######## rom_seq_ctrl ########
Figure 1. Cells by drive strength (rom_seq_ctrl).
The bar under the picture is 20 µm long.
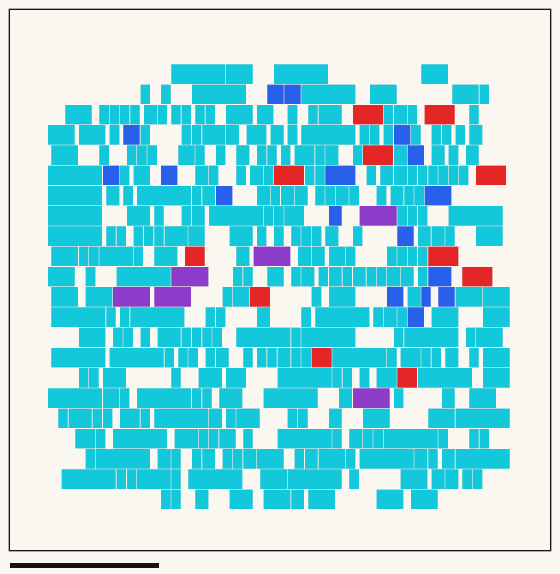
Figure 2. Placed standard cells (rom_seq_ctrl).
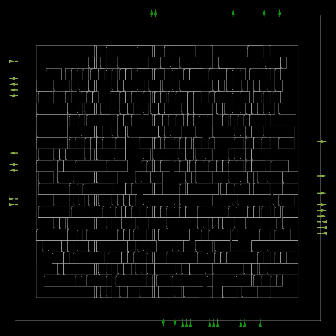
<file path="src/rtl/rom_seq_pkg.sv">
// Shared definitions for the FIR test-signal ROM sequencer: table ids,
// table length lookup and FSM state encoding.
package rom_seq_pkg;

  localparam int unsigned TBL_W  = 3;
  localparam int unsigned LAST_W = 12;

  localparam logic [TBL_W-1:0] TBL_64   = 3'd0;
  localparam logic [TBL_W-1:0] TBL_128  = 3'd1;
  localparam logic [TBL_W-1:0] TBL_512  = 3'd2;
  localparam logic [TBL_W-1:0] TBL_2048 = 3'd3;
  localparam logic [TBL_W-1:0] TBL_4096 = 3'd4;

  typedef enum logic [1:0] {
    ST_IDLE  = 2'd0,
    ST_RUN   = 2'd1,
    ST_DRAIN = 2'd2
  } state_e;

  function automatic logic tbl_valid(input logic [TBL_W-1:0] id);
    return id <= TBL_4096;
  endfunction

  // Last valid index of each table; invalid ids map to 0.
  function automatic logic [LAST_W-1:0] tbl_last(input logic [TBL_W-1:0] id);
    case (id)
      TBL_64:   return 12'd63;
      TBL_128:  return 12'd127;
      TBL_512:  return 12'd511;
      TBL_2048: return 12'd2047;
      TBL_4096: return 12'd4095;
      default:  return 12'd0;
    endcase
  endfunction

endpackage

</file>
<file path="src/rtl/rom_seq_tick.sv">
// Sample-rate divider: counts 0..div_q while enabled and flags the tick
// cycle combinationally. div is captured on clr (start) or load (wrap).
module rom_seq_tick #(
  parameter int unsigned DIV_W = 8
) (
  input  logic             clk,
  input  logic             rst,
  input  logic             clr,
  input  logic             load,
  input  logic             en,
  input  logic [DIV_W-1:0] div,
  output logic             tick_c
);

  logic [DIV_W-1:0] cnt_q;
  logic [DIV_W-1:0] div_q;

  assign tick_c = en && (cnt_q == div_q);

  always_ff @(posedge clk) begin
    if (rst) begin
      cnt_q <= '0;
      div_q <= '0;
    end else begin
      if (clr || load) div_q <= div;
      if (clr || !en || tick_c) cnt_q <= '0;
      else                      cnt_q <= cnt_q + DIV_W'(1);
    end
  end

endmodule

</file>
<file path="src/rtl/rom_seq_ctrl.sv">
// FIR test-signal ROM sequencer. Define ROM_SEQ_STOP_ALIGN_EN to make stop
// finish the current table period (DRAIN) instead of halting immediately.
module rom_seq_ctrl
  import rom_seq_pkg::*;
#(
  parameter int unsigned ADDR_W  = 12,
  parameter int unsigned DIV_W   = 8,
  parameter int unsigned ROM_LAT = 1
) (
  input  logic              clk,
  input  logic              rst,
  input  logic              start,
  input  logic              stop,
  input  logic [TBL_W-1:0]  tbl_sel,
  input  logic [DIV_W-1:0]  div,
  output logic [ADDR_W-1:0] rom_addr,
  output logic              rom_en,
  output logic [TBL_W-1:0]  tbl_act,
  output logic              smp_valid,
  output logic              wrap,
  output logic              busy,
  output logic              sel_err
);

  state_e state_q, state_d;
  logic accept_c, err_c, halt_c, en_c, load_c, tick_c;
  logic [ADDR_W-1:0] addr_d, last_c;
  logic [ROM_LAT-1:0] vld_q;

  assign last_c = ADDR_W'(tbl_last(tbl_act));
  // New table/rate only take effect at a period boundary.
  assign load_c = wrap && tbl_valid(tbl_sel);

  always_ff @(posedge clk) begin
    if (rst) begin
      state_q <= ST_IDLE;
      busy    <= 1'b0;
    end else begin
      state_q <= state_d;
      busy    <= (state_d != ST_IDLE);
    end
  end

  always_comb begin
    state_d  = state_q;
    accept_c = 1'b0;
    err_c    = 1'b0;
    halt_c   = 1'b0;
    en_c     = 1'b0;
    case (state_q)
      ST_IDLE: begin
        if (start && !stop) begin
          if (tbl_valid(tbl_sel)) begin
            accept_c = 1'b1;
            state_d  = ST_RUN;
          end else begin
            err_c = 1'b1;
          end
        end
      end
      ST_RUN: begin
        en_c = 1'b1;
        if (stop) begin
`ifdef ROM_SEQ_STOP_ALIGN_EN
          state_d = ST_DRAIN;
`else
          en_c    = 1'b0;
          halt_c  = 1'b1;
          state_d = ST_IDLE;
`endif
        end
      end
`ifdef ROM_SEQ_STOP_ALIGN_EN
      ST_DRAIN: begin
        if (wrap) begin
          halt_c  = 1'b1;
          state_d = ST_IDLE;
        end else begin
          en_c = 1'b1;
        end
      end
`endif
      default: state_d = ST_IDLE;
    endcase
  end

  rom_seq_tick #(.DIV_W(DIV_W)) u_tick (
    .clk    (clk),
    .rst    (rst),
    .clr    (accept_c),
    .load   (load_c),
    .en     (en_c),
    .div    (div),
    .tick_c (tick_c)
  );

  // Address advances the cycle after each read, wrapping at the table end.
  always_comb begin
    addr_d = rom_addr;
    if (accept_c || halt_c) addr_d = '0;
    else if (rom_en)        addr_d = (rom_addr == last_c) ? '0 : rom_addr + ADDR_W'(1);
  end

  always_ff @(posedge clk) begin
    if (rst) begin
      rom_addr <= '0;
      rom_en   <= 1'b0;
      wrap     <= 1'b0;
      tbl_act  <= '0;
      sel_err  <= 1'b0;
      vld_q    <= '0;
    end else begin
      rom_addr <= addr_d;
      rom_en   <= tick_c;
      wrap     <= tick_c && (addr_d == last_c);
      if (accept_c || load_c) tbl_act <= tbl_sel;
      if (accept_c)   sel_err <= 1'b0;
      else if (err_c) sel_err <= 1'b1;
      vld_q[0] <= rom_en;
      for (int i = 1; i < ROM_LAT; i++) vld_q[i] <= vld_q[i-1];
    end
  end

  assign smp_valid = vld_q[ROM_LAT-1];

endmodule

</file>
<file path="config.mk">
export PLATFORM = sky130hd
export DESIGN_NAME = rom_seq_ctrl
export DESIGN_NICKNAME = d
export VERILOG_FILES = /design/src/rtl/rom_seq_pkg.sv /design/src/rtl/rom_seq_tick.sv /design/src/rtl/rom_seq_ctrl.sv
export SDC_FILE = /design/constraint.sdc
export NUM_CORES = 1
export LEC_CHECK = 0
export ABC_AREA = 1
export CAP_MARGIN = 10
export CORE_MARGIN = 5
export CORE_UTILIZATION = 55
export CTS_CLUSTER_SIZE = 20
export DETAILED_ROUTE_END_ITERATION = 7
export HOLD_SLACK_MARGIN = 0.12
export PLACE_DENSITY_LB_ADDON = 0.12
export SYNTH_ARGS = -nofsm -noshare
export SYNTH_HDL_FRONTEND = slang
export SYNTH_SLANG_ARGS = --single-unit
</file>
<file path="constraint.sdc">
create_clock -name clk -period 3.2 [get_ports clk]
set_input_delay 0.96 -clock clk [delete_from_list [all_inputs] [get_ports clk]]
set_output_delay 0.96 -clock clk [all_outputs]
set_load 0.05 [all_outputs]
</file>
==> results.txt <==
fresh numbers from the pnr run: outcome completed, CTS tree done, CP cell instances clkdlybuf4s50_1, # setup viols final 0, CTS max path bufs 2, Largest type area fraction 0.354, Mapped Nets approximately 340, Final Max Tran Viols 0, Placed Cells between 400 and 500, total power 0.927 mW, Main synth FF type dfxtp_1, largest net degree at the start of global routing 20, Core Util at FP 0.579, critical path's top delay family buffers and inverters, Clock-cell share 0.0344, top cells, area dfxtp_1, nor2_1, nand2_1, inv_1, nand3_1, Critical Path RT between 2000 and 2500 ps, Ports 35
About Figure 1:
legend:
  blue:
    size: _2 cells
    cells: 17
  purple:
    size: _6 and larger
    cells: 6
  cyan:
    size: _0 and _1 cells
    cells: 333
  red:
    size: _3 and _4 cells
    cells: 11
Final Cell Area: 2650 µm²
worst setup margin: 559 ps
P&R area growth vs syn: 23.4%

About Figure 2:
Flop Count: 38
Final Non-Filler Cells: 415

-- cell families (layout without fill, tap and decap cells) --
group	count (synthesis)	after routing	share of synthesized area
simple gates	194	194	0.412
buf+inv	46	88	0.0820
flops	38	38	0.354
compound gates	33	33	0.0942
xor+xnor	11	11	0.0448
fa+ha+maj	2	2	0.0116
other cells	1	1	0.00174
-- metal layers --
layer,GRT usage,up-vias
li1,-,1119
met1,0.284,959
met2,0.330,68
met3,0.0512,7
met4,0.0574,0
met5,0,-
-- power by group --
part / leakage, nW / total [mW] / internal, mW / switching [mW]
registers: 0.308 / 0.490 / 0.481 / 0.00881
clock network: 0.0482 / 0.333 / 0.174 / 0.160
logic: 0.803 / 0.104 / 0.0438 / 0.0603
-- worst max path at each step --
stage,start,end,slack (ps),cells past startpoint
after floorplan,tbl_sel[2],wrap,1000,9
after global placement,tbl_sel[0],wrap,520,12
after detailed placement,tbl_sel[0],wrap,460,15
after CTS,tbl_act[1],tbl_act[1],550,1
after global routing,tbl_act[1],tbl_act[1],500,1
final,tbl_act[1],tbl_act[1],560,1

######## rule90_ctrl ########
Figure 3. Signal metal coverage by tile (rule90_ctrl).
The bar under the picture is 20 µm long. 23 x 24 tiles, from dark purple (low) to yellow (high), scaled to the fullest tile. Values are wire area over tile area, all layers added.
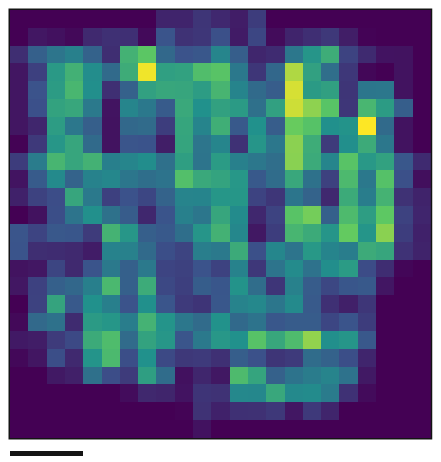
Figure 4. Sequential cells colored by netlist name (rule90_ctrl).
Other sequential cells in the stronger gray, the rest of the logic in the fainter gray.
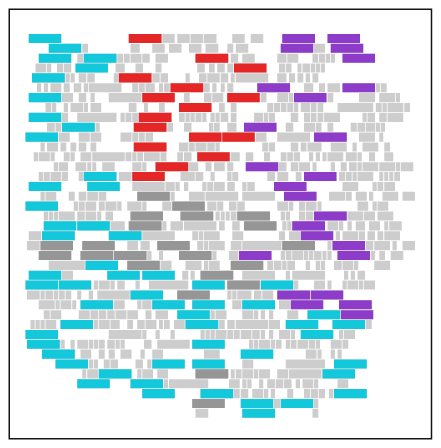
<file path="src/rtl/rule90_ctrl.sv">
// rule90_ctrl: sequencing controller for the 16-bit rule-90 CA LED datapath.
// Conditions three raw push buttons (sync + debounce + press detect), runs
// a CLEAR/PAUSED/RUNNING state machine and a rate prescaler, and issues
// one-cycle command strobes that the CA register array obeys.
//
// Ports:
//   clk             system clock, rising edge
//   rst             asynchronous, active-high reset
//   btn_load        raw load button
//   btn_start_stop  raw run/pause toggle button
//   btn_step        raw single-step button
//   rate_sel[1:0]   step period = TICK_DIV >> rate_sel
//   ca_clear        strobe: datapath clears to zero
//   ca_load         strobe: datapath loads switch data
//   ca_step         strobe: datapath advances one generation
//   running         high while in RUNNING
//   gen_count       generations stepped since last load/clear (wraps)
module rule90_ctrl #(
  parameter int DEBOUNCE_CYCLES = 500000,
  parameter int TICK_DIV        = 25000000,
  parameter int GEN_W           = 16
) (
  input  logic             clk,
  input  logic             rst,
  input  logic             btn_load,
  input  logic             btn_start_stop,
  input  logic             btn_step,
  input  logic [1:0]       rate_sel,
  output logic             ca_clear,
  output logic             ca_load,
  output logic             ca_step,
  output logic             running,
  output logic [GEN_W-1:0] gen_count
);

  localparam int DB_W = $clog2(DEBOUNCE_CYCLES + 1);
  localparam int PS_W = $clog2(TICK_DIV);

  // Button lane indices.
  localparam int B_LOAD = 0;
  localparam int B_SS   = 1;
  localparam int B_STEP = 2;

  typedef enum logic [1:0] {S_CLEAR, S_PAUSED, S_RUNNING} state_t;

  // ---------------- Button conditioning ----------------
  logic [2:0]      raw;
  logic [2:0]      sync1, sync2;
  logic [2:0]      level, level_d;
  logic [2:0]      primed;
  logic [2:0]      press;
  logic [DB_W-1:0] db_cnt [3];
  logic [1:0]      fill;
  logic            fill_done;

  assign raw       = {btn_step, btn_start_stop, btn_load};
  assign fill_done = (fill == 2'd2);

  // A lane is primed once its synchronized input has been seen low after the
  // synchronizer refilled following reset; a button held through reset
  // release therefore must be released before it can produce a press.
  always_ff @(posedge clk or posedge rst) begin
    if (rst) begin
      sync1   <= '0;
      sync2   <= '0;
      level   <= '0;
      level_d <= '0;
      primed  <= '0;
      fill    <= '0;
      // NOTE: the debounce counters are a tiny register array, not RAM, so
      // they are reset along with everything else to give a known start.
      for (int i = 0; i < 3; i++) db_cnt[i] <= '0;
    end else begin
      // NOTE: non-blocking assignments here so sync2 takes the old sync1,
      // forming a true two-flop chain regardless of statement order.
      sync1   <= raw;
      sync2   <= sync1;
      level_d <= level;
      if (!fill_done) fill <= fill + 2'd1;
      for (int i = 0; i < 3; i++) begin
        primed[i] <= primed[i] | (fill_done & ~sync2[i]);
        if (sync2[i] == level[i]) begin
          db_cnt[i] <= '0;
        end else if (db_cnt[i] == DB_W'(DEBOUNCE_CYCLES - 1)) begin
          level[i]  <= sync2[i];
          db_cnt[i] <= '0;
        end else begin
          db_cnt[i] <= db_cnt[i] + DB_W'(1);
        end
      end
    end
  end

  // Press pulse on accepted rising edge only; releases produce nothing.
  assign press = level & ~level_d & primed;

  // ---------------- Sequencer ----------------
  state_t           state, state_next;
  logic [PS_W-1:0]  presc, presc_next;
  logic [PS_W-1:0]  period_m1;
  logic             terminal;
  logic [GEN_W-1:0] gen_next;
  logic             clear_cmd, load_cmd, step_cmd;

  assign period_m1 = PS_W'((TICK_DIV >> rate_sel) - 1);
  // ">=" rather than "==" so a rate change that shortens the period below
  // the current count still fires on the next cycle instead of wrapping.
  assign terminal  = (presc >= period_m1);

  // State register plus registered strobes and counters.
  always_ff @(posedge clk or posedge rst) begin
    if (rst) begin
      state     <= S_CLEAR;
      presc     <= '0;
      gen_count <= '0;
      ca_clear  <= 1'b0;
      ca_load   <= 1'b0;
      ca_step   <= 1'b0;
    end else begin
      state     <= state_next;
      presc     <= presc_next;
      gen_count <= gen_next;
      ca_clear  <= clear_cmd;
      ca_load   <= load_cmd;
      ca_step   <= step_cmd;
    end
  end

  // Next-state and prescaler logic. Priority: load > start_stop > step.
  always_comb begin
    // NOTE: defaults first so every path assigns every output and no latch
    // is inferred.
    state_next = state;
    presc_next = presc;
    case (state)
      S_CLEAR: state_next = S_PAUSED;
      S_PAUSED: begin
        if (press[B_LOAD]) begin
          state_next = S_PAUSED;
        end else if (press[B_SS]) begin
          state_next = S_RUNNING;
          presc_next = '0;
        end
      end
      S_RUNNING: begin
        // A press freezes the prescaler and suppresses any coincident step.
        if (press[B_LOAD] || press[B_SS]) begin
          state_next = S_PAUSED;
        end else if (terminal) begin
          presc_next = '0;
        end else begin
          presc_next = presc + PS_W'(1);
        end
      end
      default: state_next = S_PAUSED;
    endcase
  end

  // Command / output logic.
  always_comb begin
    clear_cmd = 1'b0;
    load_cmd  = 1'b0;
    step_cmd  = 1'b0;
    gen_next  = gen_count;
    case (state)
      S_CLEAR: clear_cmd = 1'b1;
      S_PAUSED: begin
        if (press[B_LOAD]) begin
          load_cmd = 1'b1;
          gen_next = '0;
        end else if (!press[B_SS] && press[B_STEP]) begin
          step_cmd = 1'b1;
          gen_next = gen_count + GEN_W'(1);
        end
      end
      S_RUNNING: begin
        if (press[B_LOAD]) begin
          load_cmd = 1'b1;
          gen_next = '0;
        end else if (!press[B_SS] && terminal) begin
          step_cmd = 1'b1;
          gen_next = gen_count + GEN_W'(1);
        end
      end
      default: ;
    endcase
  end

  assign running = (state == S_RUNNING);

endmodule

</file>
<file path="config.mk">
export PLATFORM = sky130hd
export DESIGN_NAME = rule90_ctrl
export DESIGN_NICKNAME = d
export VERILOG_FILES = /design/src/rtl/rule90_ctrl.sv
export SDC_FILE = /design/constraint.sdc
export NUM_CORES = 1
export LEC_CHECK = 0
export CAP_MARGIN = 20
export CORE_AREA = 4 4 112 114
export DETAILED_ROUTE_END_ITERATION = 10
export DIE_AREA = 0 0 116 118
export PLACE_DENSITY = 0.71
export SLEW_MARGIN = 5
export SYNTH_ARGS = -nofsm -noshare
export SYNTH_HDL_FRONTEND = slang
export SYNTH_SLANG_ARGS = --single-unit
</file>
<file path="constraint.sdc">
create_clock -name clk -period 5.89 [get_ports clk]
set_clock_uncertainty 0.15 [all_clocks]
set_input_delay 1.178 -clock clk [delete_from_list [all_inputs] [get_ports clk]]
set_output_delay 1.178 -clock clk [all_outputs]
set_load 0.01 [all_outputs]
</file>
==> results.txt <==
fresh numbers from the pnr run: MI comb area 3110 µm², Final HPWL DP between 8000 and 9000 µm, max_slew headroom 0.363, critical path's top delay family AND-OR/OR-AND gates, CLK BUF 17, post-synthesis sequential area ratio 0.479, Fin. Hold Viols 0, yosys simple share 0.245, # setup viols final 0, most instantiated logic cell after routing dfrtp_1, total grt overflow 0, Die W 116 µm, combinational share of cell area 0.424, Sw Share 0.208, post-cts hold buffer count 0, Flop Count between 100 and 150, layout cells sized above 1 0.0658, Ys Warns 0, combinational share of power 0.027, n_taps about 140, xor/xnor share 0.0866, antenna violations before repair 0, Most Crowded Layer GR met2, Core Util at FP 0.549, count leader, synth dfrtp_1, Comb. pwr between 0.05 and 0.06 mW, Post-synth ARST share 1.00, routability cong. ~0.9, Main synth FF type dfrtp_1, DR pass1 iterations 5, Clock-cell share 0.0885, H-tree Lvls 4, Final Max Tran Viols 0, outcome completed, # Cells Yosys 673, crit path from rate_sel[0], root buffer cell clkbuf_16, worst r2r src presc[18], Critical-path top delay cell o32ai_4, max reg flops 57, M3 GR Usage 0.0478, Clock Power Share 0.558, sequential share of power 0.414, largest net degree at the start of global routing 85, top cells, area dfrtp_1, nor2_1, ha_1, xor2_1, xnor2_1, setup TNS 0 ps, Layout Nets between 700 and 800, period utilisation layout 0.782, Num CTS Buffers 17, P_leak around 3.2 nW, row count 39, Crit path depth 12, Internal 1.60 mW, synth unique cells 55, Mapped Cells just under 700, Reg clk slew, reported paths ~60 ps, Largest type area fraction 0.479, Ports 27
## Picture notes: Figure 3
tiles over half the peak: 22%
nearly empty tiles: 18%
fullest tile: 0.50
routed length per instance: 14.9 µm
GRT Util Overall: 0.204
via count: 4,871
drt total wl: 12,800 µm

## Picture notes: Figure 4
legend:
  red:
    signal: gen_count
    sequential_cells: 16
    where: top center
  purple:
    signal: presc
    sequential_cells: 25
  cyan:
    signal: db_cnt
    sequential_cells: 57
    where: all over the die
sequential group power: 0.839 mW
final core occ: 0.641
register area: 3000 µm²
fraction of area in registers: 0.410

[through the flow]
step | instances | total power, mW | area, µm² | worst slack, ps | hold slack (ps)
final | 857 | 2.02 | 7320 | 1280 | 199
after global placement | 825 | 0.904 | 6640 | 1100 | 188
after global routing | 857 | 2.09 | 7320 | 923 | 215
after floorplan | 675 | 0.890 | 6280 | 1380 | 181
after detailed placement | 825 | 0.907 | 6640 | 857 | 189
after CTS | 856 | 2.04 | 7290 | 1270 | 202
[per-layer routing]
layer	share of wire	routed length, µm	up-vias
li1	-	-	2407
met1	0.45	5790	2363
met2	0.50	6410	83
met3	0.032	407	18
met4	0.013	163	0
met5	0	0	-
[cell families after synthesis]
family	after synthesis
and+or+nand+nor	313
AOI/OAI and AO/OA	101
buffers and inverters	43
adders and majority gates	28
xor gates and xnor gates	62
DFF	120
other	2
muxes	4
[worst reg2reg max path, stage by stage, from the launching register on]
cell      delay, ps
dfrtp_1         460
ha_1            400
a21oi_1         150
o21bai_1         70
a311oi_1        640
nand3_1         150
o21ai_1         760
o21ai_0         250
o31ai_1         110

######## uart_word_tx ########
Figure 5. Cells by drive strength (uart_word_tx).
The bar under the picture is 20 µm long.
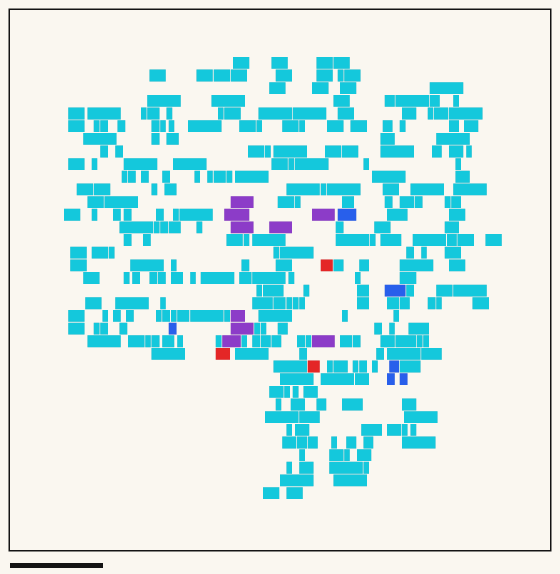
Figure 6. Sequential cells colored by netlist name (uart_word_tx).
Other sequential cells in the stronger gray, the rest of the logic in the fainter gray.
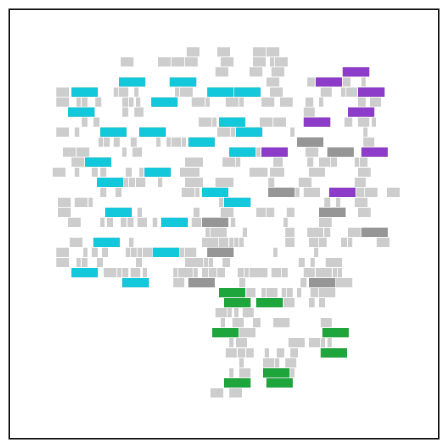
## src/rtl/uart_pkg.sv

```systemverilog
// -----------------------------------------------------------------------------
// uart_pkg
// Definitions shared by the UART transmit and receive paths:
//   tx_state_e   - serializer states (IDLE, START, DATA, STOP)
//   BitsPerFrame - line bits in one 8N1 frame (start + 8 data + stop)
//   calc_div()   - clocks per line bit, rounded to nearest
// No ports.
// -----------------------------------------------------------------------------
package uart_pkg;

    typedef enum logic [1:0] {
        TX_IDLE  = 2'd0,
        TX_START = 2'd1,
        TX_DATA  = 2'd2,
        TX_STOP  = 2'd3
    } tx_state_e;

    localparam int BitsPerFrame = 10;

    // Rounded rather than truncated so the achieved baud rate is as close
    // to nominal as the integer divider allows.
    function automatic int calc_div(input int clk_freq, input int baud_rate);
        return (clk_freq + baud_rate / 2) / baud_rate;
    endfunction

endpackage

```

## src/rtl/uart_tx_byte.sv

```systemverilog
// -----------------------------------------------------------------------------
// uart_tx_byte
// 8N1 single-byte serializer with its own baud counter.
//
// state | meaning
// IDLE  | line idle high, waiting for a byte
// START | start bit (low) for Div cycles
// DATA  | 8 data bits LSB first, Div cycles each
// STOP  | stop bit (high) for Div cycles
//
// Ports:
//   clk_i   in   system clock
//   rst_i   in   synchronous reset, active-high
//   data_i  in   [7:0] byte to send
//   valid_i in   data_i is valid
//   ready_o out  byte accepted this cycle if valid_i is high
//   idle_o  out  serializer is in IDLE
//   tx_o    out  serial line, registered, idle high
// -----------------------------------------------------------------------------
module uart_tx_byte
    import uart_pkg::*;
#(
    parameter int Div = 280
) (
    input  logic       clk_i,
    input  logic       rst_i,
    input  logic [7:0] data_i,
    input  logic       valid_i,
    output logic       ready_o,
    output logic       idle_o,
    output logic       tx_o
);

    localparam int              CntW    = (Div > 1) ? $clog2(Div) : 1;
    localparam logic [CntW-1:0] CntLast = CntW'(Div - 1);

    tx_state_e       r_state;
    logic [CntW-1:0] r_baud;
    logic [2:0]      r_bit;
    logic [7:0]      r_shift;
    logic            r_tx;

    logic            w_baud_end;
    logic            w_accept;

    assign w_baud_end = (r_baud == CntLast);
    // Also ready in the final stop-bit cycle so the next frame's start bit
    // follows with no idle gap.
    assign ready_o    = (r_state == TX_IDLE) || ((r_state == TX_STOP) && w_baud_end);
    assign idle_o     = (r_state == TX_IDLE);
    assign w_accept   = valid_i && ready_o;
    assign tx_o       = r_tx;

    always_ff @(posedge clk_i) begin
        if (rst_i) begin
            r_state <= TX_IDLE;
            r_baud  <= '0;
            r_bit   <= '0;
            r_shift <= '0;
            r_tx    <= 1'b1;
        end else if (w_accept) begin
            r_state <= TX_START;
            r_baud  <= '0;
            r_bit   <= '0;
            r_shift <= data_i;
            r_tx    <= 1'b0;
        end else if (r_state != TX_IDLE) begin
            if (w_baud_end) begin
                r_baud <= '0;
                unique case (r_state)
                    TX_START: begin
                        r_state <= TX_DATA;
                        r_tx    <= r_shift[0];
                        r_shift <= r_shift >> 1;
                    end
                    TX_DATA: begin
                        if (r_bit == 3'd7) begin
                            r_state <= TX_STOP;
                            r_tx    <= 1'b1;
                        end else begin
                            r_bit   <= r_bit + 3'd1;
                            r_tx    <= r_shift[0];
                            r_shift <= r_shift >> 1;
                        end
                    end
                    default: begin
                        r_state <= TX_IDLE;
                        r_tx    <= 1'b1;
                    end
                endcase
            end else begin
                r_baud <= r_baud + 1'b1;
            end
        end
    end

endmodule

```

## src/rtl/uart_word_tx.sv

```systemverilog
// -----------------------------------------------------------------------------
// uart_word_tx
// Word sequencer: accepts a 32-bit word over valid/ready and sends it as
// BytesPerWord back-to-back 8N1 frames, least-significant byte first.
//
// Build option: UART_WORD_TX_CKSUM_EN - when defined, one extra frame holding
// the XOR of the word's bytes follows the last data byte.
//
// Ports:
//   clk_i   in   system clock
//   rst_i   in   synchronous reset, active-high
//   data_i  in   [31:0] word to transmit
//   valid_i in   data_i is valid
//   ready_o out  word accepted this cycle if valid_i is high (IDLE only)
//   busy_o  out  frame sequence in progress (= !ready_o)
//   tx_o    out  UART serial line, idle high
// -----------------------------------------------------------------------------
module uart_word_tx
    import uart_pkg::*;
#(
    parameter int ClkFreq      = 32250000,
    parameter int BaudRate     = 115200,
    parameter int BytesPerWord = 4
) (
    input  logic        clk_i,
    input  logic        rst_i,
    input  logic [31:0] data_i,
    input  logic        valid_i,
    output logic        ready_o,
    output logic        busy_o,
    output logic        tx_o
);

    localparam int Div = calc_div(ClkFreq, BaudRate);
`ifdef UART_WORD_TX_CKSUM_EN
    localparam int NFrames = BytesPerWord + 1;
`else
    localparam int NFrames = BytesPerWord;
`endif
    localparam int LeftW  = $clog2(NFrames + 1);
    localparam int ShiftW = 8 * NFrames;

    logic [ShiftW-1:0] w_frame;
    logic [ShiftW-1:0] r_shift;
    logic [LeftW-1:0]  r_left;
    logic              w_ready;
    logic              w_idle;
    logic              w_byte_ready;
    logic              w_byte_valid;
    logic [7:0]        w_byte_data;

`ifdef UART_WORD_TX_CKSUM_EN
    logic [7:0] w_cksum;
    assign w_cksum = data_i[7:0] ^ data_i[15:8] ^ data_i[23:16] ^ data_i[31:24];
    assign w_frame = {w_cksum, data_i};
`else
    assign w_frame = data_i;
`endif

    // Idle only once every byte has been handed over and the serializer has
    // finished the final stop bit.
    assign w_ready = (r_left == '0) && w_idle;
    assign ready_o = w_ready;
    assign busy_o  = !w_ready;

    // The first byte goes straight from data_i so the start bit begins on
    // the edge right after the accept; later bytes come from the latch.
    assign w_byte_valid = w_ready ? valid_i     : (r_left != '0);
    assign w_byte_data  = w_ready ? data_i[7:0] : r_shift[7:0];

    always_ff @(posedge clk_i) begin
        if (rst_i) begin
            r_shift <= '0;
            r_left  <= '0;
        end else if (w_ready && valid_i) begin
            r_shift <= w_frame >> 8;
            r_left  <= LeftW'(NFrames - 1);
        end else if ((r_left != '0) && w_byte_ready) begin
            r_shift <= r_shift >> 8;
            r_left  <= r_left - 1'b1;
        end
    end

    uart_tx_byte #(
        .Div (Div)
    ) u_tx_byte (
        .clk_i   (clk_i),
        .rst_i   (rst_i),
        .data_i  (w_byte_data),
        .valid_i (w_byte_valid),
        .ready_o (w_byte_ready),
        .idle_o  (w_idle),
        .tx_o    (tx_o)
    );

endmodule

```

## config.mk

```make
export PLATFORM = sky130hd
export DESIGN_NAME = uart_word_tx
export DESIGN_NICKNAME = d
export VERILOG_FILES = /design/src/rtl/uart_pkg.sv /design/src/rtl/uart_tx_byte.sv /design/src/rtl/uart_word_tx.sv
export SDC_FILE = /design/constraint.sdc
export NUM_CORES = 1
export LEC_CHECK = 0
export ABC_CLOCK_PERIOD_IN_PS = 3800
export CORE_MARGIN = 10
export CORE_UTILIZATION = 25
export DETAILED_ROUTE_END_ITERATION = 6
export GPL_TIMING_DRIVEN = 0
export PLACE_DENSITY = 0.41
export SYNTH_ARGS = -nofsm -noshare
export SYNTH_HDL_FRONTEND = slang
export SYNTH_SLANG_ARGS = --single-unit
```

## constraint.sdc

```tcl
create_clock -name clk_i -period 3.8 [get_ports clk_i]
set_input_delay 0.76 -clock clk_i [delete_from_list [all_inputs] [get_ports clk_i]]
set_output_delay 0.76 -clock clk_i [all_outputs]
set_load 0.03 [all_outputs]
```

==> results.txt <==
fresh numbers from the pnr run: via count 1,911, CP most frequent cell inv_1, yosys simple share 0.187, setup TNS 0 ps, Internal around 1.2 mW, total grt overflow 0, worst r2r dst u_tx_byte.tx_o, power per cell area around 690 nW/µm², peak supply drop between 0.3 and 0.4 mV, antenna violations before repair 0, reg2reg setup slack roughly 1600 ps, Main synth FF type dfxtp_1, Reg clk slew, reported paths around 100 ps, die area around 13,000 µm², outcome completed, period utilisation layout 0.855, #FFs+latches synth around 50, tool warnings 30, unrepaired setup endpoints after global routing no, CP cell instances inv_1 > ha_1 > buf_2 > nand2_1 > inv_1 > clkdlybuf4s50_1, Critical Path RT 3040 ps, diode count 0, hold_ws about 470 ps, CTS sink count roughly 50, count leader, synth dfxtp_1
Notes on Figure 5 above:
legend:
  red:
    size: _3 and _4 cells
    cells: 3
  blue:
    size: _2 cells
    cells: 6
  cyan:
    size: _0 and _1 cells
    cells: 286
  purple:
    size: _6 and larger
    cells: 9
Plain + repair buffers: 51
worst setup margin: 552 ps
Final Cell Area: 2910 µm²
P&R area growth vs syn: 25.9%

Notes on Figure 6 above:
legend:
  green:
    signal: u_tx_byte.r_baud
    sequential_cells: 9
    where: bottom center
  cyan:
    signal: r_shift
    sequential_cells: 24
  purple:
    signal: u_tx_byte.r_shift
    sequential_cells: 8
    where: upper right
not colored: 9
final core occ: 0.319
register area: 1000 µm²
fraction of area in registers: 0.344

## layout make-up
class / instances / area, µm²
plain buffers: 15 / 82.6
clock buffers: 6 / 82.6
clock inverters: 2 / 16.3
fillers: 979 / 6200
inverters: 13 / 48.8
multi-input cells: 182 / 1180
flip-flops and latches: 50 / 1000
well taps: 111 / 139
repair buffers: 36 / 360
## metrics by stage
stage                     total power [mW]  utilization
after floorplan                       1.42            -
after global placement                1.70        0.308
after detailed placement              1.70        0.308
after CTS                             2.05        0.319
after global routing                  2.17        0.319
final                                 2.01        0.319
## routing by layer
layer,up-vias,part of all wire,track usage
met5,-,0,0
met4,0,0.0066,0.0175
met2,26,0.44,0.144
met3,4,0.040,0.0298
li1,1014,-,-
met1,867,0.51,0.122
## sequential cells by signal (all words and copies together), names as in the netlist
name / cells
u_tx_byte.r_bit: 3
r_left: 3
u_tx_byte.r_shift: 8
r_shift: 24
u_tx_byte.r_baud: 9
u_tx_byte.r_state: 2
u_tx_byte.tx_o: 1
## power groups by stage
stage	registers, mW	clock network (mW)	logic, mW
floorplan	0.738	0	0.680
global placement	0.759	0	0.942
detailed placement	0.762	0	0.939
CTS	0.749	0.358	0.942
global route	0.765	0.373	1.03
finish	0.748	0.340	0.927

######## muldiv_seq ########
Figure 7. Signal metal coverage by tile (muldiv_seq).
The bar under the picture is 100 µm long. 33 x 33 tiles, from dark purple (low) to yellow (high), scaled to the fullest tile. Values are wire area over tile area, all layers added.
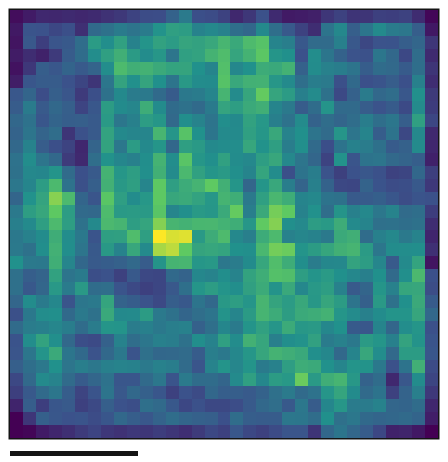
Figure 8. Signal wires on met4 (muldiv_seq).
The bar under the picture is 100 µm long. Supply wires on this layer in gray.
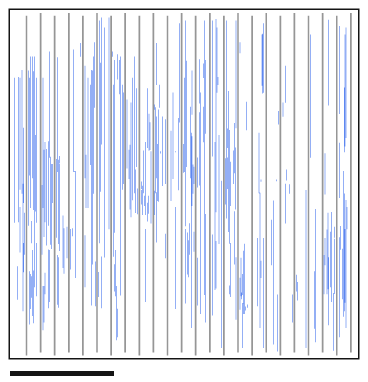
===== src/rtl/muldiv_seq.sv =====
// Sequential RV-M style multiply/divide unit: single-cycle multiply, restoring divider.
// Optional MULDIV_EARLY_OUT_EN: divide-by-zero and signed overflow finish at accept.
module muldiv_seq #(
    parameter int unsigned XLEN = 32
) (
    input  logic            clk,
    input  logic            rst_n,
    input  logic            flush,
    input  logic            in_valid,
    output logic            in_ready,
    input  logic [2:0]      op,
    input  logic [XLEN-1:0] rs1,
    input  logic [XLEN-1:0] rs2,
    output logic            out_valid,
    input  logic            out_ready,
    output logic [XLEN-1:0] result,
    output logic            busy
);

    localparam int unsigned CW = $clog2(XLEN) + 1;

    typedef enum logic [1:0] {IDLE, DIV_RUN, FIXUP, DONE} state_t;

    state_t            r_state, w_next;
    logic [CW-1:0]     r_cnt;
    logic [XLEN-1:0]   r_quo, r_rem, r_dvs, r_rs1, r_result;
    logic              r_neg_q, r_neg_r, r_dz, r_is_rem;

    logic              w_accept, w_is_mul, w_sa, w_sb, w_dsigned, w_dz;
    logic              w_rs1_neg, w_rs2_neg, w_early, w_ge;
    logic [2*XLEN-1:0] w_mul_a, w_mul_b, w_prod;
    logic [XLEN-1:0]   w_mul_res, w_abs1, w_abs2, w_early_res, w_sub, w_fix;
    logic [XLEN:0]     w_shift;

    assign w_accept  = in_valid & in_ready & ~flush;
    assign w_is_mul  = ~op[2];

    // Sign/zero-extend both operands so one unsigned 2*XLEN multiply covers every variant
    assign w_sa      = (op == 3'd1) | (op == 3'd2);
    assign w_sb      = (op == 3'd1);
    assign w_mul_a   = {{XLEN{w_sa & rs1[XLEN-1]}}, rs1};
    assign w_mul_b   = {{XLEN{w_sb & rs2[XLEN-1]}}, rs2};
    assign w_prod    = w_mul_a * w_mul_b;
    assign w_mul_res = (op[1:0] == 2'd0) ? w_prod[XLEN-1:0] : w_prod[2*XLEN-1:XLEN];

    assign w_dsigned = ~op[0];
    assign w_rs1_neg = w_dsigned & rs1[XLEN-1];
    assign w_rs2_neg = w_dsigned & rs2[XLEN-1];
    assign w_abs1    = w_rs1_neg ? -rs1 : rs1;
    assign w_abs2    = w_rs2_neg ? -rs2 : rs2;
    assign w_dz      = (rs2 == '0);

`ifdef MULDIV_EARLY_OUT_EN
    logic w_ovf;
    assign w_ovf       = w_dsigned & (rs1 == {1'b1, {(XLEN-1){1'b0}}}) & (rs2 == '1);
    assign w_early     = w_dz | w_ovf;
    assign w_early_res = w_dz ? (op[1] ? rs1 : '1) : (op[1] ? '0 : rs1);
`else
    assign w_early     = 1'b0;
    assign w_early_res = '0;
`endif

    // Restoring step: shifted partial remainder never exceeds XLEN+1 bits
    assign w_shift = {r_rem, r_quo[XLEN-1]};
    assign w_ge    = w_shift >= {1'b0, r_dvs};
    assign w_sub   = w_shift[XLEN-1:0] - r_dvs;

    always_comb begin
        w_fix = '0;
        if (r_dz)
            w_fix = r_is_rem ? r_rs1 : '1;
        else if (r_is_rem)
            w_fix = r_neg_r ? -r_rem : r_rem;
        else
            w_fix = r_neg_q ? -r_quo : r_quo;
    end

    always_ff @(posedge clk or negedge rst_n) begin
        if (!rst_n)
            r_state <= IDLE;
        else
            r_state <= w_next;
    end

    always_comb begin
        w_next = r_state;
        if (flush) begin
            w_next = IDLE;
        end else begin
            case (r_state)
                IDLE:    if (w_accept) w_next = (w_is_mul | w_early) ? DONE : DIV_RUN;
                DIV_RUN: if (r_cnt == CW'(1)) w_next = FIXUP;
                FIXUP:   w_next = DONE;
                DONE:    if (out_ready) w_next = IDLE;
                default: w_next = IDLE;
            endcase
        end
    end

    always_comb begin
        in_ready  = (r_state == IDLE);
        busy      = (r_state != IDLE);
        out_valid = (r_state == DONE);
    end

    assign result = r_result;

    always_ff @(posedge clk or negedge rst_n) begin
        if (!rst_n) begin
            r_cnt    <= '0;
            r_quo    <= '0;
            r_rem    <= '0;
            r_dvs    <= '0;
            r_rs1    <= '0;
            r_result <= '0;
            r_neg_q  <= 1'b0;
            r_neg_r  <= 1'b0;
            r_dz     <= 1'b0;
            r_is_rem <= 1'b0;
        end else if (flush) begin
            r_cnt    <= '0;
            r_result <= '0;
        end else begin
            case (r_state)
                IDLE: if (w_accept) begin
                    if (w_is_mul) begin
                        r_result <= w_mul_res;
                    end else if (w_early) begin
                        r_result <= w_early_res;
                    end else begin
                        r_quo    <= w_abs1;
                        r_rem    <= '0;
                        r_dvs    <= w_abs2;
                        r_rs1    <= rs1;
                        r_cnt    <= CW'(XLEN);
                        r_neg_q  <= w_rs1_neg ^ w_rs2_neg;
                        r_neg_r  <= w_rs1_neg;
                        r_dz     <= w_dz;
                        r_is_rem <= op[1];
                    end
                end
                DIV_RUN: begin
                    r_rem <= w_ge ? w_sub : w_shift[XLEN-1:0];
                    r_quo <= {r_quo[XLEN-2:0], w_ge};
                    r_cnt <= r_cnt - CW'(1);
                end
                FIXUP:   r_result <= w_fix;
                default: ;
            endcase
        end
    end

endmodule


===== config.mk =====
export PLATFORM = sky130hd
export DESIGN_NAME = muldiv_seq
export DESIGN_NICKNAME = d
export VERILOG_FILES = /design/src/rtl/muldiv_seq.sv
export SDC_FILE = /design/constraint.sdc
export NUM_CORES = 2
export LEC_CHECK = 0
export ABC_AREA = 1
export CELL_PAD_IN_SITES_DETAIL_PLACEMENT = 0
export CELL_PAD_IN_SITES_GLOBAL_PLACEMENT = 1
export CORE_MARGIN = 2
export CORE_UTILIZATION = 49
export DETAILED_ROUTE_END_ITERATION = 8
export PLACE_DENSITY = 0.81
export SLEW_MARGIN = 20
export SYNTH_ARGS = -nofsm -noshare
export SYNTH_HDL_FRONTEND = slang
export SYNTH_SLANG_ARGS = --single-unit

===== constraint.sdc =====
create_clock -name clk -period 3.4 [get_ports clk]
set_clock_uncertainty 0.2 [all_clocks]
set_input_delay 1.02 -clock clk [delete_from_list [all_inputs] [get_ports clk]]
set_output_delay 1.02 -clock clk [all_outputs]
set_load 0.01 [all_outputs]

==> results.txt <==
fresh numbers from the pnr run: antenna viol nets, final 0, Fmax roughly 130 MHz, Die Y about 330 µm, post_cts resized 397, CP max FO 6, CTS sink count between 150 and 200, period utilisation layout 2.35, count leader, synth nand2_1, root buffer cell clkbuf_16, violations in the final reports negative setup slack, n_taps about 1,400, multi-input gates roughly 4,800, outcome finished, violations left, # setup viols final 32, buffer share of cell area 0.130, Final HPWL DP around 180,000 µm, # Cells Yosys ~7,200, worst setup margin -4590 ps, Ys Warns 0, final core occ 0.605, unrepaired setup endpoints after global routing yes, global-route wire length before repair 319,000 µm, IO Port Bufs ~110, Flop Count 172, Ports ~110, Largest type area fraction 0.420, Fin. Hold Viols 0, Min-Delay Startpoint result[2], crit path from op[1], GRT Util Overall 0.387, crit path capture result[23], total grt overflow 0, register area 4300 µm², reg2reg setup slack 350 ps, Critical-path top delay cell fa_2, Core ar. approximately 110,000 µm², row count between 100 and 150, placed cell area just over 60,000 µm², syn avg cell area 7.43 µm², Late-Pin Clk Latency 480 ps, top cells, area fa_1, nand2_1, inv_1, dfrtp_1, ha_1, critical path's top delay family adder cells, R2R depth 13, DR pass1 iterations 6, top cell type by total area after synthesis fa_1, #FFs+latches synth 172, Core Util at FP 0.494, Crit path depth 37, top cell category combinational gates, worst r2r src r_rem[9], MI comb area about 43,000 µm², layout cells sized above 1 0.184, Final Cell Area approximately 66,000 µm², most instantiated logic cell after routing nand2_1, diode count 8, hold_ws between 200 and 300 ps, post-synthesis sequential area ratio 0.0802, Iteration-0 DRC Markers between 4,000 and 5,000, Clock-cell share 0.00961, Mapped Cells between 7,000 and 8,000, combinational share of cell area 0.660, fraction of area in registers 0.0655, Buffers & Inverters on Critical Path 13, min Tclk post-route between 7000 and 8000 ps, CLK BUF 17, die area approximately 110,000 µm², Tightest Hold Check Type reg2reg, max_slew headroom 0.444
About Figure 7:
tiles over half the peak: 29%
fullest tile: 0.79
nearly empty tiles: 0.50%
mean over tiles: 0.32
densest ninth of the die: center
via count: 49,300
routed length per instance: 22.9 µm

About Figure 8:
share of all routed wire: 7.7%
main direction: vertical
wire length on this layer: 16,400 µm
longest straight run: 264 µm
drt total wl: 212,000 µm

-- registers in the layout (all words and copies together), names as in the netlist --
register,cells
r_cnt,6
r_dvs,32
r_dz,1
r_is_rem,1
r_neg_q,1
r_neg_r,1
r_quo,32
r_rem,32
r_rs1,32
r_state,2
result,32
-- per-stage QoR --
stage          TNS [ps]  setup WS (ps)
2_1_floorplan   -138470          -4780
3_3_place_gp    -196110          -5760
3_5_place_dp    -196420          -5740
4_1_cts         -141380          -4610
5_1_grt         -148280          -4850
6_report        -140700          -4590
-- cell families after synthesis --
| group | synth area share |
|---|---|
| AND-OR/OR-AND | 0.0652 |
| XOR/XNOR | 0.0162 |
| adder cells (fa/ha/maj) | 0.479 |
| buffers and inverters | 0.156 |
| flip-flops | 0.0802 |
| AND/OR/NAND/NOR | 0.203 |
-- layer usage --
metal	wire length, µm	GRT usage	up-vias
met5	36	0	-
met4	16400	0.234	6
met3	16500	0.0612	484
met2	97000	0.622	2071
met1	82000	0.495	24500
li1	-	-	22200

######## quad_position_decoder ########
Figure 9. Clock distribution (quad_position_decoder).
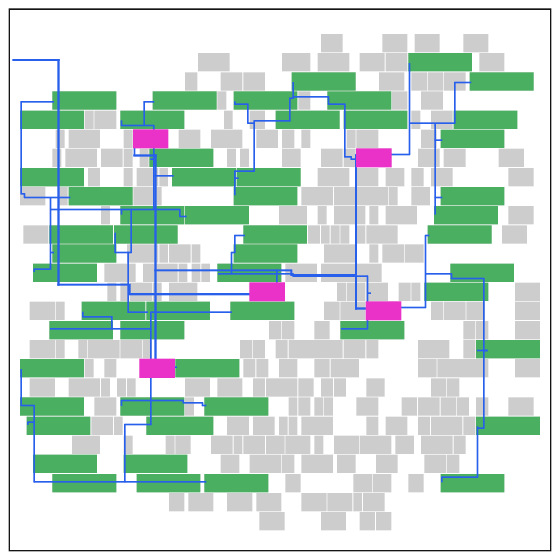
Figure 10. Placed standard cells (quad_position_decoder).
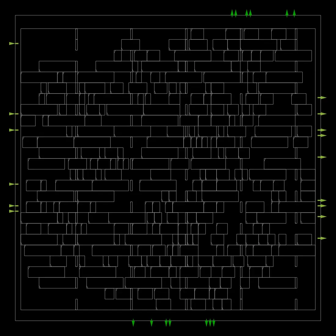
`src/rtl/quad_pkg.sv`:
```
// Shared widths, limits and decoder state encoding for the quadrature position decoder.
package quad_pkg;

  localparam int POS_W = 10;
  localparam int ERR_W = 8;
  localparam logic [POS_W-1:0] CENTER_DEFAULT = 10'd512;
  localparam logic [POS_W-1:0] POS_MAX = 10'd1023;
  localparam logic [ERR_W-1:0] ERR_MAX = 8'd255;

  typedef enum logic {
    PRIME = 1'b0,
    TRACK = 1'b1
  } dec_state_t;

  // Position of an AB pair around the x4 cycle 00->01->11->10, so that a
  // forward step is +1 and a reverse step is -1 modulo 4.
  function automatic logic [1:0] gray_idx(input logic [1:0] ab);
    logic [1:0] idx;
    case (ab)
      2'b00:   idx = 2'd0;
      2'b01:   idx = 2'd1;
      2'b11:   idx = 2'd2;
      default: idx = 2'd3;
    endcase
    return idx;
  endfunction

endpackage

```
`src/rtl/sig_filter.sv`:
```
// Two-flop synchronizer plus glitch filter; dout follows din after 2 + FILTER_LEN cycles.
// No backpressure: free-running, pulses shorter than FILTER_LEN cycles are dropped.
module sig_filter #(
  parameter int FILTER_LEN = 3
) (
  input  logic clk,
  input  logic reset,
  input  logic din,
  output logic dout
);

  logic       sync1;
  logic       sync2;
  logic [3:0] cnt;

  always_ff @(posedge clk or posedge reset) begin
    if (reset) begin
      sync1 <= 1'b0;
      sync2 <= 1'b0;
      cnt   <= 4'd0;
      dout  <= 1'b0;
    end else begin
      sync1 <= din;
      sync2 <= sync1;
      // cnt holds how many consecutive cycles sync2 has disagreed with dout;
      // the FILTER_LEN-th disagreeing cycle commits the new value.
      if (sync2 != dout) begin
        if (cnt == 4'(FILTER_LEN - 1)) begin
          dout <= sync2;
          cnt  <= 4'd0;
        end else begin
          cnt <= cnt + 4'd1;
        end
      end else begin
        cnt <= 4'd0;
      end
    end
  end

endmodule

```
`src/rtl/quad_position_decoder.sv`:
```
// x4 quadrature decoder with saturating position, error counting and index homing.
// Latency FILTER_LEN+3 clk edges from first synchronizer flop to outputs; no backpressure.
module quad_position_decoder
  import quad_pkg::*;
#(
  parameter int               FILTER_LEN = 3,
  parameter logic [POS_W-1:0] CENTER     = CENTER_DEFAULT
) (
  input  logic             clk,
  input  logic             reset,
  input  logic             enc_a,
  input  logic             enc_b,
  input  logic             enc_z,
  input  logic             home_en,
  output logic [POS_W-1:0] position,
  output logic             direction,
  output logic             step,
  output logic             err,
  output logic [ERR_W-1:0] err_count,
  output logic             homed
);

  logic a_f;
  logic b_f;
  logic z_f;

  sig_filter #(.FILTER_LEN(FILTER_LEN)) u_filt_a (.clk(clk), .reset(reset), .din(enc_a), .dout(a_f));
  sig_filter #(.FILTER_LEN(FILTER_LEN)) u_filt_b (.clk(clk), .reset(reset), .din(enc_b), .dout(b_f));
  sig_filter #(.FILTER_LEN(FILTER_LEN)) u_filt_z (.clk(clk), .reset(reset), .din(enc_z), .dout(z_f));

  dec_state_t       state;
  dec_state_t       state_n;
  logic [3:0]       prime_cnt;
  logic [3:0]       prime_cnt_n;
  logic [1:0]       ab_q;
  logic [1:0]       ref_ab;
  logic [1:0]       ref_n;
  logic             z_q;
  logic             z_prev;
  logic [POS_W-1:0] pos_n;
  logic             dir_n;
  logic             step_n;
  logic             err_n;
  logic [ERR_W-1:0] errc_n;
  logic             homed_n;
  logic [1:0]       delta;

  // ab_q/z_q register the filter outputs so decode logic sees clean flops.
  always_ff @(posedge clk or posedge reset) begin
    if (reset) begin
      state     <= PRIME;
      prime_cnt <= 4'd0;
      ab_q      <= 2'b00;
      ref_ab    <= 2'b00;
      z_q       <= 1'b0;
      z_prev    <= 1'b0;
      position  <= CENTER;
      direction <= 1'b0;
      step      <= 1'b0;
      err       <= 1'b0;
      err_count <= '0;
      homed     <= 1'b0;
    end else begin
      state     <= state_n;
      prime_cnt <= prime_cnt_n;
      ab_q      <= {a_f, b_f};
      ref_ab    <= ref_n;
      z_q       <= z_f;
      z_prev    <= z_q;
      position  <= pos_n;
      direction <= dir_n;
      step      <= step_n;
      err       <= err_n;
      err_count <= errc_n;
      homed     <= homed_n;
    end
  end

  always_comb begin
    state_n     = state;
    prime_cnt_n = prime_cnt;
    ref_n       = ref_ab;
    pos_n       = position;
    dir_n       = direction;
    step_n      = 1'b0;
    err_n       = 1'b0;
    errc_n      = err_count;
    homed_n     = homed;
    delta       = gray_idx(ab_q) - gray_idx(ref_ab);

    case (state)
      PRIME: begin
        if (prime_cnt == 4'(FILTER_LEN - 1)) begin
          ref_n   = ab_q;
          state_n = TRACK;
        end else begin
          prime_cnt_n = prime_cnt + 4'd1;
        end
      end
      TRACK: begin
        if (ab_q != ref_ab) begin
          ref_n = ab_q;
          if (&(ab_q ^ ref_ab)) begin
            err_n = 1'b1;
            if (err_count != ERR_MAX) errc_n = err_count + 1'b1;
          end else begin
            step_n = 1'b1;
            dir_n  = (delta == 2'd1);
            if (delta == 2'd1) begin
              if (position != POS_MAX) pos_n = position + 1'b1;
            end else if (position != '0) begin
              pos_n = position - 1'b1;
            end
          end
        end
      end
      default: state_n = PRIME;
    endcase

    // Index load overrides any step decoded in the same cycle.
    if (home_en && z_q && !z_prev) begin
      pos_n   = CENTER;
      homed_n = 1'b1;
    end
  end

endmodule

```
`config.mk`:
```
export PLATFORM = sky130hd
export DESIGN_NAME = quad_position_decoder
export DESIGN_NICKNAME = d
export VERILOG_FILES = /design/src/rtl/quad_pkg.sv /design/src/rtl/sig_filter.sv /design/src/rtl/quad_position_decoder.sv
export SDC_FILE = /design/constraint.sdc
export NUM_CORES = 1
export LEC_CHECK = 0
export CORE_UTILIZATION = 50
export CTS_CLUSTER_DIAMETER = 150
export DETAILED_ROUTE_END_ITERATION = 10
export GPL_ROUTABILITY_DRIVEN = 1
export PLACE_DENSITY_LB_ADDON = 0.3
export SYNTH_ARGS = -nofsm -noshare
export SYNTH_HDL_FRONTEND = slang
export SYNTH_SLANG_ARGS = --single-unit
```
`constraint.sdc`:
```
create_clock -name clk -period 9.5 [get_ports clk]
set_input_delay 1.425 -clock clk [delete_from_list [all_inputs] [get_ports clk]]
set_output_delay 1.425 -clock clk [all_outputs]
set_load 0.02 [all_outputs]
```
==> results.txt <==
fresh numbers from the pnr run: outcome completed, Die Y between 70 and 80 µm, Ys Warns 0, met1 WL 2180 µm, Layout Skew 1.89 ps, Top Layout Cells dfrtp_1, clkdlybuf4s50_1, nor2_1, ha_1, yosys simple share 0.164, Late-Pin Clk Latency 300 ps, met2 routed WL about 2200 µm, antenna viol nets, final 0, Tightest Hold Check Type reg2reg, hold_ws 354 ps, Mapped Nets around 290, Compound Share, Synth 0.0957, Hold Path Stages 0, worst r2r dst position[9], worst r2r src ab_q[0], Non-CTS inverters 15, diode count 0, # setup viols final 0, buffer share of cell area 0.0839, Die W around 77 µm
Notes on Figure 9 above:
legend:
  magenta:
    item: clock drivers
    count: 5
  blue:
    item: clock wires
    length: 596 µm
  green:
    item: flip-flops
    count: 54
flops lie: all over the die

Notes on Figure 10 above:
fraction of area in registers: 0.420
Core ar.: 5240 µm²
n_taps: 70
fillers: 441
Final Non-Filler Cells: 357

-- cells in the mapped netlist, types with 2 or more instances --
master,instances
dfrtp_1,53
ha_1,25
nor2_1,25
inv_1,15
nand2_1,14
nand3_1,13
xnor2_1,13
xor2_1,11
a21oi_1,9
o21ai_0,8
and3_1,5
mux2_2,5
a21o_1,4
nand4_1,4
nor3_1,4
o211ai_1,3
a21oi_2,2
and2_2,2
clkbuf_1,2
mux2i_1,2
nand4b_1,2
nor2b_1,2
nor4_1,2
o211a_1,2
o31ai_1,2
or2_2,2
or3_1,2
-- sequential cells by signal, indices dropped and copies added (netlist names), 2 cells and up --
signal	cells
position	10
ab_q	2
prime_cnt	4
ref_ab	2
u_filt_b.cnt	4
u_filt_a.cnt	4
err_count	8
u_filt_z.cnt	4
-- layer usage --
metal	vias up	GRT usage
met5	-	0
met4	0	0.0885
met3	11	0.0321
met2	38	0.288
met1	937	0.217
li1	952	-

######## histogram_topn_engine ########
Figure 11. Signal metal coverage by tile (histogram_topn_engine).
The bar under the picture is 100 µm long. 29 x 26 tiles, from dark purple (low) to yellow (high), scaled to the fullest tile. Values are wire area over tile area, all layers added.
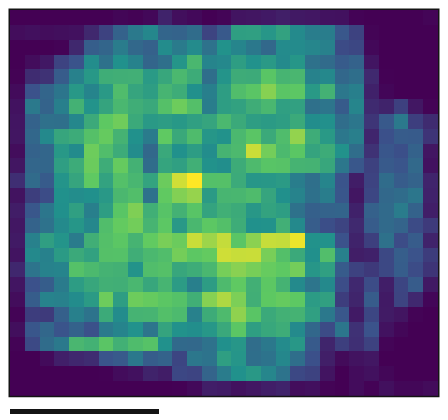
Figure 12. Clock distribution (histogram_topn_engine).
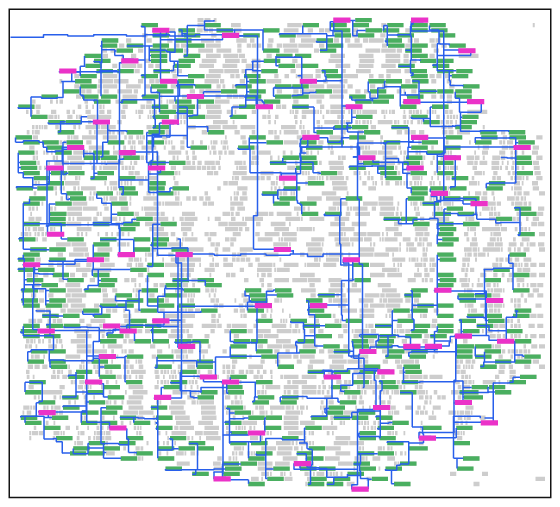
Figure 13. Signal wires on met4 (histogram_topn_engine).
The bar under the picture is 100 µm long. Supply wires on this layer in gray.
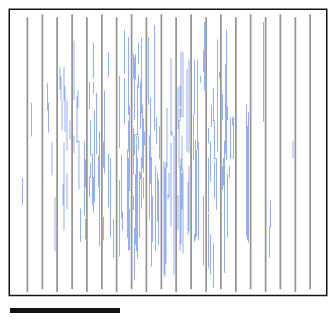
--- src/rtl/histo_pkg.sv ---
// Shared types and elaboration helpers for the histogram top-N engine.
package histo_pkg;

    typedef enum logic [1:0] {
        ST_IDLE    = 2'd0,
        ST_COLLECT = 2'd1,
        ST_SCAN    = 2'd2,
        ST_DONE    = 2'd3
    } histo_state_e;

    // Ceiling log2; returns 0 for values of 0 or 1.
    function automatic int unsigned log2_ceil(input int unsigned value);
        int unsigned w;
        w = 0;
        for (int unsigned i = 0; i < 32; i++) begin
            if ((64'd1 << i) < 64'(value)) begin
                w = i + 1;
            end
        end
        return w;
    endfunction

    // Index width that never collapses to zero bits.
    function automatic int unsigned index_width(input int unsigned value);
        return (log2_ceil(value) > 0) ? log2_ceil(value) : 1;
    endfunction

endpackage

--- src/rtl/histo_topn_sort.sv ---
// Descending TOP_N insertion sorter; strict compare keeps the earlier bin ahead on ties.
module histo_topn_sort
    import histo_pkg::*;
#(
    parameter int unsigned DATA_SIZE = 4,
    parameter int unsigned SUM_SIZE  = 10,
    parameter int unsigned TOP_N     = 3
) (
    input  logic                 clk200,
    input  logic                 rstn,
    input  logic                 clr,
    input  logic                 in_valid,
    input  logic [DATA_SIZE-1:0] in_data,
    input  logic [SUM_SIZE-1:0]  in_count,
    output logic [DATA_SIZE-1:0] slot_data  [TOP_N],
    output logic [SUM_SIZE-1:0]  slot_count [TOP_N]
);

    logic [TOP_N-1:0] gt_c;

    // A slot is displaced when the candidate strictly beats its count.
    always_comb begin
        gt_c = '0;
        for (int unsigned i = 0; i < TOP_N; i++) begin
            gt_c[i] = in_valid && (in_count != '0) && (in_count > slot_count[i]);
        end
    end

    always_ff @(posedge clk200 or negedge rstn) begin
        if (!rstn) begin
            for (int unsigned i = 0; i < TOP_N; i++) begin
                slot_data[i]  <= '0;
                slot_count[i] <= '0;
            end
        end else if (clr) begin
            for (int unsigned i = 0; i < TOP_N; i++) begin
                slot_data[i]  <= '0;
                slot_count[i] <= '0;
            end
        end else begin
            if (gt_c[0]) begin
                slot_data[0]  <= in_data;
                slot_count[0] <= in_count;
            end
            // Slots below the insertion point shift down by one.
            for (int unsigned i = 1; i < TOP_N; i++) begin
                if (gt_c[i]) begin
                    if (gt_c[i-1]) begin
                        slot_data[i]  <= slot_data[i-1];
                        slot_count[i] <= slot_count[i-1];
                    end else begin
                        slot_data[i]  <= in_data;
                        slot_count[i] <= in_count;
                    end
                end
            end
        end
    end

endmodule

--- src/rtl/histogram_topn_engine.sv ---
// Multi-channel histogram with a ranked top-N scan of the merged bins.
// Define HISTO_SATURATE_EN to make bin counters saturate and drive sat_flag.
module histogram_topn_engine
    import histo_pkg::*;
#(
    parameter int unsigned DATA_SIZE  = 4,
    parameter int unsigned NUM_CH     = 4,
    parameter int unsigned COUNT_SIZE = 8,
    parameter int unsigned TOP_N      = 3,
    localparam int unsigned SUM_SIZE  = COUNT_SIZE + log2_ceil(NUM_CH)
) (
    input  logic                          clk200,
    input  logic                          rstn,
    input  logic                          collect,
    input  logic                          valid,
    input  logic [DATA_SIZE-1:0]          data,
    output logic                          busy,
    output logic                          result_valid,
    output logic [TOP_N*DATA_SIZE-1:0]    top_data,
    output logic [TOP_N*SUM_SIZE-1:0]     top_count,
    output logic                          sat_flag
);

    localparam int unsigned DATA_NUM = 2 ** DATA_SIZE;
    localparam int unsigned PTR_W    = index_width(NUM_CH);
    localparam int unsigned CNT_W    = DATA_SIZE + 2;
    localparam logic [COUNT_SIZE-1:0] BIN_MAX = '1;

    histo_state_e state, state_next;
    logic busy_d, rv_d, start_c, hit_c;

    logic [PTR_W-1:0]      ptr;
    logic [COUNT_SIZE-1:0] hist [NUM_CH][DATA_NUM];
    logic                  sat_q;

    logic [CNT_W-1:0]     scan_cnt;
    logic [DATA_SIZE-1:0] scan_addr;
    logic [SUM_SIZE-1:0]  sum_c, sum_q;
    logic [DATA_SIZE-1:0] sum_bin;
    logic                 sum_vld;

    logic [DATA_SIZE-1:0] slot_data  [TOP_N];
    logic [SUM_SIZE-1:0]  slot_count [TOP_N];

    assign scan_addr = scan_cnt[DATA_SIZE-1:0];
    assign hit_c     = (state == ST_COLLECT) && collect && valid;

    always_ff @(posedge clk200 or negedge rstn) begin
        if (!rstn) begin
            state        <= ST_IDLE;
            busy         <= 1'b0;
            result_valid <= 1'b0;
        end else begin
            state        <= state_next;
            busy         <= busy_d;
            result_valid <= rv_d;
        end
    end

    always_comb begin
        state_next = state;
        busy_d     = 1'b0;
        rv_d       = 1'b0;
        start_c    = 1'b0;
        case (state)
            ST_IDLE, ST_DONE: begin
                if (collect) begin
                    state_next = ST_COLLECT;
                    start_c    = 1'b1;
                end
            end
            ST_COLLECT: begin
                if (!collect) begin
                    state_next = ST_SCAN;
                end
            end
            ST_SCAN: begin
                // Address sweep, sum register and sorter stage drain by count DATA_NUM+2.
                if (scan_cnt == CNT_W'(DATA_NUM + 2)) begin
                    state_next = ST_DONE;
                    rv_d       = 1'b1;
                end
            end
            default: state_next = ST_IDLE;
        endcase
        busy_d = (state_next == ST_COLLECT) || (state_next == ST_SCAN);
    end

    // Round-robin sample accumulation into per-channel bins.
    always_ff @(posedge clk200 or negedge rstn) begin
        if (!rstn) begin
            for (int unsigned c = 0; c < NUM_CH; c++) begin
                for (int unsigned b = 0; b < DATA_NUM; b++) begin
                    hist[c][b] <= '0;
                end
            end
            ptr   <= '0;
            sat_q <= 1'b0;
        end else if (start_c) begin
            for (int unsigned c = 0; c < NUM_CH; c++) begin
                for (int unsigned b = 0; b < DATA_NUM; b++) begin
                    hist[c][b] <= '0;
                end
            end
            ptr   <= '0;
            sat_q <= 1'b0;
        end else if (hit_c) begin
`ifdef HISTO_SATURATE_EN
            if (hist[ptr][data] == BIN_MAX) begin
                sat_q <= 1'b1;
            end else begin
                hist[ptr][data] <= hist[ptr][data] + COUNT_SIZE'(1);
            end
`else
            hist[ptr][data] <= hist[ptr][data] + COUNT_SIZE'(1);
`endif
            ptr <= (ptr == PTR_W'(NUM_CH - 1)) ? '0 : ptr + PTR_W'(1);
        end
    end

`ifdef HISTO_SATURATE_EN
    assign sat_flag = sat_q;
`else
    assign sat_flag = 1'b0;
`endif

    always_comb begin
        sum_c = '0;
        for (int unsigned c = 0; c < NUM_CH; c++) begin
            sum_c = sum_c + SUM_SIZE'(hist[c][scan_addr]);
        end
    end

    // Scan sequencer and registered cross-channel sum.
    always_ff @(posedge clk200 or negedge rstn) begin
        if (!rstn) begin
            scan_cnt <= '0;
            sum_q    <= '0;
            sum_bin  <= '0;
            sum_vld  <= 1'b0;
        end else begin
            scan_cnt <= (state == ST_SCAN) ? scan_cnt + CNT_W'(1) : '0;
            sum_q    <= sum_c;
            sum_bin  <= scan_addr;
            sum_vld  <= (state == ST_SCAN) && (scan_cnt < CNT_W'(DATA_NUM));
        end
    end

    histo_topn_sort #(
        .DATA_SIZE (DATA_SIZE),
        .SUM_SIZE  (SUM_SIZE),
        .TOP_N     (TOP_N)
    ) u_sort (
        .clk200     (clk200),
        .rstn       (rstn),
        .clr        (start_c),
        .in_valid   (sum_vld),
        .in_data    (sum_bin),
        .in_count   (sum_q),
        .slot_data  (slot_data),
        .slot_count (slot_count)
    );

    always_comb begin
        top_data  = '0;
        top_count = '0;
        for (int unsigned i = 0; i < TOP_N; i++) begin
            top_data[i*DATA_SIZE +: DATA_SIZE] = slot_data[i];
            top_count[i*SUM_SIZE +: SUM_SIZE]  = slot_count[i];
        end
    end

endmodule

--- config.mk ---
export PLATFORM = sky130hd
export DESIGN_NAME = histogram_topn_engine
export DESIGN_NICKNAME = d
export VERILOG_FILES = /design/src/rtl/histo_pkg.sv /design/src/rtl/histo_topn_sort.sv /design/src/rtl/histogram_topn_engine.sv
export SDC_FILE = /design/constraint.sdc
export NUM_CORES = 1
export LEC_CHECK = 0
export CAP_MARGIN = 15
export CORE_ASPECT_RATIO = 0.9
export CORE_MARGIN = 2
export CORE_UTILIZATION = 45
export DETAILED_ROUTE_END_ITERATION = 16
export PLACE_DENSITY_LB_ADDON = 0.2
export SLEW_MARGIN = 20
export SYNTH_ARGS = -nofsm -noshare
export SYNTH_HDL_FRONTEND = slang
export SYNTH_SLANG_ARGS = --single-unit
export TNS_END_PERCENT = 50
--- constraint.sdc ---
create_clock -name clk200 -period 5.3 [get_ports clk200]
set_input_delay 1.59 -clock clk200 [delete_from_list [all_inputs] [get_ports clk200]]
set_output_delay 1.59 -clock clk200 [all_outputs]
set_load 0.05 [all_outputs]
==> results.txt <==
fresh numbers from the pnr run: Die W 288 µm, Internal approximately 8.3 mW, CTS sink count 581, row count 93, Worst setup EP type flop, Top Layout Cells dfrtp_1, nand2_1, mux4_2, post_cts resized 0, worst r2r src scan_cnt[0], CLK BUF around 90, vias in the first global route between 20,000 and 30,000, largest net degree at the start of global routing 103, root buffer cell clkbuf_16, post-synthesis sequential area ratio 0.445, Final Max Tran Viols 0, R2R depth 14, peak supply drop 0.270 mV, Final HPWL DP 95,900 µm, Worst EP arrival 5440 ps, crit path capture hist[110], combinational share of cell area 0.457, clock network power approximately 4.8 mW, CP max FO 48, Critical-path top delay cell clkdlybuf4s50_1, Largest type area fraction 0.445, CP cell instances clkdlybuf4s50_1 > nor2b_1 > buf_4 > a22oi_1 > a21oi_1 > nor4_2 > inv_1 > ha_2 > o31ai_1 > nor4_1 > xnor2_4 > buf_12 > o21ai_0, post-cts hold buffer count 0, count leader, synth dfrtp_1, top cells, area dfrtp_1, mux4_2, a22o_1, nand2_1, o21ai_0, Iteration-0 DRC Markers 3,966, Post-CTS Setup Inserts 0, Post-synth ARST share 1.00, Mapped Cells about 2,800, Layout Nets 2,867, Worst Path Class, Setup in2reg, Num CTS Buffers around 67, Crit path depth 13, outcome completed, Min-Delay Startpoint scan_cnt[2], Crit path largest cell delay between 700 and 800 ps, die area 74,800 µm², sequential share of power 0.364, Tightest Hold Check Type reg2reg, antenna viol nets, final 0, top cell type by total area after synthesis dfrtp_1, unrepaired setup endpoints after global routing no, Mapped Nets 2,844, Core ar. 71,700 µm², Comb. pwr roughly 3.3 mW, multi-input gates approximately 1,900, via density per instance a little over 7, Ys Warns 0, IO Port Bufs ~51, Main synth FF type dfrtp_1, diode count 5, CTS max path bufs 3, crit path launch type primary input, #FFs+latches synth ~580
Notes on Figure 11 above:
nearly empty tiles: 12%
tiles over half the peak: 39%
fullest tile: 0.80
via count: 26,800
drt total wl: 131,000 µm
routed length per instance: 34.4 µm
GRT Util Overall: 0.355

Notes on Figure 12 above:
legend:
  blue:
    item: clock wires
    length: 8,120 µm
  green:
    item: flip-flops
    count: 581
  magenta:
    item: clock drivers
    count: 67
routed clock nets: 68
flops lie: all over the die
Layout Skew: 25.7 ps
Clock Power Share: 0.379

Notes on Figure 13 above:
nets with wire on the layer: 123
share of all routed wire: 5.8%
longest straight run: 127 µm
main direction: vertical
wire length on this layer: 7,520 µm

stage by stage:
stage	instances	instance area, µm²	TNS (ps)	utilization	setup slack, ps
after detailed placement	3676	34900	-6070	0.487	-148
after CTS	3792	37100	0	0.518	452
after global placement	3676	34900	-4160	0.486	-92.2
after floorplan	2772	32700	0	-	304
final	3797	37100	0	0.518	342
after global routing	3793	37100	0	0.518	172
flip-flops by register name, summed over array words and instances (netlist names):
| register | flops |
|---|---|
| u_sort.slot_count | 30 |
| ptr | 2 |
| sum_q | 10 |
| sum_vld | 1 |
| busy | 1 |
| result_valid | 1 |
| hist | 512 |
| sum_bin | 4 |
| state | 2 |
| u_sort.slot_data | 12 |
| scan_cnt | 6 |
per-layer routing:
metal  track usage  part of all wire
met5       0.00769           0.00091
met2         0.505              0.42
met1         0.486              0.38
met4         0.174             0.058
met3         0.120              0.14
cells by family after synthesis:
family,after synthesis,share of synthesized area
AOI/OAI and AO/OA,767,0.172
and+or+nand+nor,697,0.0968
DFF,581,0.445
muxes,329,0.211
buffers and inverters,318,0.0421
adders and majority gates,64,0.0282
xor gates and xnor gates,15,0.00471
other,1,0.000115

######## muldiv_ctrl ########
Figure 14. Signal metal coverage by tile (muldiv_ctrl).
The bar under the picture is 100 µm long. 25 x 25 tiles, from dark purple (low) to yellow (high), scaled to the fullest tile. Values are wire area over tile area, all layers added.
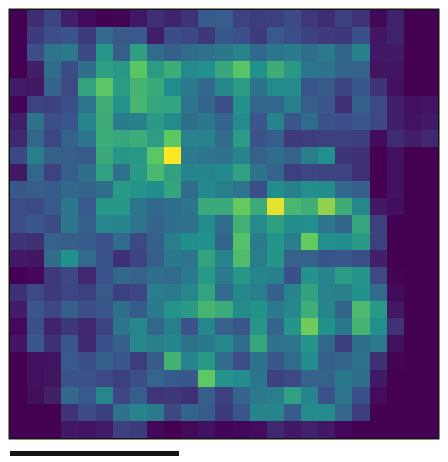
$ cat src/rtl/muldiv_pkg.sv
// Shared encodings and widths for the iterative multiply/divide unit.
package muldiv_pkg;

    localparam int unsigned DATA_W        = 32;
    localparam int unsigned ACC_W         = 64;
    localparam int unsigned ITERS_DEFAULT = 32;

    typedef enum logic [1:0] {
        OP_MULT  = 2'b00,
        OP_MULTU = 2'b01,
        OP_DIV   = 2'b10,
        OP_DIVU  = 2'b11
    } op_e;

    typedef enum logic [1:0] {
        IDLE = 2'b00,
        RUN  = 2'b01,
        FIX  = 2'b10,
        DONE = 2'b11
    } state_e;

    // Magnitude of a two's-complement operand; pass-through when unsigned.
    function automatic logic [DATA_W-1:0] mag(input logic [DATA_W-1:0] v, input logic sgn);
        return (sgn && v[DATA_W-1]) ? DATA_W'(-v) : v;
    endfunction

endpackage

$ cat src/rtl/muldiv_iter.sv
// One radix-2 step: shift-add multiply or restoring shift-subtract divide.
module muldiv_iter
    import muldiv_pkg::*;
(
    input  logic              is_div,
    input  logic [ACC_W-1:0]  acc,
    input  logic [DATA_W-1:0] b,
    output logic [ACC_W-1:0]  acc_next_c
);

    logic [DATA_W:0]   sum_c;
    logic [DATA_W:0]   rem_c;
    logic [DATA_W-1:0] diff_c;
    logic              ge_c;

    // Multiply keeps {partial product, remaining multiplier}; divide keeps {remainder, quotient}.
    always_comb begin
        sum_c  = {1'b0, acc[ACC_W-1:DATA_W]} + (acc[0] ? {1'b0, b} : '0);
        rem_c  = acc[ACC_W-1:DATA_W-1];
        ge_c   = (rem_c >= {1'b0, b});
        diff_c = DATA_W'(rem_c - {1'b0, b});
        if (is_div) begin
            acc_next_c = ge_c ? {diff_c, acc[DATA_W-2:0], 1'b1}
                              : {rem_c[DATA_W-1:0], acc[DATA_W-2:0], 1'b0};
        end else begin
            acc_next_c = {sum_c, acc[DATA_W-1:1]};
        end
    end

endmodule

$ cat src/rtl/muldiv_ctrl.sv
// HI/LO multiply/divide controller with fixed latency ITERS+FIX_CYCLES+1.
// Optional MULDIV_DIVZERO_EN: zero-divisor divides finish early and flag divzero.
module muldiv_ctrl
    import muldiv_pkg::*;
#(
    parameter int unsigned ITERS      = ITERS_DEFAULT,
    parameter int unsigned FIX_CYCLES = 1
) (
    input  logic              clock,
    input  logic              reset,
    input  logic              start,
    input  logic [1:0]        op,
    input  logic [DATA_W-1:0] rs_val,
    input  logic [DATA_W-1:0] rt_val,
    input  logic              mthi,
    input  logic              mtlo,
    input  logic [DATA_W-1:0] wdata,
    input  logic              rd_req,
    output logic              busy,
    output logic              stall,
    output logic              done,
    output logic [DATA_W-1:0] hi,
    output logic [DATA_W-1:0] lo,
    output logic              divzero
);

    localparam int unsigned CNT_W = $clog2(ITERS + FIX_CYCLES + 1);
`ifdef MULDIV_DIVZERO_EN
    localparam bit DZ_EN = 1'b1;
`else
    localparam bit DZ_EN = 1'b0;
`endif

    state_e            state, state_next;
    logic [CNT_W-1:0]  cnt;
    logic [ACC_W-1:0]  acc, acc_iter_c, fixed_c;
    logic [DATA_W-1:0] b_q;
    logic              is_div_q, neg_lo_q, neg_hi_q, dz_q;
    logic              is_div_c, is_signed_c, dz_start_c, last_iter_c, last_fix_c;

    assign is_div_c    = (op == OP_DIV) || (op == OP_DIVU);
    assign is_signed_c = (op == OP_MULT) || (op == OP_DIV);
    assign dz_start_c  = DZ_EN && is_div_c && (rt_val == '0);
    assign last_iter_c = (cnt == CNT_W'(ITERS - 1));
    assign last_fix_c  = (cnt == CNT_W'(FIX_CYCLES - 1));
    assign stall       = busy && (rd_req || start);

    muldiv_iter u_iter (
        .is_div     (is_div_q),
        .acc        (acc),
        .b          (b_q),
        .acc_next_c (acc_iter_c)
    );

    // Sign correction: divide fixes quotient and remainder separately, multiply the whole product.
    always_comb begin
        fixed_c = acc;
        if (is_div_q) begin
            if (neg_lo_q) fixed_c[DATA_W-1:0]     = DATA_W'(-acc[DATA_W-1:0]);
            if (neg_hi_q) fixed_c[ACC_W-1:DATA_W] = DATA_W'(-acc[ACC_W-1:DATA_W]);
        end else if (neg_lo_q) begin
            fixed_c = ACC_W'(-acc);
        end
    end

    always_comb begin
        state_next = state;
        case (state)
            IDLE:    if (start) state_next = dz_start_c ? DONE : RUN;
            RUN:     if (last_iter_c) state_next = FIX;
            FIX:     if (last_fix_c) state_next = DONE;
            DONE:    state_next = IDLE;
            default: state_next = IDLE;
        endcase
    end

    always_ff @(posedge clock or posedge reset) begin
        if (reset) state <= IDLE;
        else       state <= state_next;
    end

    always_ff @(posedge clock or posedge reset) begin
        if (reset) begin
            cnt      <= '0;
            acc      <= '0;
            b_q      <= '0;
            is_div_q <= 1'b0;
            neg_lo_q <= 1'b0;
            neg_hi_q <= 1'b0;
            dz_q     <= 1'b0;
            hi       <= '0;
            lo       <= '0;
            busy     <= 1'b0;
            done     <= 1'b0;
            divzero  <= 1'b0;
        end else begin
            busy    <= (state_next != IDLE);
            done    <= (state == DONE);
            divzero <= (state == DONE) && dz_q;
            case (state)
                IDLE: begin
                    cnt <= '0;
                    if (mthi) hi <= wdata;
                    if (mtlo) lo <= wdata;
                    if (start) begin
                        is_div_q <= is_div_c;
                        dz_q     <= dz_start_c;
                        acc      <= {DATA_W'(0), mag(rs_val, is_signed_c)};
                        b_q      <= mag(rt_val, is_signed_c);
                        neg_lo_q <= is_signed_c && (rs_val[DATA_W-1] ^ rt_val[DATA_W-1]);
                        neg_hi_q <= is_signed_c && is_div_c && rs_val[DATA_W-1];
                    end
                end
                RUN: begin
                    acc <= acc_iter_c;
                    cnt <= last_iter_c ? '0 : cnt + CNT_W'(1);
                end
                FIX: begin
                    cnt <= last_fix_c ? '0 : cnt + CNT_W'(1);
                    if (last_fix_c) acc <= fixed_c;
                end
                DONE: begin
                    if (!dz_q) begin
                        hi <= acc[ACC_W-1:DATA_W];
                        lo <= acc[DATA_W-1:0];
                    end
                end
                default: cnt <= '0;
            endcase
        end
    end

endmodule

$ cat config.mk
export PLATFORM = sky130hd
export DESIGN_NAME = muldiv_ctrl
export DESIGN_NICKNAME = d
export VERILOG_FILES = /design/src/rtl/muldiv_pkg.sv /design/src/rtl/muldiv_iter.sv /design/src/rtl/muldiv_ctrl.sv
export SDC_FILE = /design/constraint.sdc
export NUM_CORES = 1
export LEC_CHECK = 0
export CELL_PAD_IN_SITES_DETAIL_PLACEMENT = 0
export CELL_PAD_IN_SITES_GLOBAL_PLACEMENT = 1
export CORE_MARGIN = 2
export CORE_UTILIZATION = 25
export CTS_BUF_LIST = sky130_fd_sc_hd__clkbuf_8
export DETAILED_ROUTE_END_ITERATION = 10
export GPL_TIMING_DRIVEN = 0
export PLACE_DENSITY_LB_ADDON = 0.1
export SYNTH_ARGS = -nofsm -noshare
export SYNTH_HDL_FRONTEND = slang
export SYNTH_HIERARCHICAL = 1
export SYNTH_SLANG_ARGS = --single-unit
$ cat constraint.sdc
create_clock -name clock -period 6 [get_ports clock]
set_clock_uncertainty 0.05 [all_clocks]
set_input_delay 1.2 -clock clock [delete_from_list [all_inputs] [get_ports clock]]
set_output_delay 1.2 -clock clock [all_outputs]
set_load 0.05 [all_outputs]
==> results.txt <==
fresh numbers from the pnr run: Fmax approximately 200 MHz, P&R area growth vs syn 20.3%, fillers ~6,800, Reg clk slew, reported paths 110 ps, Hold Path Stages 2, P_leak between 7 and 8 nW, pre-CTS setup slack ~1100 ps, die area roughly 64,000 µm², crit path launch type flop, actual slew at the worst max-slew pin roughly 990 ps, Mapped Nets 2,167, # Cells Yosys 1,987, top cell type by total area after synthesis dfrtp_1, n_taps 790, crit path capture acc[59], outcome completed, met2 routed WL roughly 33,000 µm, Commonest cells post-synth nand2_1, o21ai_0, a21oi_1, unrepaired setup endpoints after global routing no, Num CTS Buffers 17, CP cell instances clkbuf_1 > and2_1 > ha_1 > fa_1 > a21o_1 > a211oi_2 > and4bb_1 > o211ai_2 > a211oi_2 > o211ai_2 > or4b_1 > and4_1 > a221o_1 > nand2_1 > nand3_1 > o211ai_1 > o221ai_1, MI comb area between 10,000 and 15,000 µm², post_cts resized 0, antenna violations before repair 1, CTS tree done, Worst EP arrival 5320 ps, Critical Path RT around 6400 ps
About Figure 14:
mean over tiles: 0.18
densest ninth of the die: center
nearly empty tiles: 13%
tiles over half the peak: 15%
fullest tile: 0.60
routed length per instance: 24.3 µm
drt total wl: 72,500 µm
GRT Util Overall: 0.227
via count: 16,200

## sequential cells by signal, indices dropped and copies added, names as in the netlist
register	flops
state	2
hi	32
cnt	6
b_q	32
done	1
lo	32
busy	1
neg_lo_q	1
is_div_q	1
acc	64
neg_hi_q	1
## report_power, final
part,internal (mW),total (mW),switching (mW)
clock network,0.391,0.941,0.550
logic,2.81,7.73,4.93
registers,1.68,2.76,1.08
## cell families after synthesis
| family | after synthesis | share of synthesized area |
|---|---|---|
| multiplexers | 62 | 0.0429 |
| XOR/XNOR | 109 | 0.0617 |
| buffers and inverters | 196 | 0.0490 |
| flip-flops | 173 | 0.280 |
| other | 1 | 0.000242 |
| AND-OR/OR-AND | 674 | 0.275 |
| adder cells (fa/ha/maj) | 76 | 0.0624 |
| AND/OR/NAND/NOR | 696 | 0.229 |
## metrics by stage
step           cell area (µm²)  total power, mW
2_1_floorplan            15500             7.51
3_3_place_gp             18200             10.5
3_5_place_dp             18200             10.5
4_1_cts                  18600             11.4
5_1_grt                  18600             12.3
6_report                 18600             11.4
## metal layers
metal	track usage	vias up
met4	0.0707	0
met5	0	-
li1	-	7653
met1	0.319	8050
met2	0.356	439
met3	0.0324	95

######## opto_input_conditioner ########
## src/rtl/opto_input_conditioner.sv

```systemverilog
// opto_input_conditioner: synchronizes and deglitches one opto-coupled input,
// applies a re-trigger hold-off and keeps event/rejection/period statistics.
`default_nettype none

module opto_input_conditioner #(
    parameter int SYNC_STAGES = 2,
    parameter int FILTER_LEN  = 16,
    parameter int HOLDOFF     = 10_000,
    parameter int CNT_W       = 32
) (
    input  logic             clock,
    input  logic             reset,
    input  logic             enable,
    input  logic             opto_in,
    output logic             level_out,
    output logic             pulse_out,
    output logic [CNT_W-1:0] event_count,
    output logic [15:0]      rejected_count,
    output logic [CNT_W-1:0] period,
    output logic             period_valid
);

    localparam int              HCNT_W    = (HOLDOFF < 2) ? 1 : $clog2(HOLDOFF + 1);
    localparam logic [15:0]     FILT_LAST = 16'(FILTER_LEN - 1);
    localparam logic [HCNT_W-1:0] HOLD_LOAD = HCNT_W'(HOLDOFF);

    typedef enum logic [1:0] {
        ST_LOW       = 2'b00,
        ST_QUAL_HIGH = 2'b01,
        ST_HIGH      = 2'b10,
        ST_QUAL_LOW  = 2'b11
    } filt_state_t;

    logic [SYNC_STAGES-1:0] sync_q;
    filt_state_t            state_q;
    logic [15:0]            fcnt_q;
    logic [HCNT_W-1:0]      hcnt_q, hcnt_d;
    logic [CNT_W-1:0]       pcnt_q, pcnt_d;
    logic [CNT_W-1:0]       event_count_q, event_count_d;
    logic [CNT_W-1:0]       period_q, period_d;
    logic [15:0]            rejected_q, rejected_d;
    logic                   pulse_q, pulse_d;
    logic                   pvalid_q, pvalid_d;
    logic                   have_prev_q, have_prev_d;

    logic             s;
    logic             level;
    logic             differs;
    logic             rise;
    logic             hold_clear;
    logic             accept;
    logic             reject;
    logic [CNT_W-1:0] pcnt_inc;

    always_ff @(posedge clock) begin
        if (reset) sync_q <= '0;
        else       sync_q <= {sync_q[SYNC_STAGES-2:0], opto_in};
    end

    assign s       = sync_q[SYNC_STAGES-1];
    assign level   = (state_q == ST_HIGH) || (state_q == ST_QUAL_LOW);
    assign differs = (s != level);
    assign rise    = differs && !level && (fcnt_q == FILT_LAST);

    // Filter FSM: the qualifying states mark an in-progress level change.
    always_ff @(posedge clock) begin
        if (reset) begin
            state_q <= ST_LOW;
            fcnt_q  <= '0;
        end else if (!differs) begin
            fcnt_q  <= '0;
            state_q <= level ? ST_HIGH : ST_LOW;
        end else if (fcnt_q == FILT_LAST) begin
            fcnt_q  <= '0;
            state_q <= level ? ST_LOW : ST_HIGH;
        end else begin
            fcnt_q  <= 16'(fcnt_q + 16'd1);
            state_q <= level ? ST_QUAL_LOW : ST_QUAL_HIGH;
        end
    end

    // An edge arriving as the hold-off counter expires (1 -> 0) is accepted,
    // so pulses exactly HOLDOFF cycles apart both pass.
    assign hold_clear = (hcnt_q <= HCNT_W'(1));
    assign accept     = rise && enable && hold_clear;
    assign reject     = rise && enable && !hold_clear;
    assign pcnt_inc   = (&pcnt_q) ? pcnt_q : CNT_W'(pcnt_q + CNT_W'(1));

    always_comb begin
        hcnt_d        = (hcnt_q != '0) ? HCNT_W'(hcnt_q - HCNT_W'(1)) : hcnt_q;
        pcnt_d        = pcnt_inc;
        event_count_d = event_count_q;
        period_d      = period_q;
        rejected_d    = rejected_q;
        pulse_d       = 1'b0;
        pvalid_d      = 1'b0;
        have_prev_d   = have_prev_q;
        if (accept) begin
            hcnt_d        = HOLD_LOAD;
            pcnt_d        = '0;
            event_count_d = CNT_W'(event_count_q + CNT_W'(1));
            pulse_d       = 1'b1;
            pvalid_d      = have_prev_q;
            have_prev_d   = 1'b1;
            if (have_prev_q) period_d = pcnt_inc;
        end
        if (reject && (rejected_q != 16'hFFFF)) rejected_d = 16'(rejected_q + 16'd1);
        if (!enable) have_prev_d = 1'b0;
    end

    always_ff @(posedge clock) begin
        if (reset) begin
            hcnt_q        <= '0;
            pcnt_q        <= '0;
            event_count_q <= '0;
            period_q      <= '0;
            rejected_q    <= '0;
            pulse_q       <= 1'b0;
            pvalid_q      <= 1'b0;
            have_prev_q   <= 1'b0;
        end else begin
            hcnt_q        <= hcnt_d;
            pcnt_q        <= pcnt_d;
            event_count_q <= event_count_d;
            period_q      <= period_d;
            rejected_q    <= rejected_d;
            pulse_q       <= pulse_d;
            pvalid_q      <= pvalid_d;
            have_prev_q   <= have_prev_d;
        end
    end

    assign level_out      = level;
    assign pulse_out      = pulse_q;
    assign period_valid   = pvalid_q;
    assign event_count    = event_count_q;
    assign period         = period_q;
    assign rejected_count = rejected_q;

endmodule

`default_nettype wire
```

## config.mk

```make
export PLATFORM = sky130hd
export DESIGN_NAME = opto_input_conditioner
export DESIGN_NICKNAME = d
export VERILOG_FILES = /design/src/rtl/opto_input_conditioner.sv
export SDC_FILE = /design/constraint.sdc
export NUM_CORES = 1
export LEC_CHECK = 0
export CAP_MARGIN = 20
export CORE_ASPECT_RATIO = 0.75
export CORE_MARGIN = 10
export CORE_UTILIZATION = 55
export CTS_CLUSTER_SIZE = 14
export DETAILED_ROUTE_END_ITERATION = 12
export GPL_TIMING_DRIVEN = 0
export HOLD_SLACK_MARGIN = 0.12
export PLACE_DENSITY = 0.8
export RECOVER_POWER = 25
export SKIP_CTS_REPAIR_TIMING = 1
export SLEW_MARGIN = 0
export SYNTH_ARGS = -nofsm -noshare
export SYNTH_HDL_FRONTEND = slang
export SYNTH_SLANG_ARGS = --single-unit
```

## constraint.sdc

```tcl
create_clock -name clock -period 2.9 [get_ports clock]
set_clock_uncertainty 0.1 [all_clocks]
set_input_delay 0.725 -clock clock [delete_from_list [all_inputs] [get_ports clock]]
set_output_delay 0.725 -clock clock [all_outputs]
set_load 0.01 [all_outputs]
```

Figure 15. Placed standard cells (opto_input_conditioner).
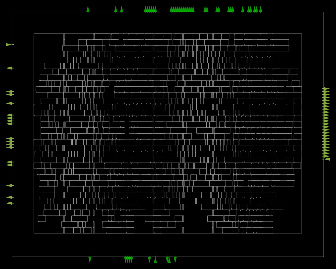
fraction of area in registers: 0.368
Final Non-Filler Cells: 988
final core occ: 0.701
fillers: 884
row count: 34

Figure 16. Signal metal coverage by tile (opto_input_conditioner).
The bar under the picture is 50 µm long. 29 x 23 tiles, from dark purple (low) to yellow (high), scaled to the fullest tile. Values are wire area over tile area, all layers added.
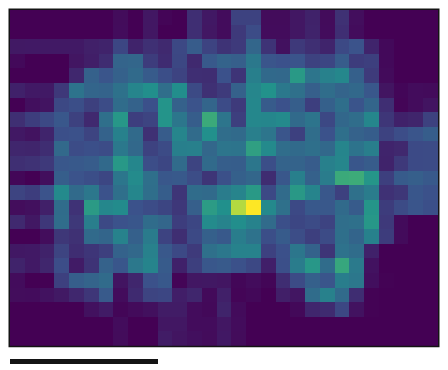
mean over tiles: 0.16
densest ninth of the die: center
nearly empty tiles: 21%
tiles over half the peak: 3.1%
fullest tile: 0.81
via count: 5,601
drt total wl: 16,100 µm
GRT Util Overall: 0.197
routed length per instance: 16.3 µm

==> results.txt <==
fresh numbers from the pnr run: layout cells sized above 1 0.0818, tool warnings 27, power per cell area approximately 600 nW/µm², outcome completed, xor/xnor share 0.116, P&R area growth vs syn 25.9%, Post-synth EDFFs 0, Compound Share, Synth 0.0761, Worst EP arrival 2910 ps, yosys stat chip area ~6400 µm², CP max FO 10, Post-synth ARST share 0, H-tree Lvls 4, unrepaired setup endpoints after global routing no, count leader, synth dfxtp_1, root buffer cell clkbuf_16, routability cong. between 0.9 and 1, antenna violations before repair 0, DRC viols 0, Final Max Tran Viols 0, die area roughly 16,000 µm², Min-Delay Startpoint sync_q[0], CTS sink count 148, CTS max path bufs 2, Mux cell area share 0.00979, Fmax approximately 370 MHz, placed cell area roughly 7400 µm², Layout Nets 842, Fin. Hold Viols 0, global-route wire length before repair between 20,000 and 30,000 µm, min Tclk post-route ~2700 ps, Num CTS Buffers 17, crit path from reset, Crit path largest cell delay approximately 540 ps, pre-CTS setup slack -265 ps, worst setup margin roughly 170 ps, Top non-seq family simple AND/OR/NAND/NOR gates, largest net degree at the start of global routing 17
metal layers:
layer / global-route usage / wire length [µm] / vias up
met3: 0.0611 / 1120 / 15
met4: 0.0625 / 157 / 2
met1: 0.234 / 6870 / 2678
li1: - / - / 2734
met2: 0.331 / 7920 / 172
met5: 0 / 7 / -
worst paths after layout:
| kind | end | slack, ps | cells past startpoint |
|---|---|---|---|
| worst max register to register | period[26] | 200 | 8 |
| worst max-delay path | period_valid | 170 | 5 |
| worst min register to register | sync_q[1] | 340 | 1 |
| worst min-delay path | sync_q[1] | 340 | 1 |
power breakdown:
group,switching [mW],total [mW],internal [mW],leakage (nW)
clock network,0.859,2.03,1.17,0.255
logic,0.363,0.608,0.245,1.49
registers,0.0811,2.18,2.10,1.19
area by class of cell:
class,count,area (µm²),share of cell area
multi-input cells,534,3290,0.409
flip-flops and latches,148,2960,0.368
repair buffers,89,881,0.109
clock buffers,19,433,0.0538
well taps,144,180,0.0224
plain buffers,31,155,0.0193
clock inverters,13,110,0.0137
inverters,10,37.5,0.00466
critical path, delay by kind of cell:
kind                   cells  cell delay (ps)
and+or+nand+nor            1              140
buffers and inverters      4             2050

######## seq_shift_add_mul ########
===== src/rtl/seq_shift_add_mul.sv =====
// Iterative unsigned shift-add multiplier: one multiplier bit per cycle, LSB first,
// WIDTH cycles after start. done is high during the final accumulation cycle.
module seq_shift_add_mul #(
  parameter int WIDTH = 16
) (
  input  logic                 clk,
  input  logic                 rst,
  input  logic                 start,
  input  logic [WIDTH-1:0]     a,
  input  logic [WIDTH-1:0]     b,
  output logic                 busy,
  output logic                 done,
  output logic [2*WIDTH-1:0]   product
);

  localparam int CW = $clog2(WIDTH);

  logic [WIDTH-1:0]   a_r, b_r;
  logic [CW-1:0]      iter;
  logic [2*WIDTH-1:0] acc;

  assign done    = busy && (iter == CW'(WIDTH - 1));
  assign product = acc;

  // Partial sums never exceed the final product, so 2*WIDTH bits cannot overflow.
  always_ff @(posedge clk or posedge rst) begin
    if (rst) begin
      a_r  <= '0;
      b_r  <= '0;
      iter <= '0;
      acc  <= '0;
      busy <= 1'b0;
    end else if (start) begin
      a_r  <= a;
      b_r  <= b;
      iter <= '0;
      acc  <= '0;
      busy <= 1'b1;
    end else if (busy) begin
      if (b_r[iter])
        acc <= acc + ({{WIDTH{1'b0}}, a_r} << iter);
      iter <= iter + 1'b1;
      if (done)
        busy <= 1'b0;
    end
  end

endmodule


===== config.mk =====
export PLATFORM = sky130hd
export DESIGN_NAME = seq_shift_add_mul
export DESIGN_NICKNAME = d
export VERILOG_FILES = /design/src/rtl/seq_shift_add_mul.sv
export SDC_FILE = /design/constraint.sdc
export NUM_CORES = 1
export LEC_CHECK = 0
export CORE_MARGIN = 5
export CORE_UTILIZATION = 57
export DETAILED_ROUTE_END_ITERATION = 10
export PLACE_DENSITY = 0.88
export SKIP_CTS_REPAIR_TIMING = 1
export SYNTH_ARGS = -nofsm -noshare
export SYNTH_HDL_FRONTEND = slang
export SYNTH_SLANG_ARGS = --single-unit

===== constraint.sdc =====
create_clock -name clk -period 4.9 [get_ports clk]
set_input_delay 0.735 -clock clk [delete_from_list [all_inputs] [get_ports clk]]
set_output_delay 0.735 -clock clk [all_outputs]
set_load 0.02 [all_outputs]

==> results.txt <==
fresh numbers from the pnr run: Critical Path RT slightly above 5000 ps, placed cell area roughly 6200 µm², setup TNS 0 ps, root buffer cell clkbuf_8, CTS tree done, DR pass1 iterations 6, Synth Area in Adders 0.0774, tool warnings 26, outcome completed, top cell type by total area after synthesis dfrtp_1, Mux cell area share 0.162, Layout Nets about 710, DRC viols 0, Die W approximately 110 µm, Worst EP arrival about 4600 ps, Mapped Nets roughly 660, diode count 0, Ports slightly below 70, pre-CTS setup slack 686 ps, crit path capture product[31], Top non-seq family AND-OR/OR-AND gates, xor/xnor share 0.0355, global-route wire length before repair between 20,000 and 25,000 µm, Top Layout Cells dfrtp_1, clkdlybuf4s50_1, nor2_1, Tightest Hold Check Type reg2reg, Ys Warns 0, worst r2r dst product[31], Crit path depth 14
==> layout make-up <==
| class | count | area [µm²] |
|---|---|---|
| Multi-Input combinational cell | 472 | 3470 |
| Fill cell | 730 | 2900 |
| Sequential cell | 69 | 1730 |
| Timing Repair Buffer | 75 | 728 |
| Tap cell | 129 | 161 |
| Clock buffer | 9 | 124 |
| Clock inverter | 7 | 105 |
| Inverter | 17 | 63.8 |
==> routing by layer <==
metal	up-vias	track usage
li1	2288	-
met3	31	0.0450
met2	200	0.442
met4	0	0.0911
met5	-	0
met1	2334	0.355
==> power by group through the flow <==
| stage | clock network [mW] | registers, mW | logic [mW] |
|---|---|---|---|
| global route | 0.592 | 0.778 | 1.41 |
| floorplan | 0 | 0.810 | 0.871 |
| detailed placement | 0 | 0.771 | 1.26 |
| CTS | 0.569 | 0.761 | 1.27 |
| finish | 0.563 | 0.762 | 1.28 |
| global placement | 0 | 0.764 | 1.24 |
==> kinds of logic after synthesis <==
family	after synthesis
simple gates	177
fa+ha+maj	33
mux	71
buf+inv	50
xor+xnor	22
compound gates	169
flops	69
==> registers in the layout (all words and copies together) (netlist names) <==
signal / count
product: 32
a_r: 16
b_r: 16
iter: 4
busy: 1
Figure 17. Signal metal coverage by tile (seq_shift_add_mul).
The bar under the picture is 20 µm long. 22 x 22 tiles, from dark purple (low) to yellow (high), scaled to the fullest tile. Values are wire area over tile area, all layers added.
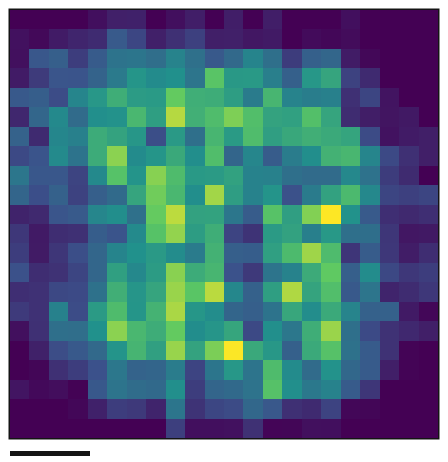
mean over tiles: 0.21
nearly empty tiles: 14%
tiles over half the peak: 28%
fullest tile: 0.62
emptiest ninth of the die: upper right
densest ninth of the die: center
GRT Util Overall: 0.267
drt total wl: 14,700 µm
routed length per instance: 18.9 µm
via count: 4,853

Figure 18. Sequential cells colored by netlist name (seq_shift_add_mul).
Other sequential cells in the stronger gray, the rest of the logic in the fainter gray.
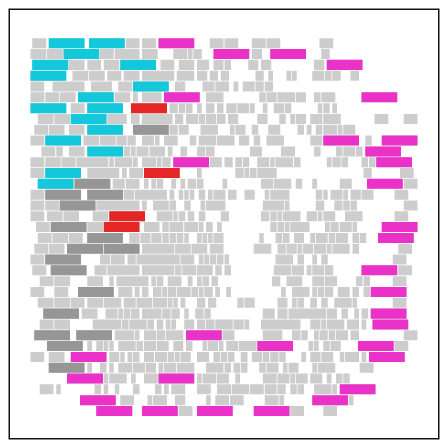
legend:
  cyan:
    signal: b_r
    sequential_cells: 16
    where: upper left
  red:
    signal: iter
    sequential_cells: 4
  magenta:
    signal: product
    sequential_cells: 32
    where: all over the die
not colored: 17
register area: 1730 µm²
fraction of area in registers: 0.271
final core occ: 0.687
sequential group power: 0.762 mW

Figure 19. Clock distribution (seq_shift_add_mul).
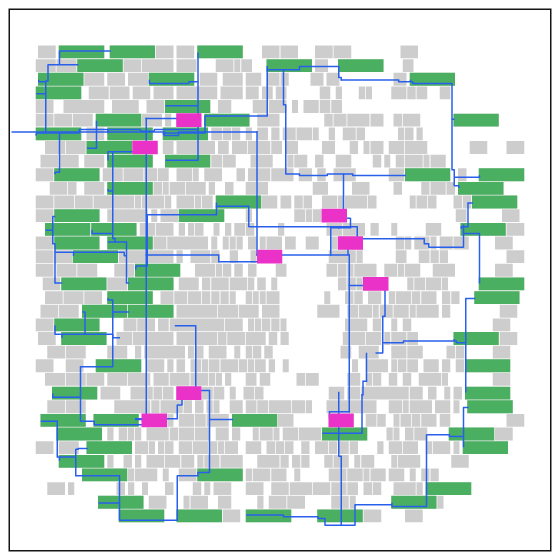
legend:
  green:
    item: flip-flops
    count: 69
  blue:
    item: clock wires
    length: 1,130 µm
  magenta:
    item: clock drivers
    count: 9
flops lie: all over the die
Clock Power Share: 0.216
clock network power: 0.563 mW


######## ins_cache ########
Figure 20. Clock distribution (ins_cache).
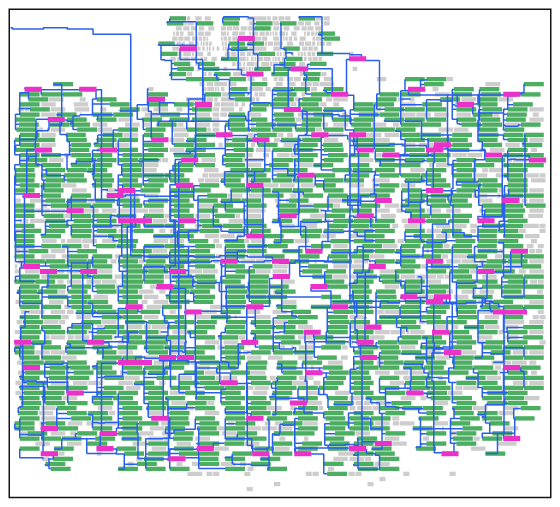
$ cat config.mk
export PLATFORM = sky130hd
export DESIGN_NAME = ins_cache
export DESIGN_NICKNAME = d
export VERILOG_FILES = /design/src/rtl/ins_cache.sv
export SDC_FILE = /design/constraint.sdc
export NUM_CORES = 1
export LEC_CHECK = 0
export CAP_MARGIN = 20
export CORE_ASPECT_RATIO = 0.9
export CORE_MARGIN = 2
export CORE_UTILIZATION = 57
export CTS_CLUSTER_SIZE = 25
export DETAILED_ROUTE_END_ITERATION = 12
export PLACE_DENSITY = 0.82
export SLEW_MARGIN = 15
export SYNTH_ARGS = -nofsm -noshare
export SYNTH_HDL_FRONTEND = slang
export SYNTH_SLANG_ARGS = --single-unit
$ cat constraint.sdc
create_clock -name clock -period 11.9 [get_ports clock]
set_input_delay 2.38 -clock clock [delete_from_list [all_inputs] [get_ports clock]]
set_output_delay 2.38 -clock clock [all_outputs]
set_load 0.01 [all_outputs]
$ cat src/rtl/ins_cache.sv
// rtl/ins_cache.sv - direct-mapped read-only instruction cache with block fill from ins_memory
module ins_cache #(
    parameter int INDEX_BITS = 3,
    parameter int CNT_WIDTH  = 16
) (
    input  logic                 clock,
    input  logic                 reset,
    input  logic                 read,
    input  logic [9:0]           address,
    output logic [31:0]          readinst,
    output logic                 busywait,
    output logic                 mem_read,
    output logic [5:0]           mem_address,
    input  logic [127:0]         mem_readdata,
    input  logic                 mem_busywait,
    output logic [CNT_WIDTH-1:0] hit_count,
    output logic [CNT_WIDTH-1:0] miss_count
);

    localparam int TAG_BITS = 6 - INDEX_BITS;
    localparam int LINES    = 2 ** INDEX_BITS;

    typedef enum logic [1:0] {
        IDLE     = 2'd0,
        MEM_READ = 2'd1,
        UPDATE   = 2'd2
    } state_t;

    state_t                state_q, state_d;
    logic [5:0]            miss_addr_q, miss_addr_d;
    logic [LINES-1:0]      valid_q, valid_d;
    logic [CNT_WIDTH-1:0]  hit_cnt_q, hit_cnt_d;
    logic [CNT_WIDTH-1:0]  miss_cnt_q, miss_cnt_d;
    logic [TAG_BITS-1:0]   tag_q  [LINES];
    logic [127:0]          data_q [LINES];

    logic [TAG_BITS-1:0]   addr_tag;
    logic [INDEX_BITS-1:0] addr_idx;
    logic [1:0]            addr_word;
    logic [TAG_BITS-1:0]   miss_tag;
    logic [INDEX_BITS-1:0] miss_idx;
    logic                  hit;
    logic                  fill_en;
    logic                  busy_c;
    logic                  unused_addr_bits;

    assign addr_tag         = address[9:4+INDEX_BITS];
    assign addr_idx         = address[3+INDEX_BITS:4];
    assign addr_word        = address[3:2];
    assign unused_addr_bits = ^address[1:0];
    assign miss_tag         = miss_addr_q[5:INDEX_BITS];
    assign miss_idx         = miss_addr_q[INDEX_BITS-1:0];

    // Combinational lookup and word select from the indexed line
    always_comb begin
        hit      = read & valid_q[addr_idx] & (tag_q[addr_idx] == addr_tag);
        readinst = data_q[addr_idx][32*addr_word +: 32];
    end

    // Next-state, handshake outputs and saturating counter updates
    always_comb begin
        state_d     = state_q;
        miss_addr_d = miss_addr_q;
        valid_d     = valid_q;
        hit_cnt_d   = hit_cnt_q;
        miss_cnt_d  = miss_cnt_q;
        busy_c      = 1'b0;
        mem_read    = 1'b0;
        mem_address = 6'd0;
        fill_en     = 1'b0;
        case (state_q)
            IDLE: begin
                busy_c = read & ~hit;
                if (read & ~hit) begin
                    state_d     = MEM_READ;
                    miss_addr_d = {addr_tag, addr_idx};
                    if (miss_cnt_q != {CNT_WIDTH{1'b1}})
                        miss_cnt_d = miss_cnt_q + CNT_WIDTH'(1);
                end else if (hit) begin
                    if (hit_cnt_q != {CNT_WIDTH{1'b1}})
                        hit_cnt_d = hit_cnt_q + CNT_WIDTH'(1);
                end
            end
            MEM_READ: begin
                busy_c      = 1'b1;
                mem_read    = 1'b1;
                mem_address = miss_addr_q;
                if (!mem_busywait)
                    state_d = UPDATE;
            end
            UPDATE: begin
                busy_c            = 1'b1;
                fill_en           = 1'b1;
                valid_d[miss_idx] = 1'b1;
                state_d           = IDLE;
            end
            default: state_d = IDLE;
        endcase
        // Stall is held low while reset is asserted even if a read is pending
        busywait = busy_c & ~reset;
    end

    // Control state, valid bits and counters; cleared asynchronously
    always_ff @(posedge clock or posedge reset) begin
        if (reset) begin
            state_q     <= IDLE;
            miss_addr_q <= 6'd0;
            valid_q     <= '0;
            hit_cnt_q   <= '0;
            miss_cnt_q  <= '0;
        end else begin
            state_q     <= state_d;
            miss_addr_q <= miss_addr_d;
            valid_q     <= valid_d;
            hit_cnt_q   <= hit_cnt_d;
            miss_cnt_q  <= miss_cnt_d;
        end
    end

    // Tag and data arrays are written only on a fill and never cleared
    always_ff @(posedge clock) begin
        if (fill_en) begin
            data_q[miss_idx] <= mem_readdata;
            tag_q[miss_idx]  <= miss_tag;
        end
    end

    assign hit_count  = hit_cnt_q;
    assign miss_count = miss_cnt_q;

endmodule

==> results.txt <==
fresh numbers from the pnr run: Worst EP arrival 5780 ps, Largest type area fraction 0.749, Fmax 123 MHz, Worst Path Class, Setup in2out, actual slew at the worst max-slew pin about 1000 ps, max_slew headroom 0.301, # Cells Yosys about 1,700, crit path launch type primary input, Mapped Cells ~1,700, CTS max path bufs 3, total grt overflow 0, Top Layout Cells edfxtp_1, mux4_2, clkdlybuf4s50_1, Placed Cells about 2,800, drt total wl 88,500 µm, syn avg cell area approximately 24 µm², yosys stat chip area 42,000 µm², Reg clk slew, reported paths approximately 60 ps, antenna viol nets, final 0, die area 75,900 µm², Worst setup EP type output port, period utilisation layout 0.685, CTS sink count 1,096, Main power group registers, root buffer cell clkbuf_16, outcome completed, Hold Path End valid_q[5], DRC viols 0, final core occ 0.664, DR pass1 iterations 6, most instantiated logic cell after routing edfxtp_1, combinational share of power 0.102, via count roughly 19,000, #FFs+latches synth 1,096, Iteration-0 DRC Markers ~2,100, post-cts hold buffer count 0, post-synthesis sequential area ratio 0.778, Main synth FF type edfxtp_1, min Tclk post-route 8160 ps, met2 routed WL 47,100 µm, Min-Delay Startpoint valid_q[5], Layout Skew around 26 ps, CP max FO between 100 and 150, GRT Util Overall 0.237, Hold Path Stages 1, cell area after synthesis ~42,000 µm², Most Crowded Layer GR met2, Post-synth ARST share 0.0438, worst r2r src state_q[0], Mapped Nets between 1,500 and 2,000, routability cong. between 0.8 and 0.9, sequential share of power 0.536, Final Cell Area approximately 48,000 µm², met1 WL between 30,000 and 40,000 µm, Num CTS Buffers around 100, synth unique cells 33, IO Port Bufs 211, Critical Path RT 9520 ps, row count approximately 94, Post-CTS Setup Inserts 0, top cells, area edfxtp_1, mux4_2, dfrtp_1, mux2_2, xor2_1, R2R depth 5, top cell type by total area after synthesis edfxtp_1, peak supply drop 0.151 mV, vias in the first global route between 20,000 and 25,000
About Figure 20:
legend:
  magenta:
    item: clock drivers
    count: 104
  blue:
    item: clock wires
    length: 11,400 µm
  green:
    item: flip-flops
    count: 1,096
flops lie: all over the die
routed clock nets: 105
Clock Power Share: 0.362
Late-Pin Clk Latency: 660 ps

-- layout make-up --
type	instances	area (µm²)
Sequential cell	1096	32700
Fill cell	4298	24500
Multi-Input combinational cell	533	8950
Clock buffer	124	2680
Timing Repair Buffer	231	2380
Tap cell	960	1200
Clock inverter	64	546
Antenna cell	13	32.5
Inverter	7	26.3
-- kinds of logic (layout without fill, tap and decap cells) --
family | count (synthesis) | in the layout | share of synthesized area
AOI/OAI and AO/OA | 6 | 6 | 0.00101
xor gates and xnor gates | 33 | 33 | 0.00688
adders and majority gates | 7 | 7 | 0.00209
buffers and inverters | 91 | 426 | 0.0103
DFF | 1096 | 1096 | 0.778
muxes | 379 | 379 | 0.188
other | 0 | 13 | 0
and+or+nand+nor | 108 | 108 | 0.0135
-- flip-flops by register name, indices dropped and copies added (netlist names) --
name / cells
data_q: 1024
miss_addr_q: 6
tag_q: 24
miss_count: 16
valid_q: 8
state_q: 2
hit_count: 16
-- critical path, stage by stage --
cell and delay [ps]:
buf_8 430, buf_12 740, mux4_2 630, mux4_2 510, mux2_2 290, clkdlybuf4s50_1 570

######## counter_sequencer_flat ########
Figure 21. Clock distribution (counter_sequencer_flat).
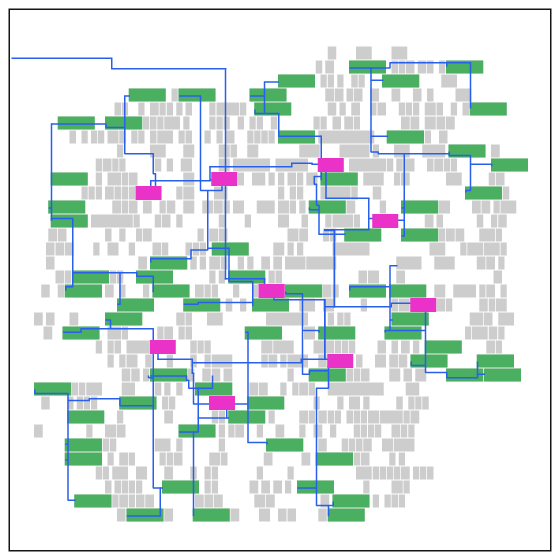
Figure 22. Cells by drive strength (counter_sequencer_flat).
The bar under the picture is 20 µm long.
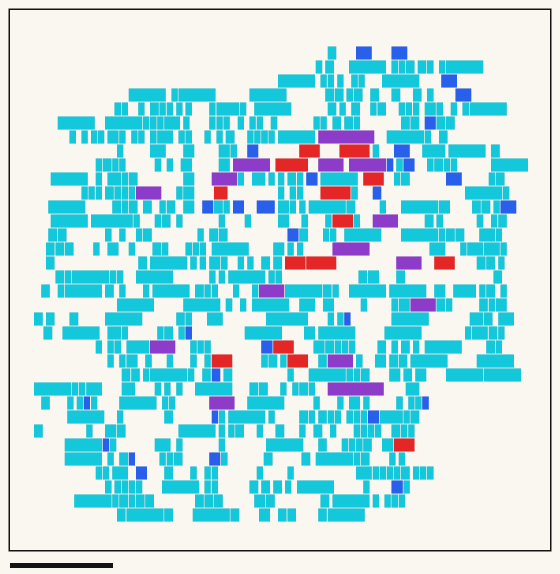
[config.mk]
export PLATFORM = sky130hd
export DESIGN_NAME = counter_sequencer_flat
export DESIGN_NICKNAME = d
export VERILOG_FILES = /design/src/rtl/counter_sequencer_pkg.sv /design/src/rtl/counter_sequencer_if.sv /design/src/rtl/counter_sequencer_tick_prescaler.sv /design/src/rtl/counter_sequencer.sv /design/src/flat_wrapper.sv
export SDC_FILE = /design/constraint.sdc
export NUM_CORES = 1
export LEC_CHECK = 0
export ABC_AREA = 1
export CAP_MARGIN = 5
export CORE_MARGIN = 4
export CORE_UTILIZATION = 43
export CTS_CLUSTER_SIZE = 10
export DETAILED_ROUTE_END_ITERATION = 8
export DONT_BUFFER_PORTS = 1
export SYNTH_ARGS = -nofsm -noshare
export SYNTH_HDL_FRONTEND = slang
export SYNTH_SLANG_ARGS = --single-unit
[constraint.sdc]
create_clock -name clk_i -period 4.2 [get_ports clk_i]
set_input_delay 1.05 -clock clk_i [delete_from_list [all_inputs] [get_ports clk_i]]
set_output_delay 1.05 -clock clk_i [all_outputs]
set_load 0.005 [all_outputs]
[src/rtl/counter_sequencer_pkg.sv]
// Shared types and constants for the counter run controller.
//  state_e      : controller FSM states
//  PRESC_W_DEF  : default prescaler width
//  LEN_W_DEF    : default burst length / gap / active-tick width
//  BURST_W      : width of the completed-burst counter
package counter_seq_pkg;

   localparam int unsigned PRESC_W_DEF = 8;
   localparam int unsigned LEN_W_DEF   = 8;
   localparam int unsigned BURST_W     = 8;

   typedef enum logic [2:0] {
      StIdle,
      StClear,
      StRun,
      StGap,
      StDone
   } state_e;

endpackage

[src/rtl/counter_sequencer_if.sv]
// Control/status bundle between the pin-level controller and the counter run sequencer.
//  master : drives start/stop/config and the counter's active flag, observes status
//  slave  : the sequencer; consumes control, produces ce/clear/status
interface counter_sequencer_if
   import counter_seq_pkg::*;
#(
   parameter int unsigned PRESC_W = PRESC_W_DEF,
   parameter int unsigned LEN_W   = LEN_W_DEF
) ();

   logic               start_i;
   logic               stop_i;
   logic               periodic_i;
   logic [PRESC_W-1:0] prescale_i;
   logic [LEN_W-1:0]   length_i;
   logic [LEN_W-1:0]   gap_i;
   logic               active_i;
   logic               ce_o;
   logic               cnt_n_reset_o;
   logic               busy_o;
   logic               done_o;
   logic [BURST_W-1:0] bursts_o;
   logic [LEN_W-1:0]   active_ticks_o;

   modport master (
      output start_i, stop_i, periodic_i, prescale_i, length_i, gap_i, active_i,
      input  ce_o, cnt_n_reset_o, busy_o, done_o, bursts_o, active_ticks_o
   );

   modport slave (
      input  start_i, stop_i, periodic_i, prescale_i, length_i, gap_i, active_i,
      output ce_o, cnt_n_reset_o, busy_o, done_o, bursts_o, active_ticks_o
   );

endinterface

[src/rtl/counter_sequencer_tick_prescaler.sv]
// Free-running divider that emits one tick every limit_i+1 enabled cycles.
//  clk_i     : clock
//  n_reset_i : synchronous active-low reset
//  clear_i   : restart the count at 0 (wins over en_i)
//  en_i      : count this cycle
//  limit_i   : terminal count; tick period is limit_i+1
//  tick_o    : high in the enabled cycle where the count equals limit_i
module tick_prescaler #(
   parameter int unsigned W = 8
) (
   input  logic         clk_i,
   input  logic         n_reset_i,
   input  logic         clear_i,
   input  logic         en_i,
   input  logic [W-1:0] limit_i,
   output logic         tick_o
);

   logic [W-1:0] cnt_q, cnt_d;
   logic         at_limit;

   assign at_limit = (cnt_q == limit_i);

   always_comb begin
      cnt_d = cnt_q;
      if (clear_i) begin
         cnt_d = '0;
      end else if (en_i) begin
         cnt_d = at_limit ? '0 : cnt_q + W'(1);
      end
   end

   always_comb begin
      tick_o = en_i & at_limit;
   end

   always_ff @(posedge clk_i) begin
      if (!n_reset_i) begin
         cnt_q <= '0;
      end else begin
         cnt_q <= cnt_d;
      end
   end

endmodule

[src/rtl/counter_sequencer.sv]
// Run controller for the counter block: issues prescaled clock-enable bursts, one-shot or
// periodic with an idle gap, and keeps burst / active-tick statistics.
//  clk_i     : clock, rising edge
//  n_reset_i : synchronous active-low reset
//  bus       : slave side of counter_sequencer_if (control in, ce/clear/status out)
// All outputs decode registered state only.
module counter_sequencer
   import counter_seq_pkg::*;
#(
   parameter int unsigned PRESC_W = PRESC_W_DEF,
   parameter int unsigned LEN_W   = LEN_W_DEF
) (
   input logic                clk_i,
   input logic                n_reset_i,
   counter_sequencer_if.slave bus
);

   state_e state_q, state_d;

   logic [PRESC_W-1:0] presc_q, presc_d;
   logic [LEN_W-1:0]   len_q, len_d;
   logic [LEN_W-1:0]   gap_q, gap_d;
   logic               periodic_q, periodic_d;

   logic [LEN_W-1:0]   tick_q, tick_d;
   logic [LEN_W-1:0]   gap_cnt_q, gap_cnt_d;
   logic [BURST_W-1:0] bursts_q, bursts_d;
   logic [LEN_W-1:0]   act_q, act_d;

   logic               presc_tick;
   logic               presc_en;
   logic               presc_clr;
   logic               accept;
   logic               burst_end;
   logic               gap_end;
   logic [LEN_W-1:0]   tick_inc;
   logic [LEN_W-1:0]   gap_inc;

   assign presc_en  = (state_q == StRun) || (state_q == StGap);
   assign presc_clr = (state_q == StClear);

   tick_prescaler #(
      .W (PRESC_W)
   ) u_prescaler (
      .clk_i     (clk_i),
      .n_reset_i (n_reset_i),
      .clear_i   (presc_clr),
      .en_i      (presc_en),
      .limit_i   (presc_q),
      .tick_o    (presc_tick)
   );

   // Counters never exceed their limit, so the increment cannot overflow before the compare.
   assign tick_inc  = tick_q + LEN_W'(1);
   assign gap_inc   = gap_cnt_q + LEN_W'(1);
   assign accept    = (state_q == StIdle) && bus.start_i && !bus.stop_i;
   assign burst_end = (state_q == StRun) && presc_tick && (tick_inc == len_q);
   assign gap_end   = (state_q == StGap) && presc_tick && (gap_inc == gap_q);

   // State register
   always_ff @(posedge clk_i) begin
      if (!n_reset_i) begin
         state_q <= StIdle;
      end else begin
         state_q <= state_d;
      end
   end

   // Next-state logic
   always_comb begin
      state_d = state_q;
      unique case (state_q)
         StIdle: begin
            if (accept) begin
               state_d = (bus.length_i == '0) ? StDone : StClear;
            end
         end
         StClear: state_d = StRun;
         StRun: begin
            if (burst_end) begin
               if (!periodic_q) begin
                  state_d = StDone;
               end else begin
                  state_d = (gap_q != '0) ? StGap : StClear;
               end
            end
         end
         StGap: begin
            if (gap_end) begin
               state_d = StClear;
            end
         end
         StDone:  state_d = StIdle;
         default: state_d = StIdle;
      endcase
      // Abort from any active state; statistics freeze below.
      if (bus.stop_i && (state_q != StIdle)) begin
         state_d = StIdle;
      end
   end

   // Configuration latch and statistics counters
   always_comb begin
      presc_d    = presc_q;
      len_d      = len_q;
      gap_d      = gap_q;
      periodic_d = periodic_q;
      tick_d     = tick_q;
      gap_cnt_d  = gap_cnt_q;
      bursts_d   = bursts_q;
      act_d      = act_q;
      unique case (state_q)
         StIdle: begin
            if (accept) begin
               presc_d    = bus.prescale_i;
               len_d      = bus.length_i;
               gap_d      = bus.gap_i;
               periodic_d = bus.periodic_i;
               tick_d     = '0;
               gap_cnt_d  = '0;
               bursts_d   = '0;
               act_d      = '0;
            end
         end
         StClear: begin
            // Drops any residue left by an earlier abort.
            tick_d    = '0;
            gap_cnt_d = '0;
         end
         StRun: begin
            if (presc_tick && !bus.stop_i) begin
               if (bus.active_i && (act_q != '1)) begin
                  act_d = act_q + LEN_W'(1);
               end
               if (burst_end) begin
                  tick_d = '0;
                  if (bursts_q != '1) begin
                     bursts_d = bursts_q + BURST_W'(1);
                  end
               end else begin
                  tick_d = tick_inc;
               end
            end
         end
         StGap: begin
            if (presc_tick && !bus.stop_i) begin
               gap_cnt_d = gap_end ? '0 : gap_inc;
            end
         end
         default: ;
      endcase
   end

   always_ff @(posedge clk_i) begin
      if (!n_reset_i) begin
         presc_q    <= '0;
         len_q      <= '0;
         gap_q      <= '0;
         periodic_q <= 1'b0;
         tick_q     <= '0;
         gap_cnt_q  <= '0;
         bursts_q   <= '0;
         act_q      <= '0;
      end else begin
         presc_q    <= presc_d;
         len_q      <= len_d;
         gap_q      <= gap_d;
         periodic_q <= periodic_d;
         tick_q     <= tick_d;
         gap_cnt_q  <= gap_cnt_d;
         bursts_q   <= bursts_d;
         act_q      <= act_d;
      end
   end

   // Output decode
   always_comb begin
      bus.ce_o           = (state_q == StRun) && presc_tick;
      bus.cnt_n_reset_o  = (state_q != StClear);
      bus.busy_o         = (state_q != StIdle);
      bus.done_o         = (state_q == StDone);
      bus.bursts_o       = bursts_q;
      bus.active_ticks_o = act_q;
   end

endmodule

[src/flat_wrapper.sv]
// flat-port wrapper written by rule: the top's interface ports become plain ports
module counter_sequencer_flat import counter_seq_pkg::*;
#(
   parameter int unsigned PRESC_W = PRESC_W_DEF,
   parameter int unsigned LEN_W   = LEN_W_DEF
)
  (clk_i, n_reset_i, bus_start_i, bus_stop_i, bus_periodic_i, bus_prescale_i, bus_length_i, bus_gap_i, bus_active_i, bus_ce_o, bus_cnt_n_reset_o, bus_busy_o, bus_done_o, bus_bursts_o, bus_active_ticks_o);
  counter_sequencer_if #(.PRESC_W(PRESC_W), .LEN_W(LEN_W)) bus_i ();
  input logic clk_i;
  input logic n_reset_i;
  input wire logic [$bits(bus_i.start_i)-1:0] bus_start_i;
  input wire logic [$bits(bus_i.stop_i)-1:0] bus_stop_i;
  input wire logic [$bits(bus_i.periodic_i)-1:0] bus_periodic_i;
  input wire logic [$bits(bus_i.prescale_i)-1:0] bus_prescale_i;
  input wire logic [$bits(bus_i.length_i)-1:0] bus_length_i;
  input wire logic [$bits(bus_i.gap_i)-1:0] bus_gap_i;
  input wire logic [$bits(bus_i.active_i)-1:0] bus_active_i;
  output wire logic [$bits(bus_i.ce_o)-1:0] bus_ce_o;
  output wire logic [$bits(bus_i.cnt_n_reset_o)-1:0] bus_cnt_n_reset_o;
  output wire logic [$bits(bus_i.busy_o)-1:0] bus_busy_o;
  output wire logic [$bits(bus_i.done_o)-1:0] bus_done_o;
  output wire logic [$bits(bus_i.bursts_o)-1:0] bus_bursts_o;
  output wire logic [$bits(bus_i.active_ticks_o)-1:0] bus_active_ticks_o;
  assign bus_i.start_i = bus_start_i;
  assign bus_i.stop_i = bus_stop_i;
  assign bus_i.periodic_i = bus_periodic_i;
  assign bus_i.prescale_i = bus_prescale_i;
  assign bus_i.length_i = bus_length_i;
  assign bus_i.gap_i = bus_gap_i;
  assign bus_i.active_i = bus_active_i;
  assign bus_ce_o = bus_i.ce_o;
  assign bus_cnt_n_reset_o = bus_i.cnt_n_reset_o;
  assign bus_busy_o = bus_i.busy_o;
  assign bus_done_o = bus_i.done_o;
  assign bus_bursts_o = bus_i.bursts_o;
  assign bus_active_ticks_o = bus_i.active_ticks_o;
  counter_sequencer #(.PRESC_W(PRESC_W), .LEN_W(LEN_W)) u_core (.clk_i(clk_i), .n_reset_i(n_reset_i), .bus(bus_i));
endmodule
==> results.txt <==
fresh numbers from the pnr run: outcome completed, CLK BUF 12, Commonest cells post-synth nand2_1, nor2_1, dfxtp_1, routability cong. between 0.8 and 0.9, Psw roughly 0.99 mW, Die W around 100 µm, Synth Area in Adders 0.0155, Fin. Hold Viols 0, DR pass1 iterations 4, max_cap viols 0, Core ar. 9200 µm², total power around 2.4 mW, Flop Count between 60 and 70, Placed Cells between 600 and 700, Critical Path RT roughly 3200 ps, top cell category combinational gates, yosys stat chip area around 4000 µm², CP max FO 24, Num CTS Buffers 9, Core Util at FP 0.439, Internal approximately 1.4 mW, antenna viol nets, final 0, pre-CTS setup slack between 1000 and 1500 ps, n_taps 111, Tightest Hold Check Type reg2reg, unrepaired setup endpoints after global routing no, diode count 0, combinational share of power 0.396, critical path's top delay family simple AND/OR/NAND/NOR gates, final core occ 0.467, post-cts hold buffer count 0, Reg clk slew, reported paths 80 ps, worst setup margin ~1300 ps, setup TNS 0 ps, max_slew headroom 0.524, min Tclk post-route approximately 2900 ps, via count between 3,000 and 4,000, largest net degree at the start of global routing about 47, IO Port Bufs 0, Fmax 344 MHz, post_cts resized 0, Post-CTS Setup Inserts 0, Ys Warns 0, syn avg cell area a little under 7 µm², H-tree Lvls 3, row count 35, Compound Share, Synth 0.125, Final Max Tran Viols 0, Worst EP arrival between 1500 and 2000 ps, Worst Path Class, Setup reg2out, Buffers & Inverters on Critical Path 1, fillers roughly 980, Main synth FF type dfxtp_1, count leader, synth nand2_1, Mapped Nets 631, Late-Pin Clk Latency between 300 and 400 ps, Top Layout Cells nand2_1, nor2_1, dfxtp_1, P_leak 1.72 nW, Mux cell area share 0, actual slew at the worst max-slew pin 713 ps, Layout Nets 624, #FFs+latches synth between 60 and 70, Mapped Cells between 500 and 600, cell area after synthesis between 4000 and 5000 µm², CP cell instances nand2_4 > nor2_8 > inv_2 > nor3_1, sequential share of power 0.348
About Figure 21:
legend:
  blue:
    item: clock wires
    length: 982 µm
  magenta:
    item: clock drivers
    count: 9
  green:
    item: flip-flops
    count: 68
flops lie: all over the die
Clock Power Share: 0.255
Layout Skew: 10.3 ps
clock network power: 0.604 mW

About Figure 22:
legend:
  cyan:
    size: _0 and _1 cells
    cells: 535
  purple:
    size: _6 and larger
    cells: 15
  red:
    size: _3 and _4 cells
    cells: 14
  blue:
    size: _2 cells
    cells: 30
Plain + repair buffers: 0
Final Cell Area: 4290 µm²

final timing paths:
check | startpoint | end | slack, ps | depth (start not counted)
hold / removal | u_core.presc_q[3] | u_core.presc_q[3] | 470 | 2
setup reg to reg | u_core.state_q[1] | u_core.tick_q[0] | 1770 | 10
setup / recovery | u_core.state_q[1] | bus_ce_o | 1290 | 4
hold reg to reg | u_core.presc_q[3] | u_core.presc_q[3] | 470 | 2
worst min-delay path: cells and delay by family, from the launching register on:
| family | cells | cell delay, ps |
|---|---|---|
| flip-flops | 1 | 310 |
| AND-OR/OR-AND | 1 | 50 |
| buffers and inverters | 1 | 60 |
layer usage:
metal  wire [µm]  up-vias
met5           0        -
met4         135        0
met3         521       13
met2        4590       77
met1        4250     1671
li1            -     1922
power groups by stage:
stage,Clock [mW],Sequential [mW],Combinational [mW]
floorplan,0,0.819,0.837
global placement,0,0.838,0.920
detailed placement,0,0.840,0.938
CTS,0.621,0.826,0.942
global route,0.649,0.841,1.06
finish,0.604,0.824,0.937
kinds of logic after synthesis:
kind of cell,Yosys count
AND/OR/NAND/NOR,323
buffers and inverters,94
AND-OR/OR-AND,89
flip-flops,68
XOR/XNOR,17
adder cells (fa/ha/maj),5


==> gallery <==
Clock distribution.
image #1
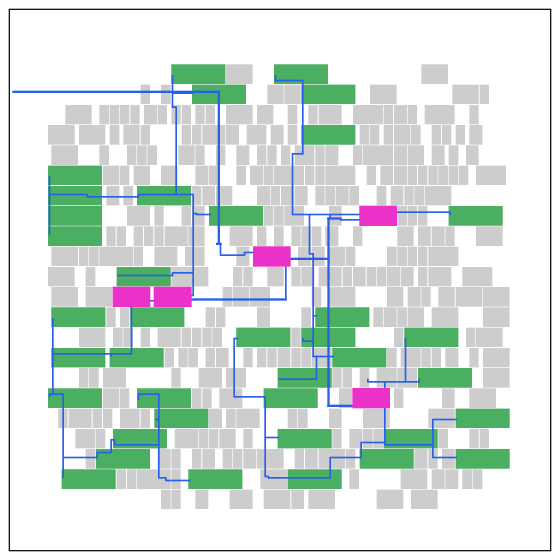
image #2
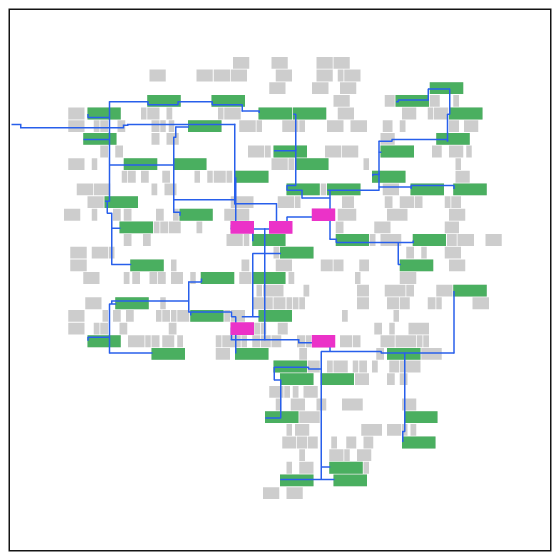
image #3
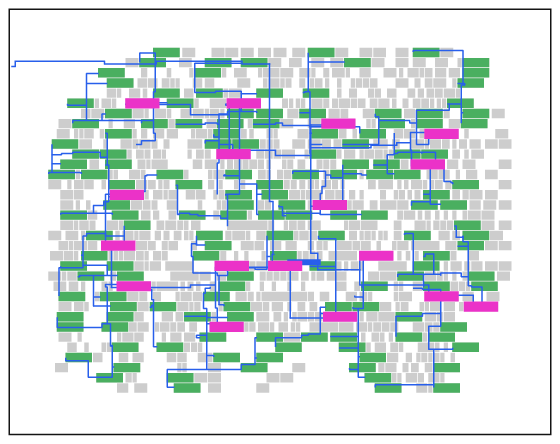
image #4
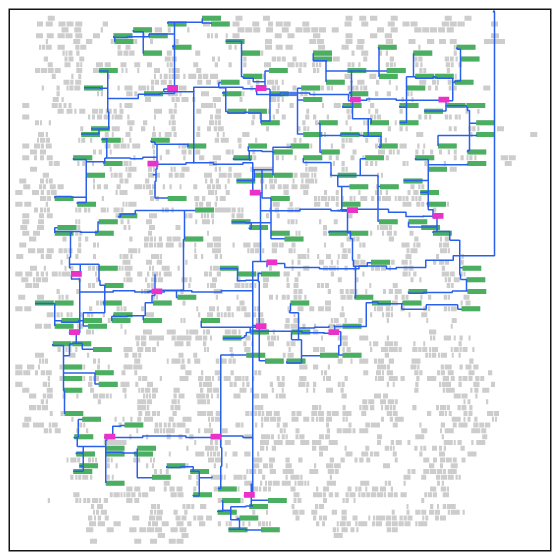
image #5
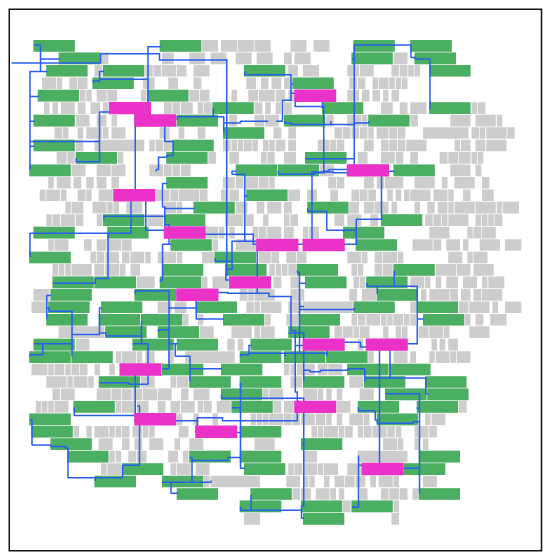
image #6
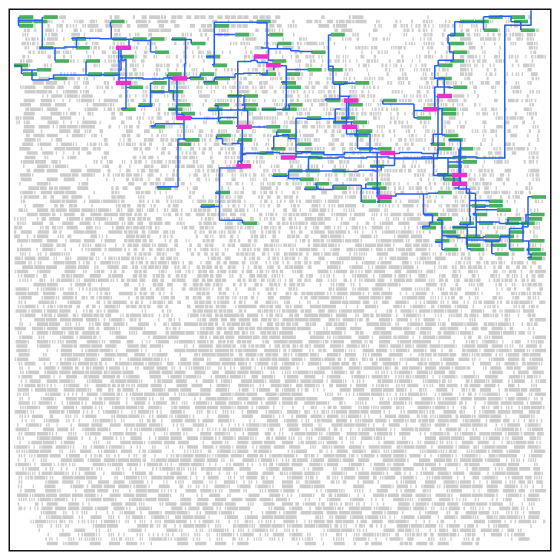
image #4: muldiv_ctrl
image #1: rom_seq_ctrl
image #2: uart_word_tx
image #5: rule90_ctrl
image #6: muldiv_seq
image #3: opto_input_conditioner
Of these, fewest sequential cells: image #1

Key to image #6:
legend:
  blue:
    item: clock wires
    length: 3,030 µm
  magenta:
    item: clock drivers
    count: 17
  green:
    item: flip-flops
    count: 172
routed clock nets: 18


==> notes/layouts.md <==
Pictures saved along the way, in no particular order.

Placed standard cells.
picture 1
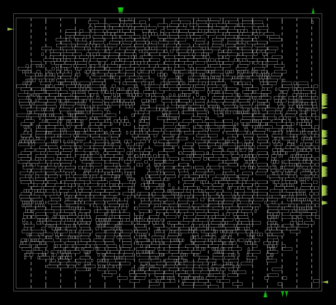
picture 2
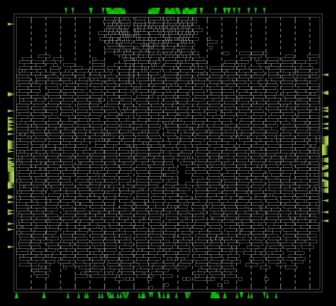
picture 3
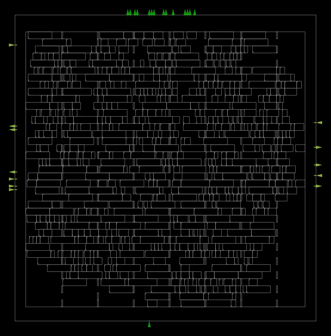
picture 4
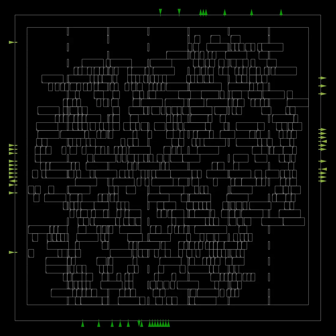
picture 5
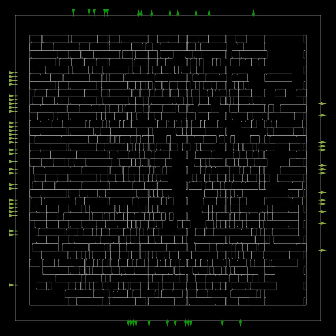
picture 6
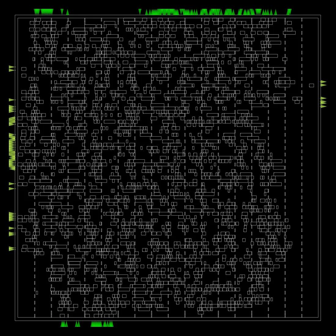
The one with the most sequential cells is picture 2.
The one with the lowest utilization is picture 6.
| picture | from |
|---|---|
| picture 3 | rule90_ctrl |
| picture 1 | histogram_topn_engine |
| picture 5 | seq_shift_add_mul |
| picture 4 | counter_sequencer_flat |
| picture 2 | ins_cache |
| picture 6 | muldiv_ctrl |

Power is estimated from default activity; no workload was simulated.
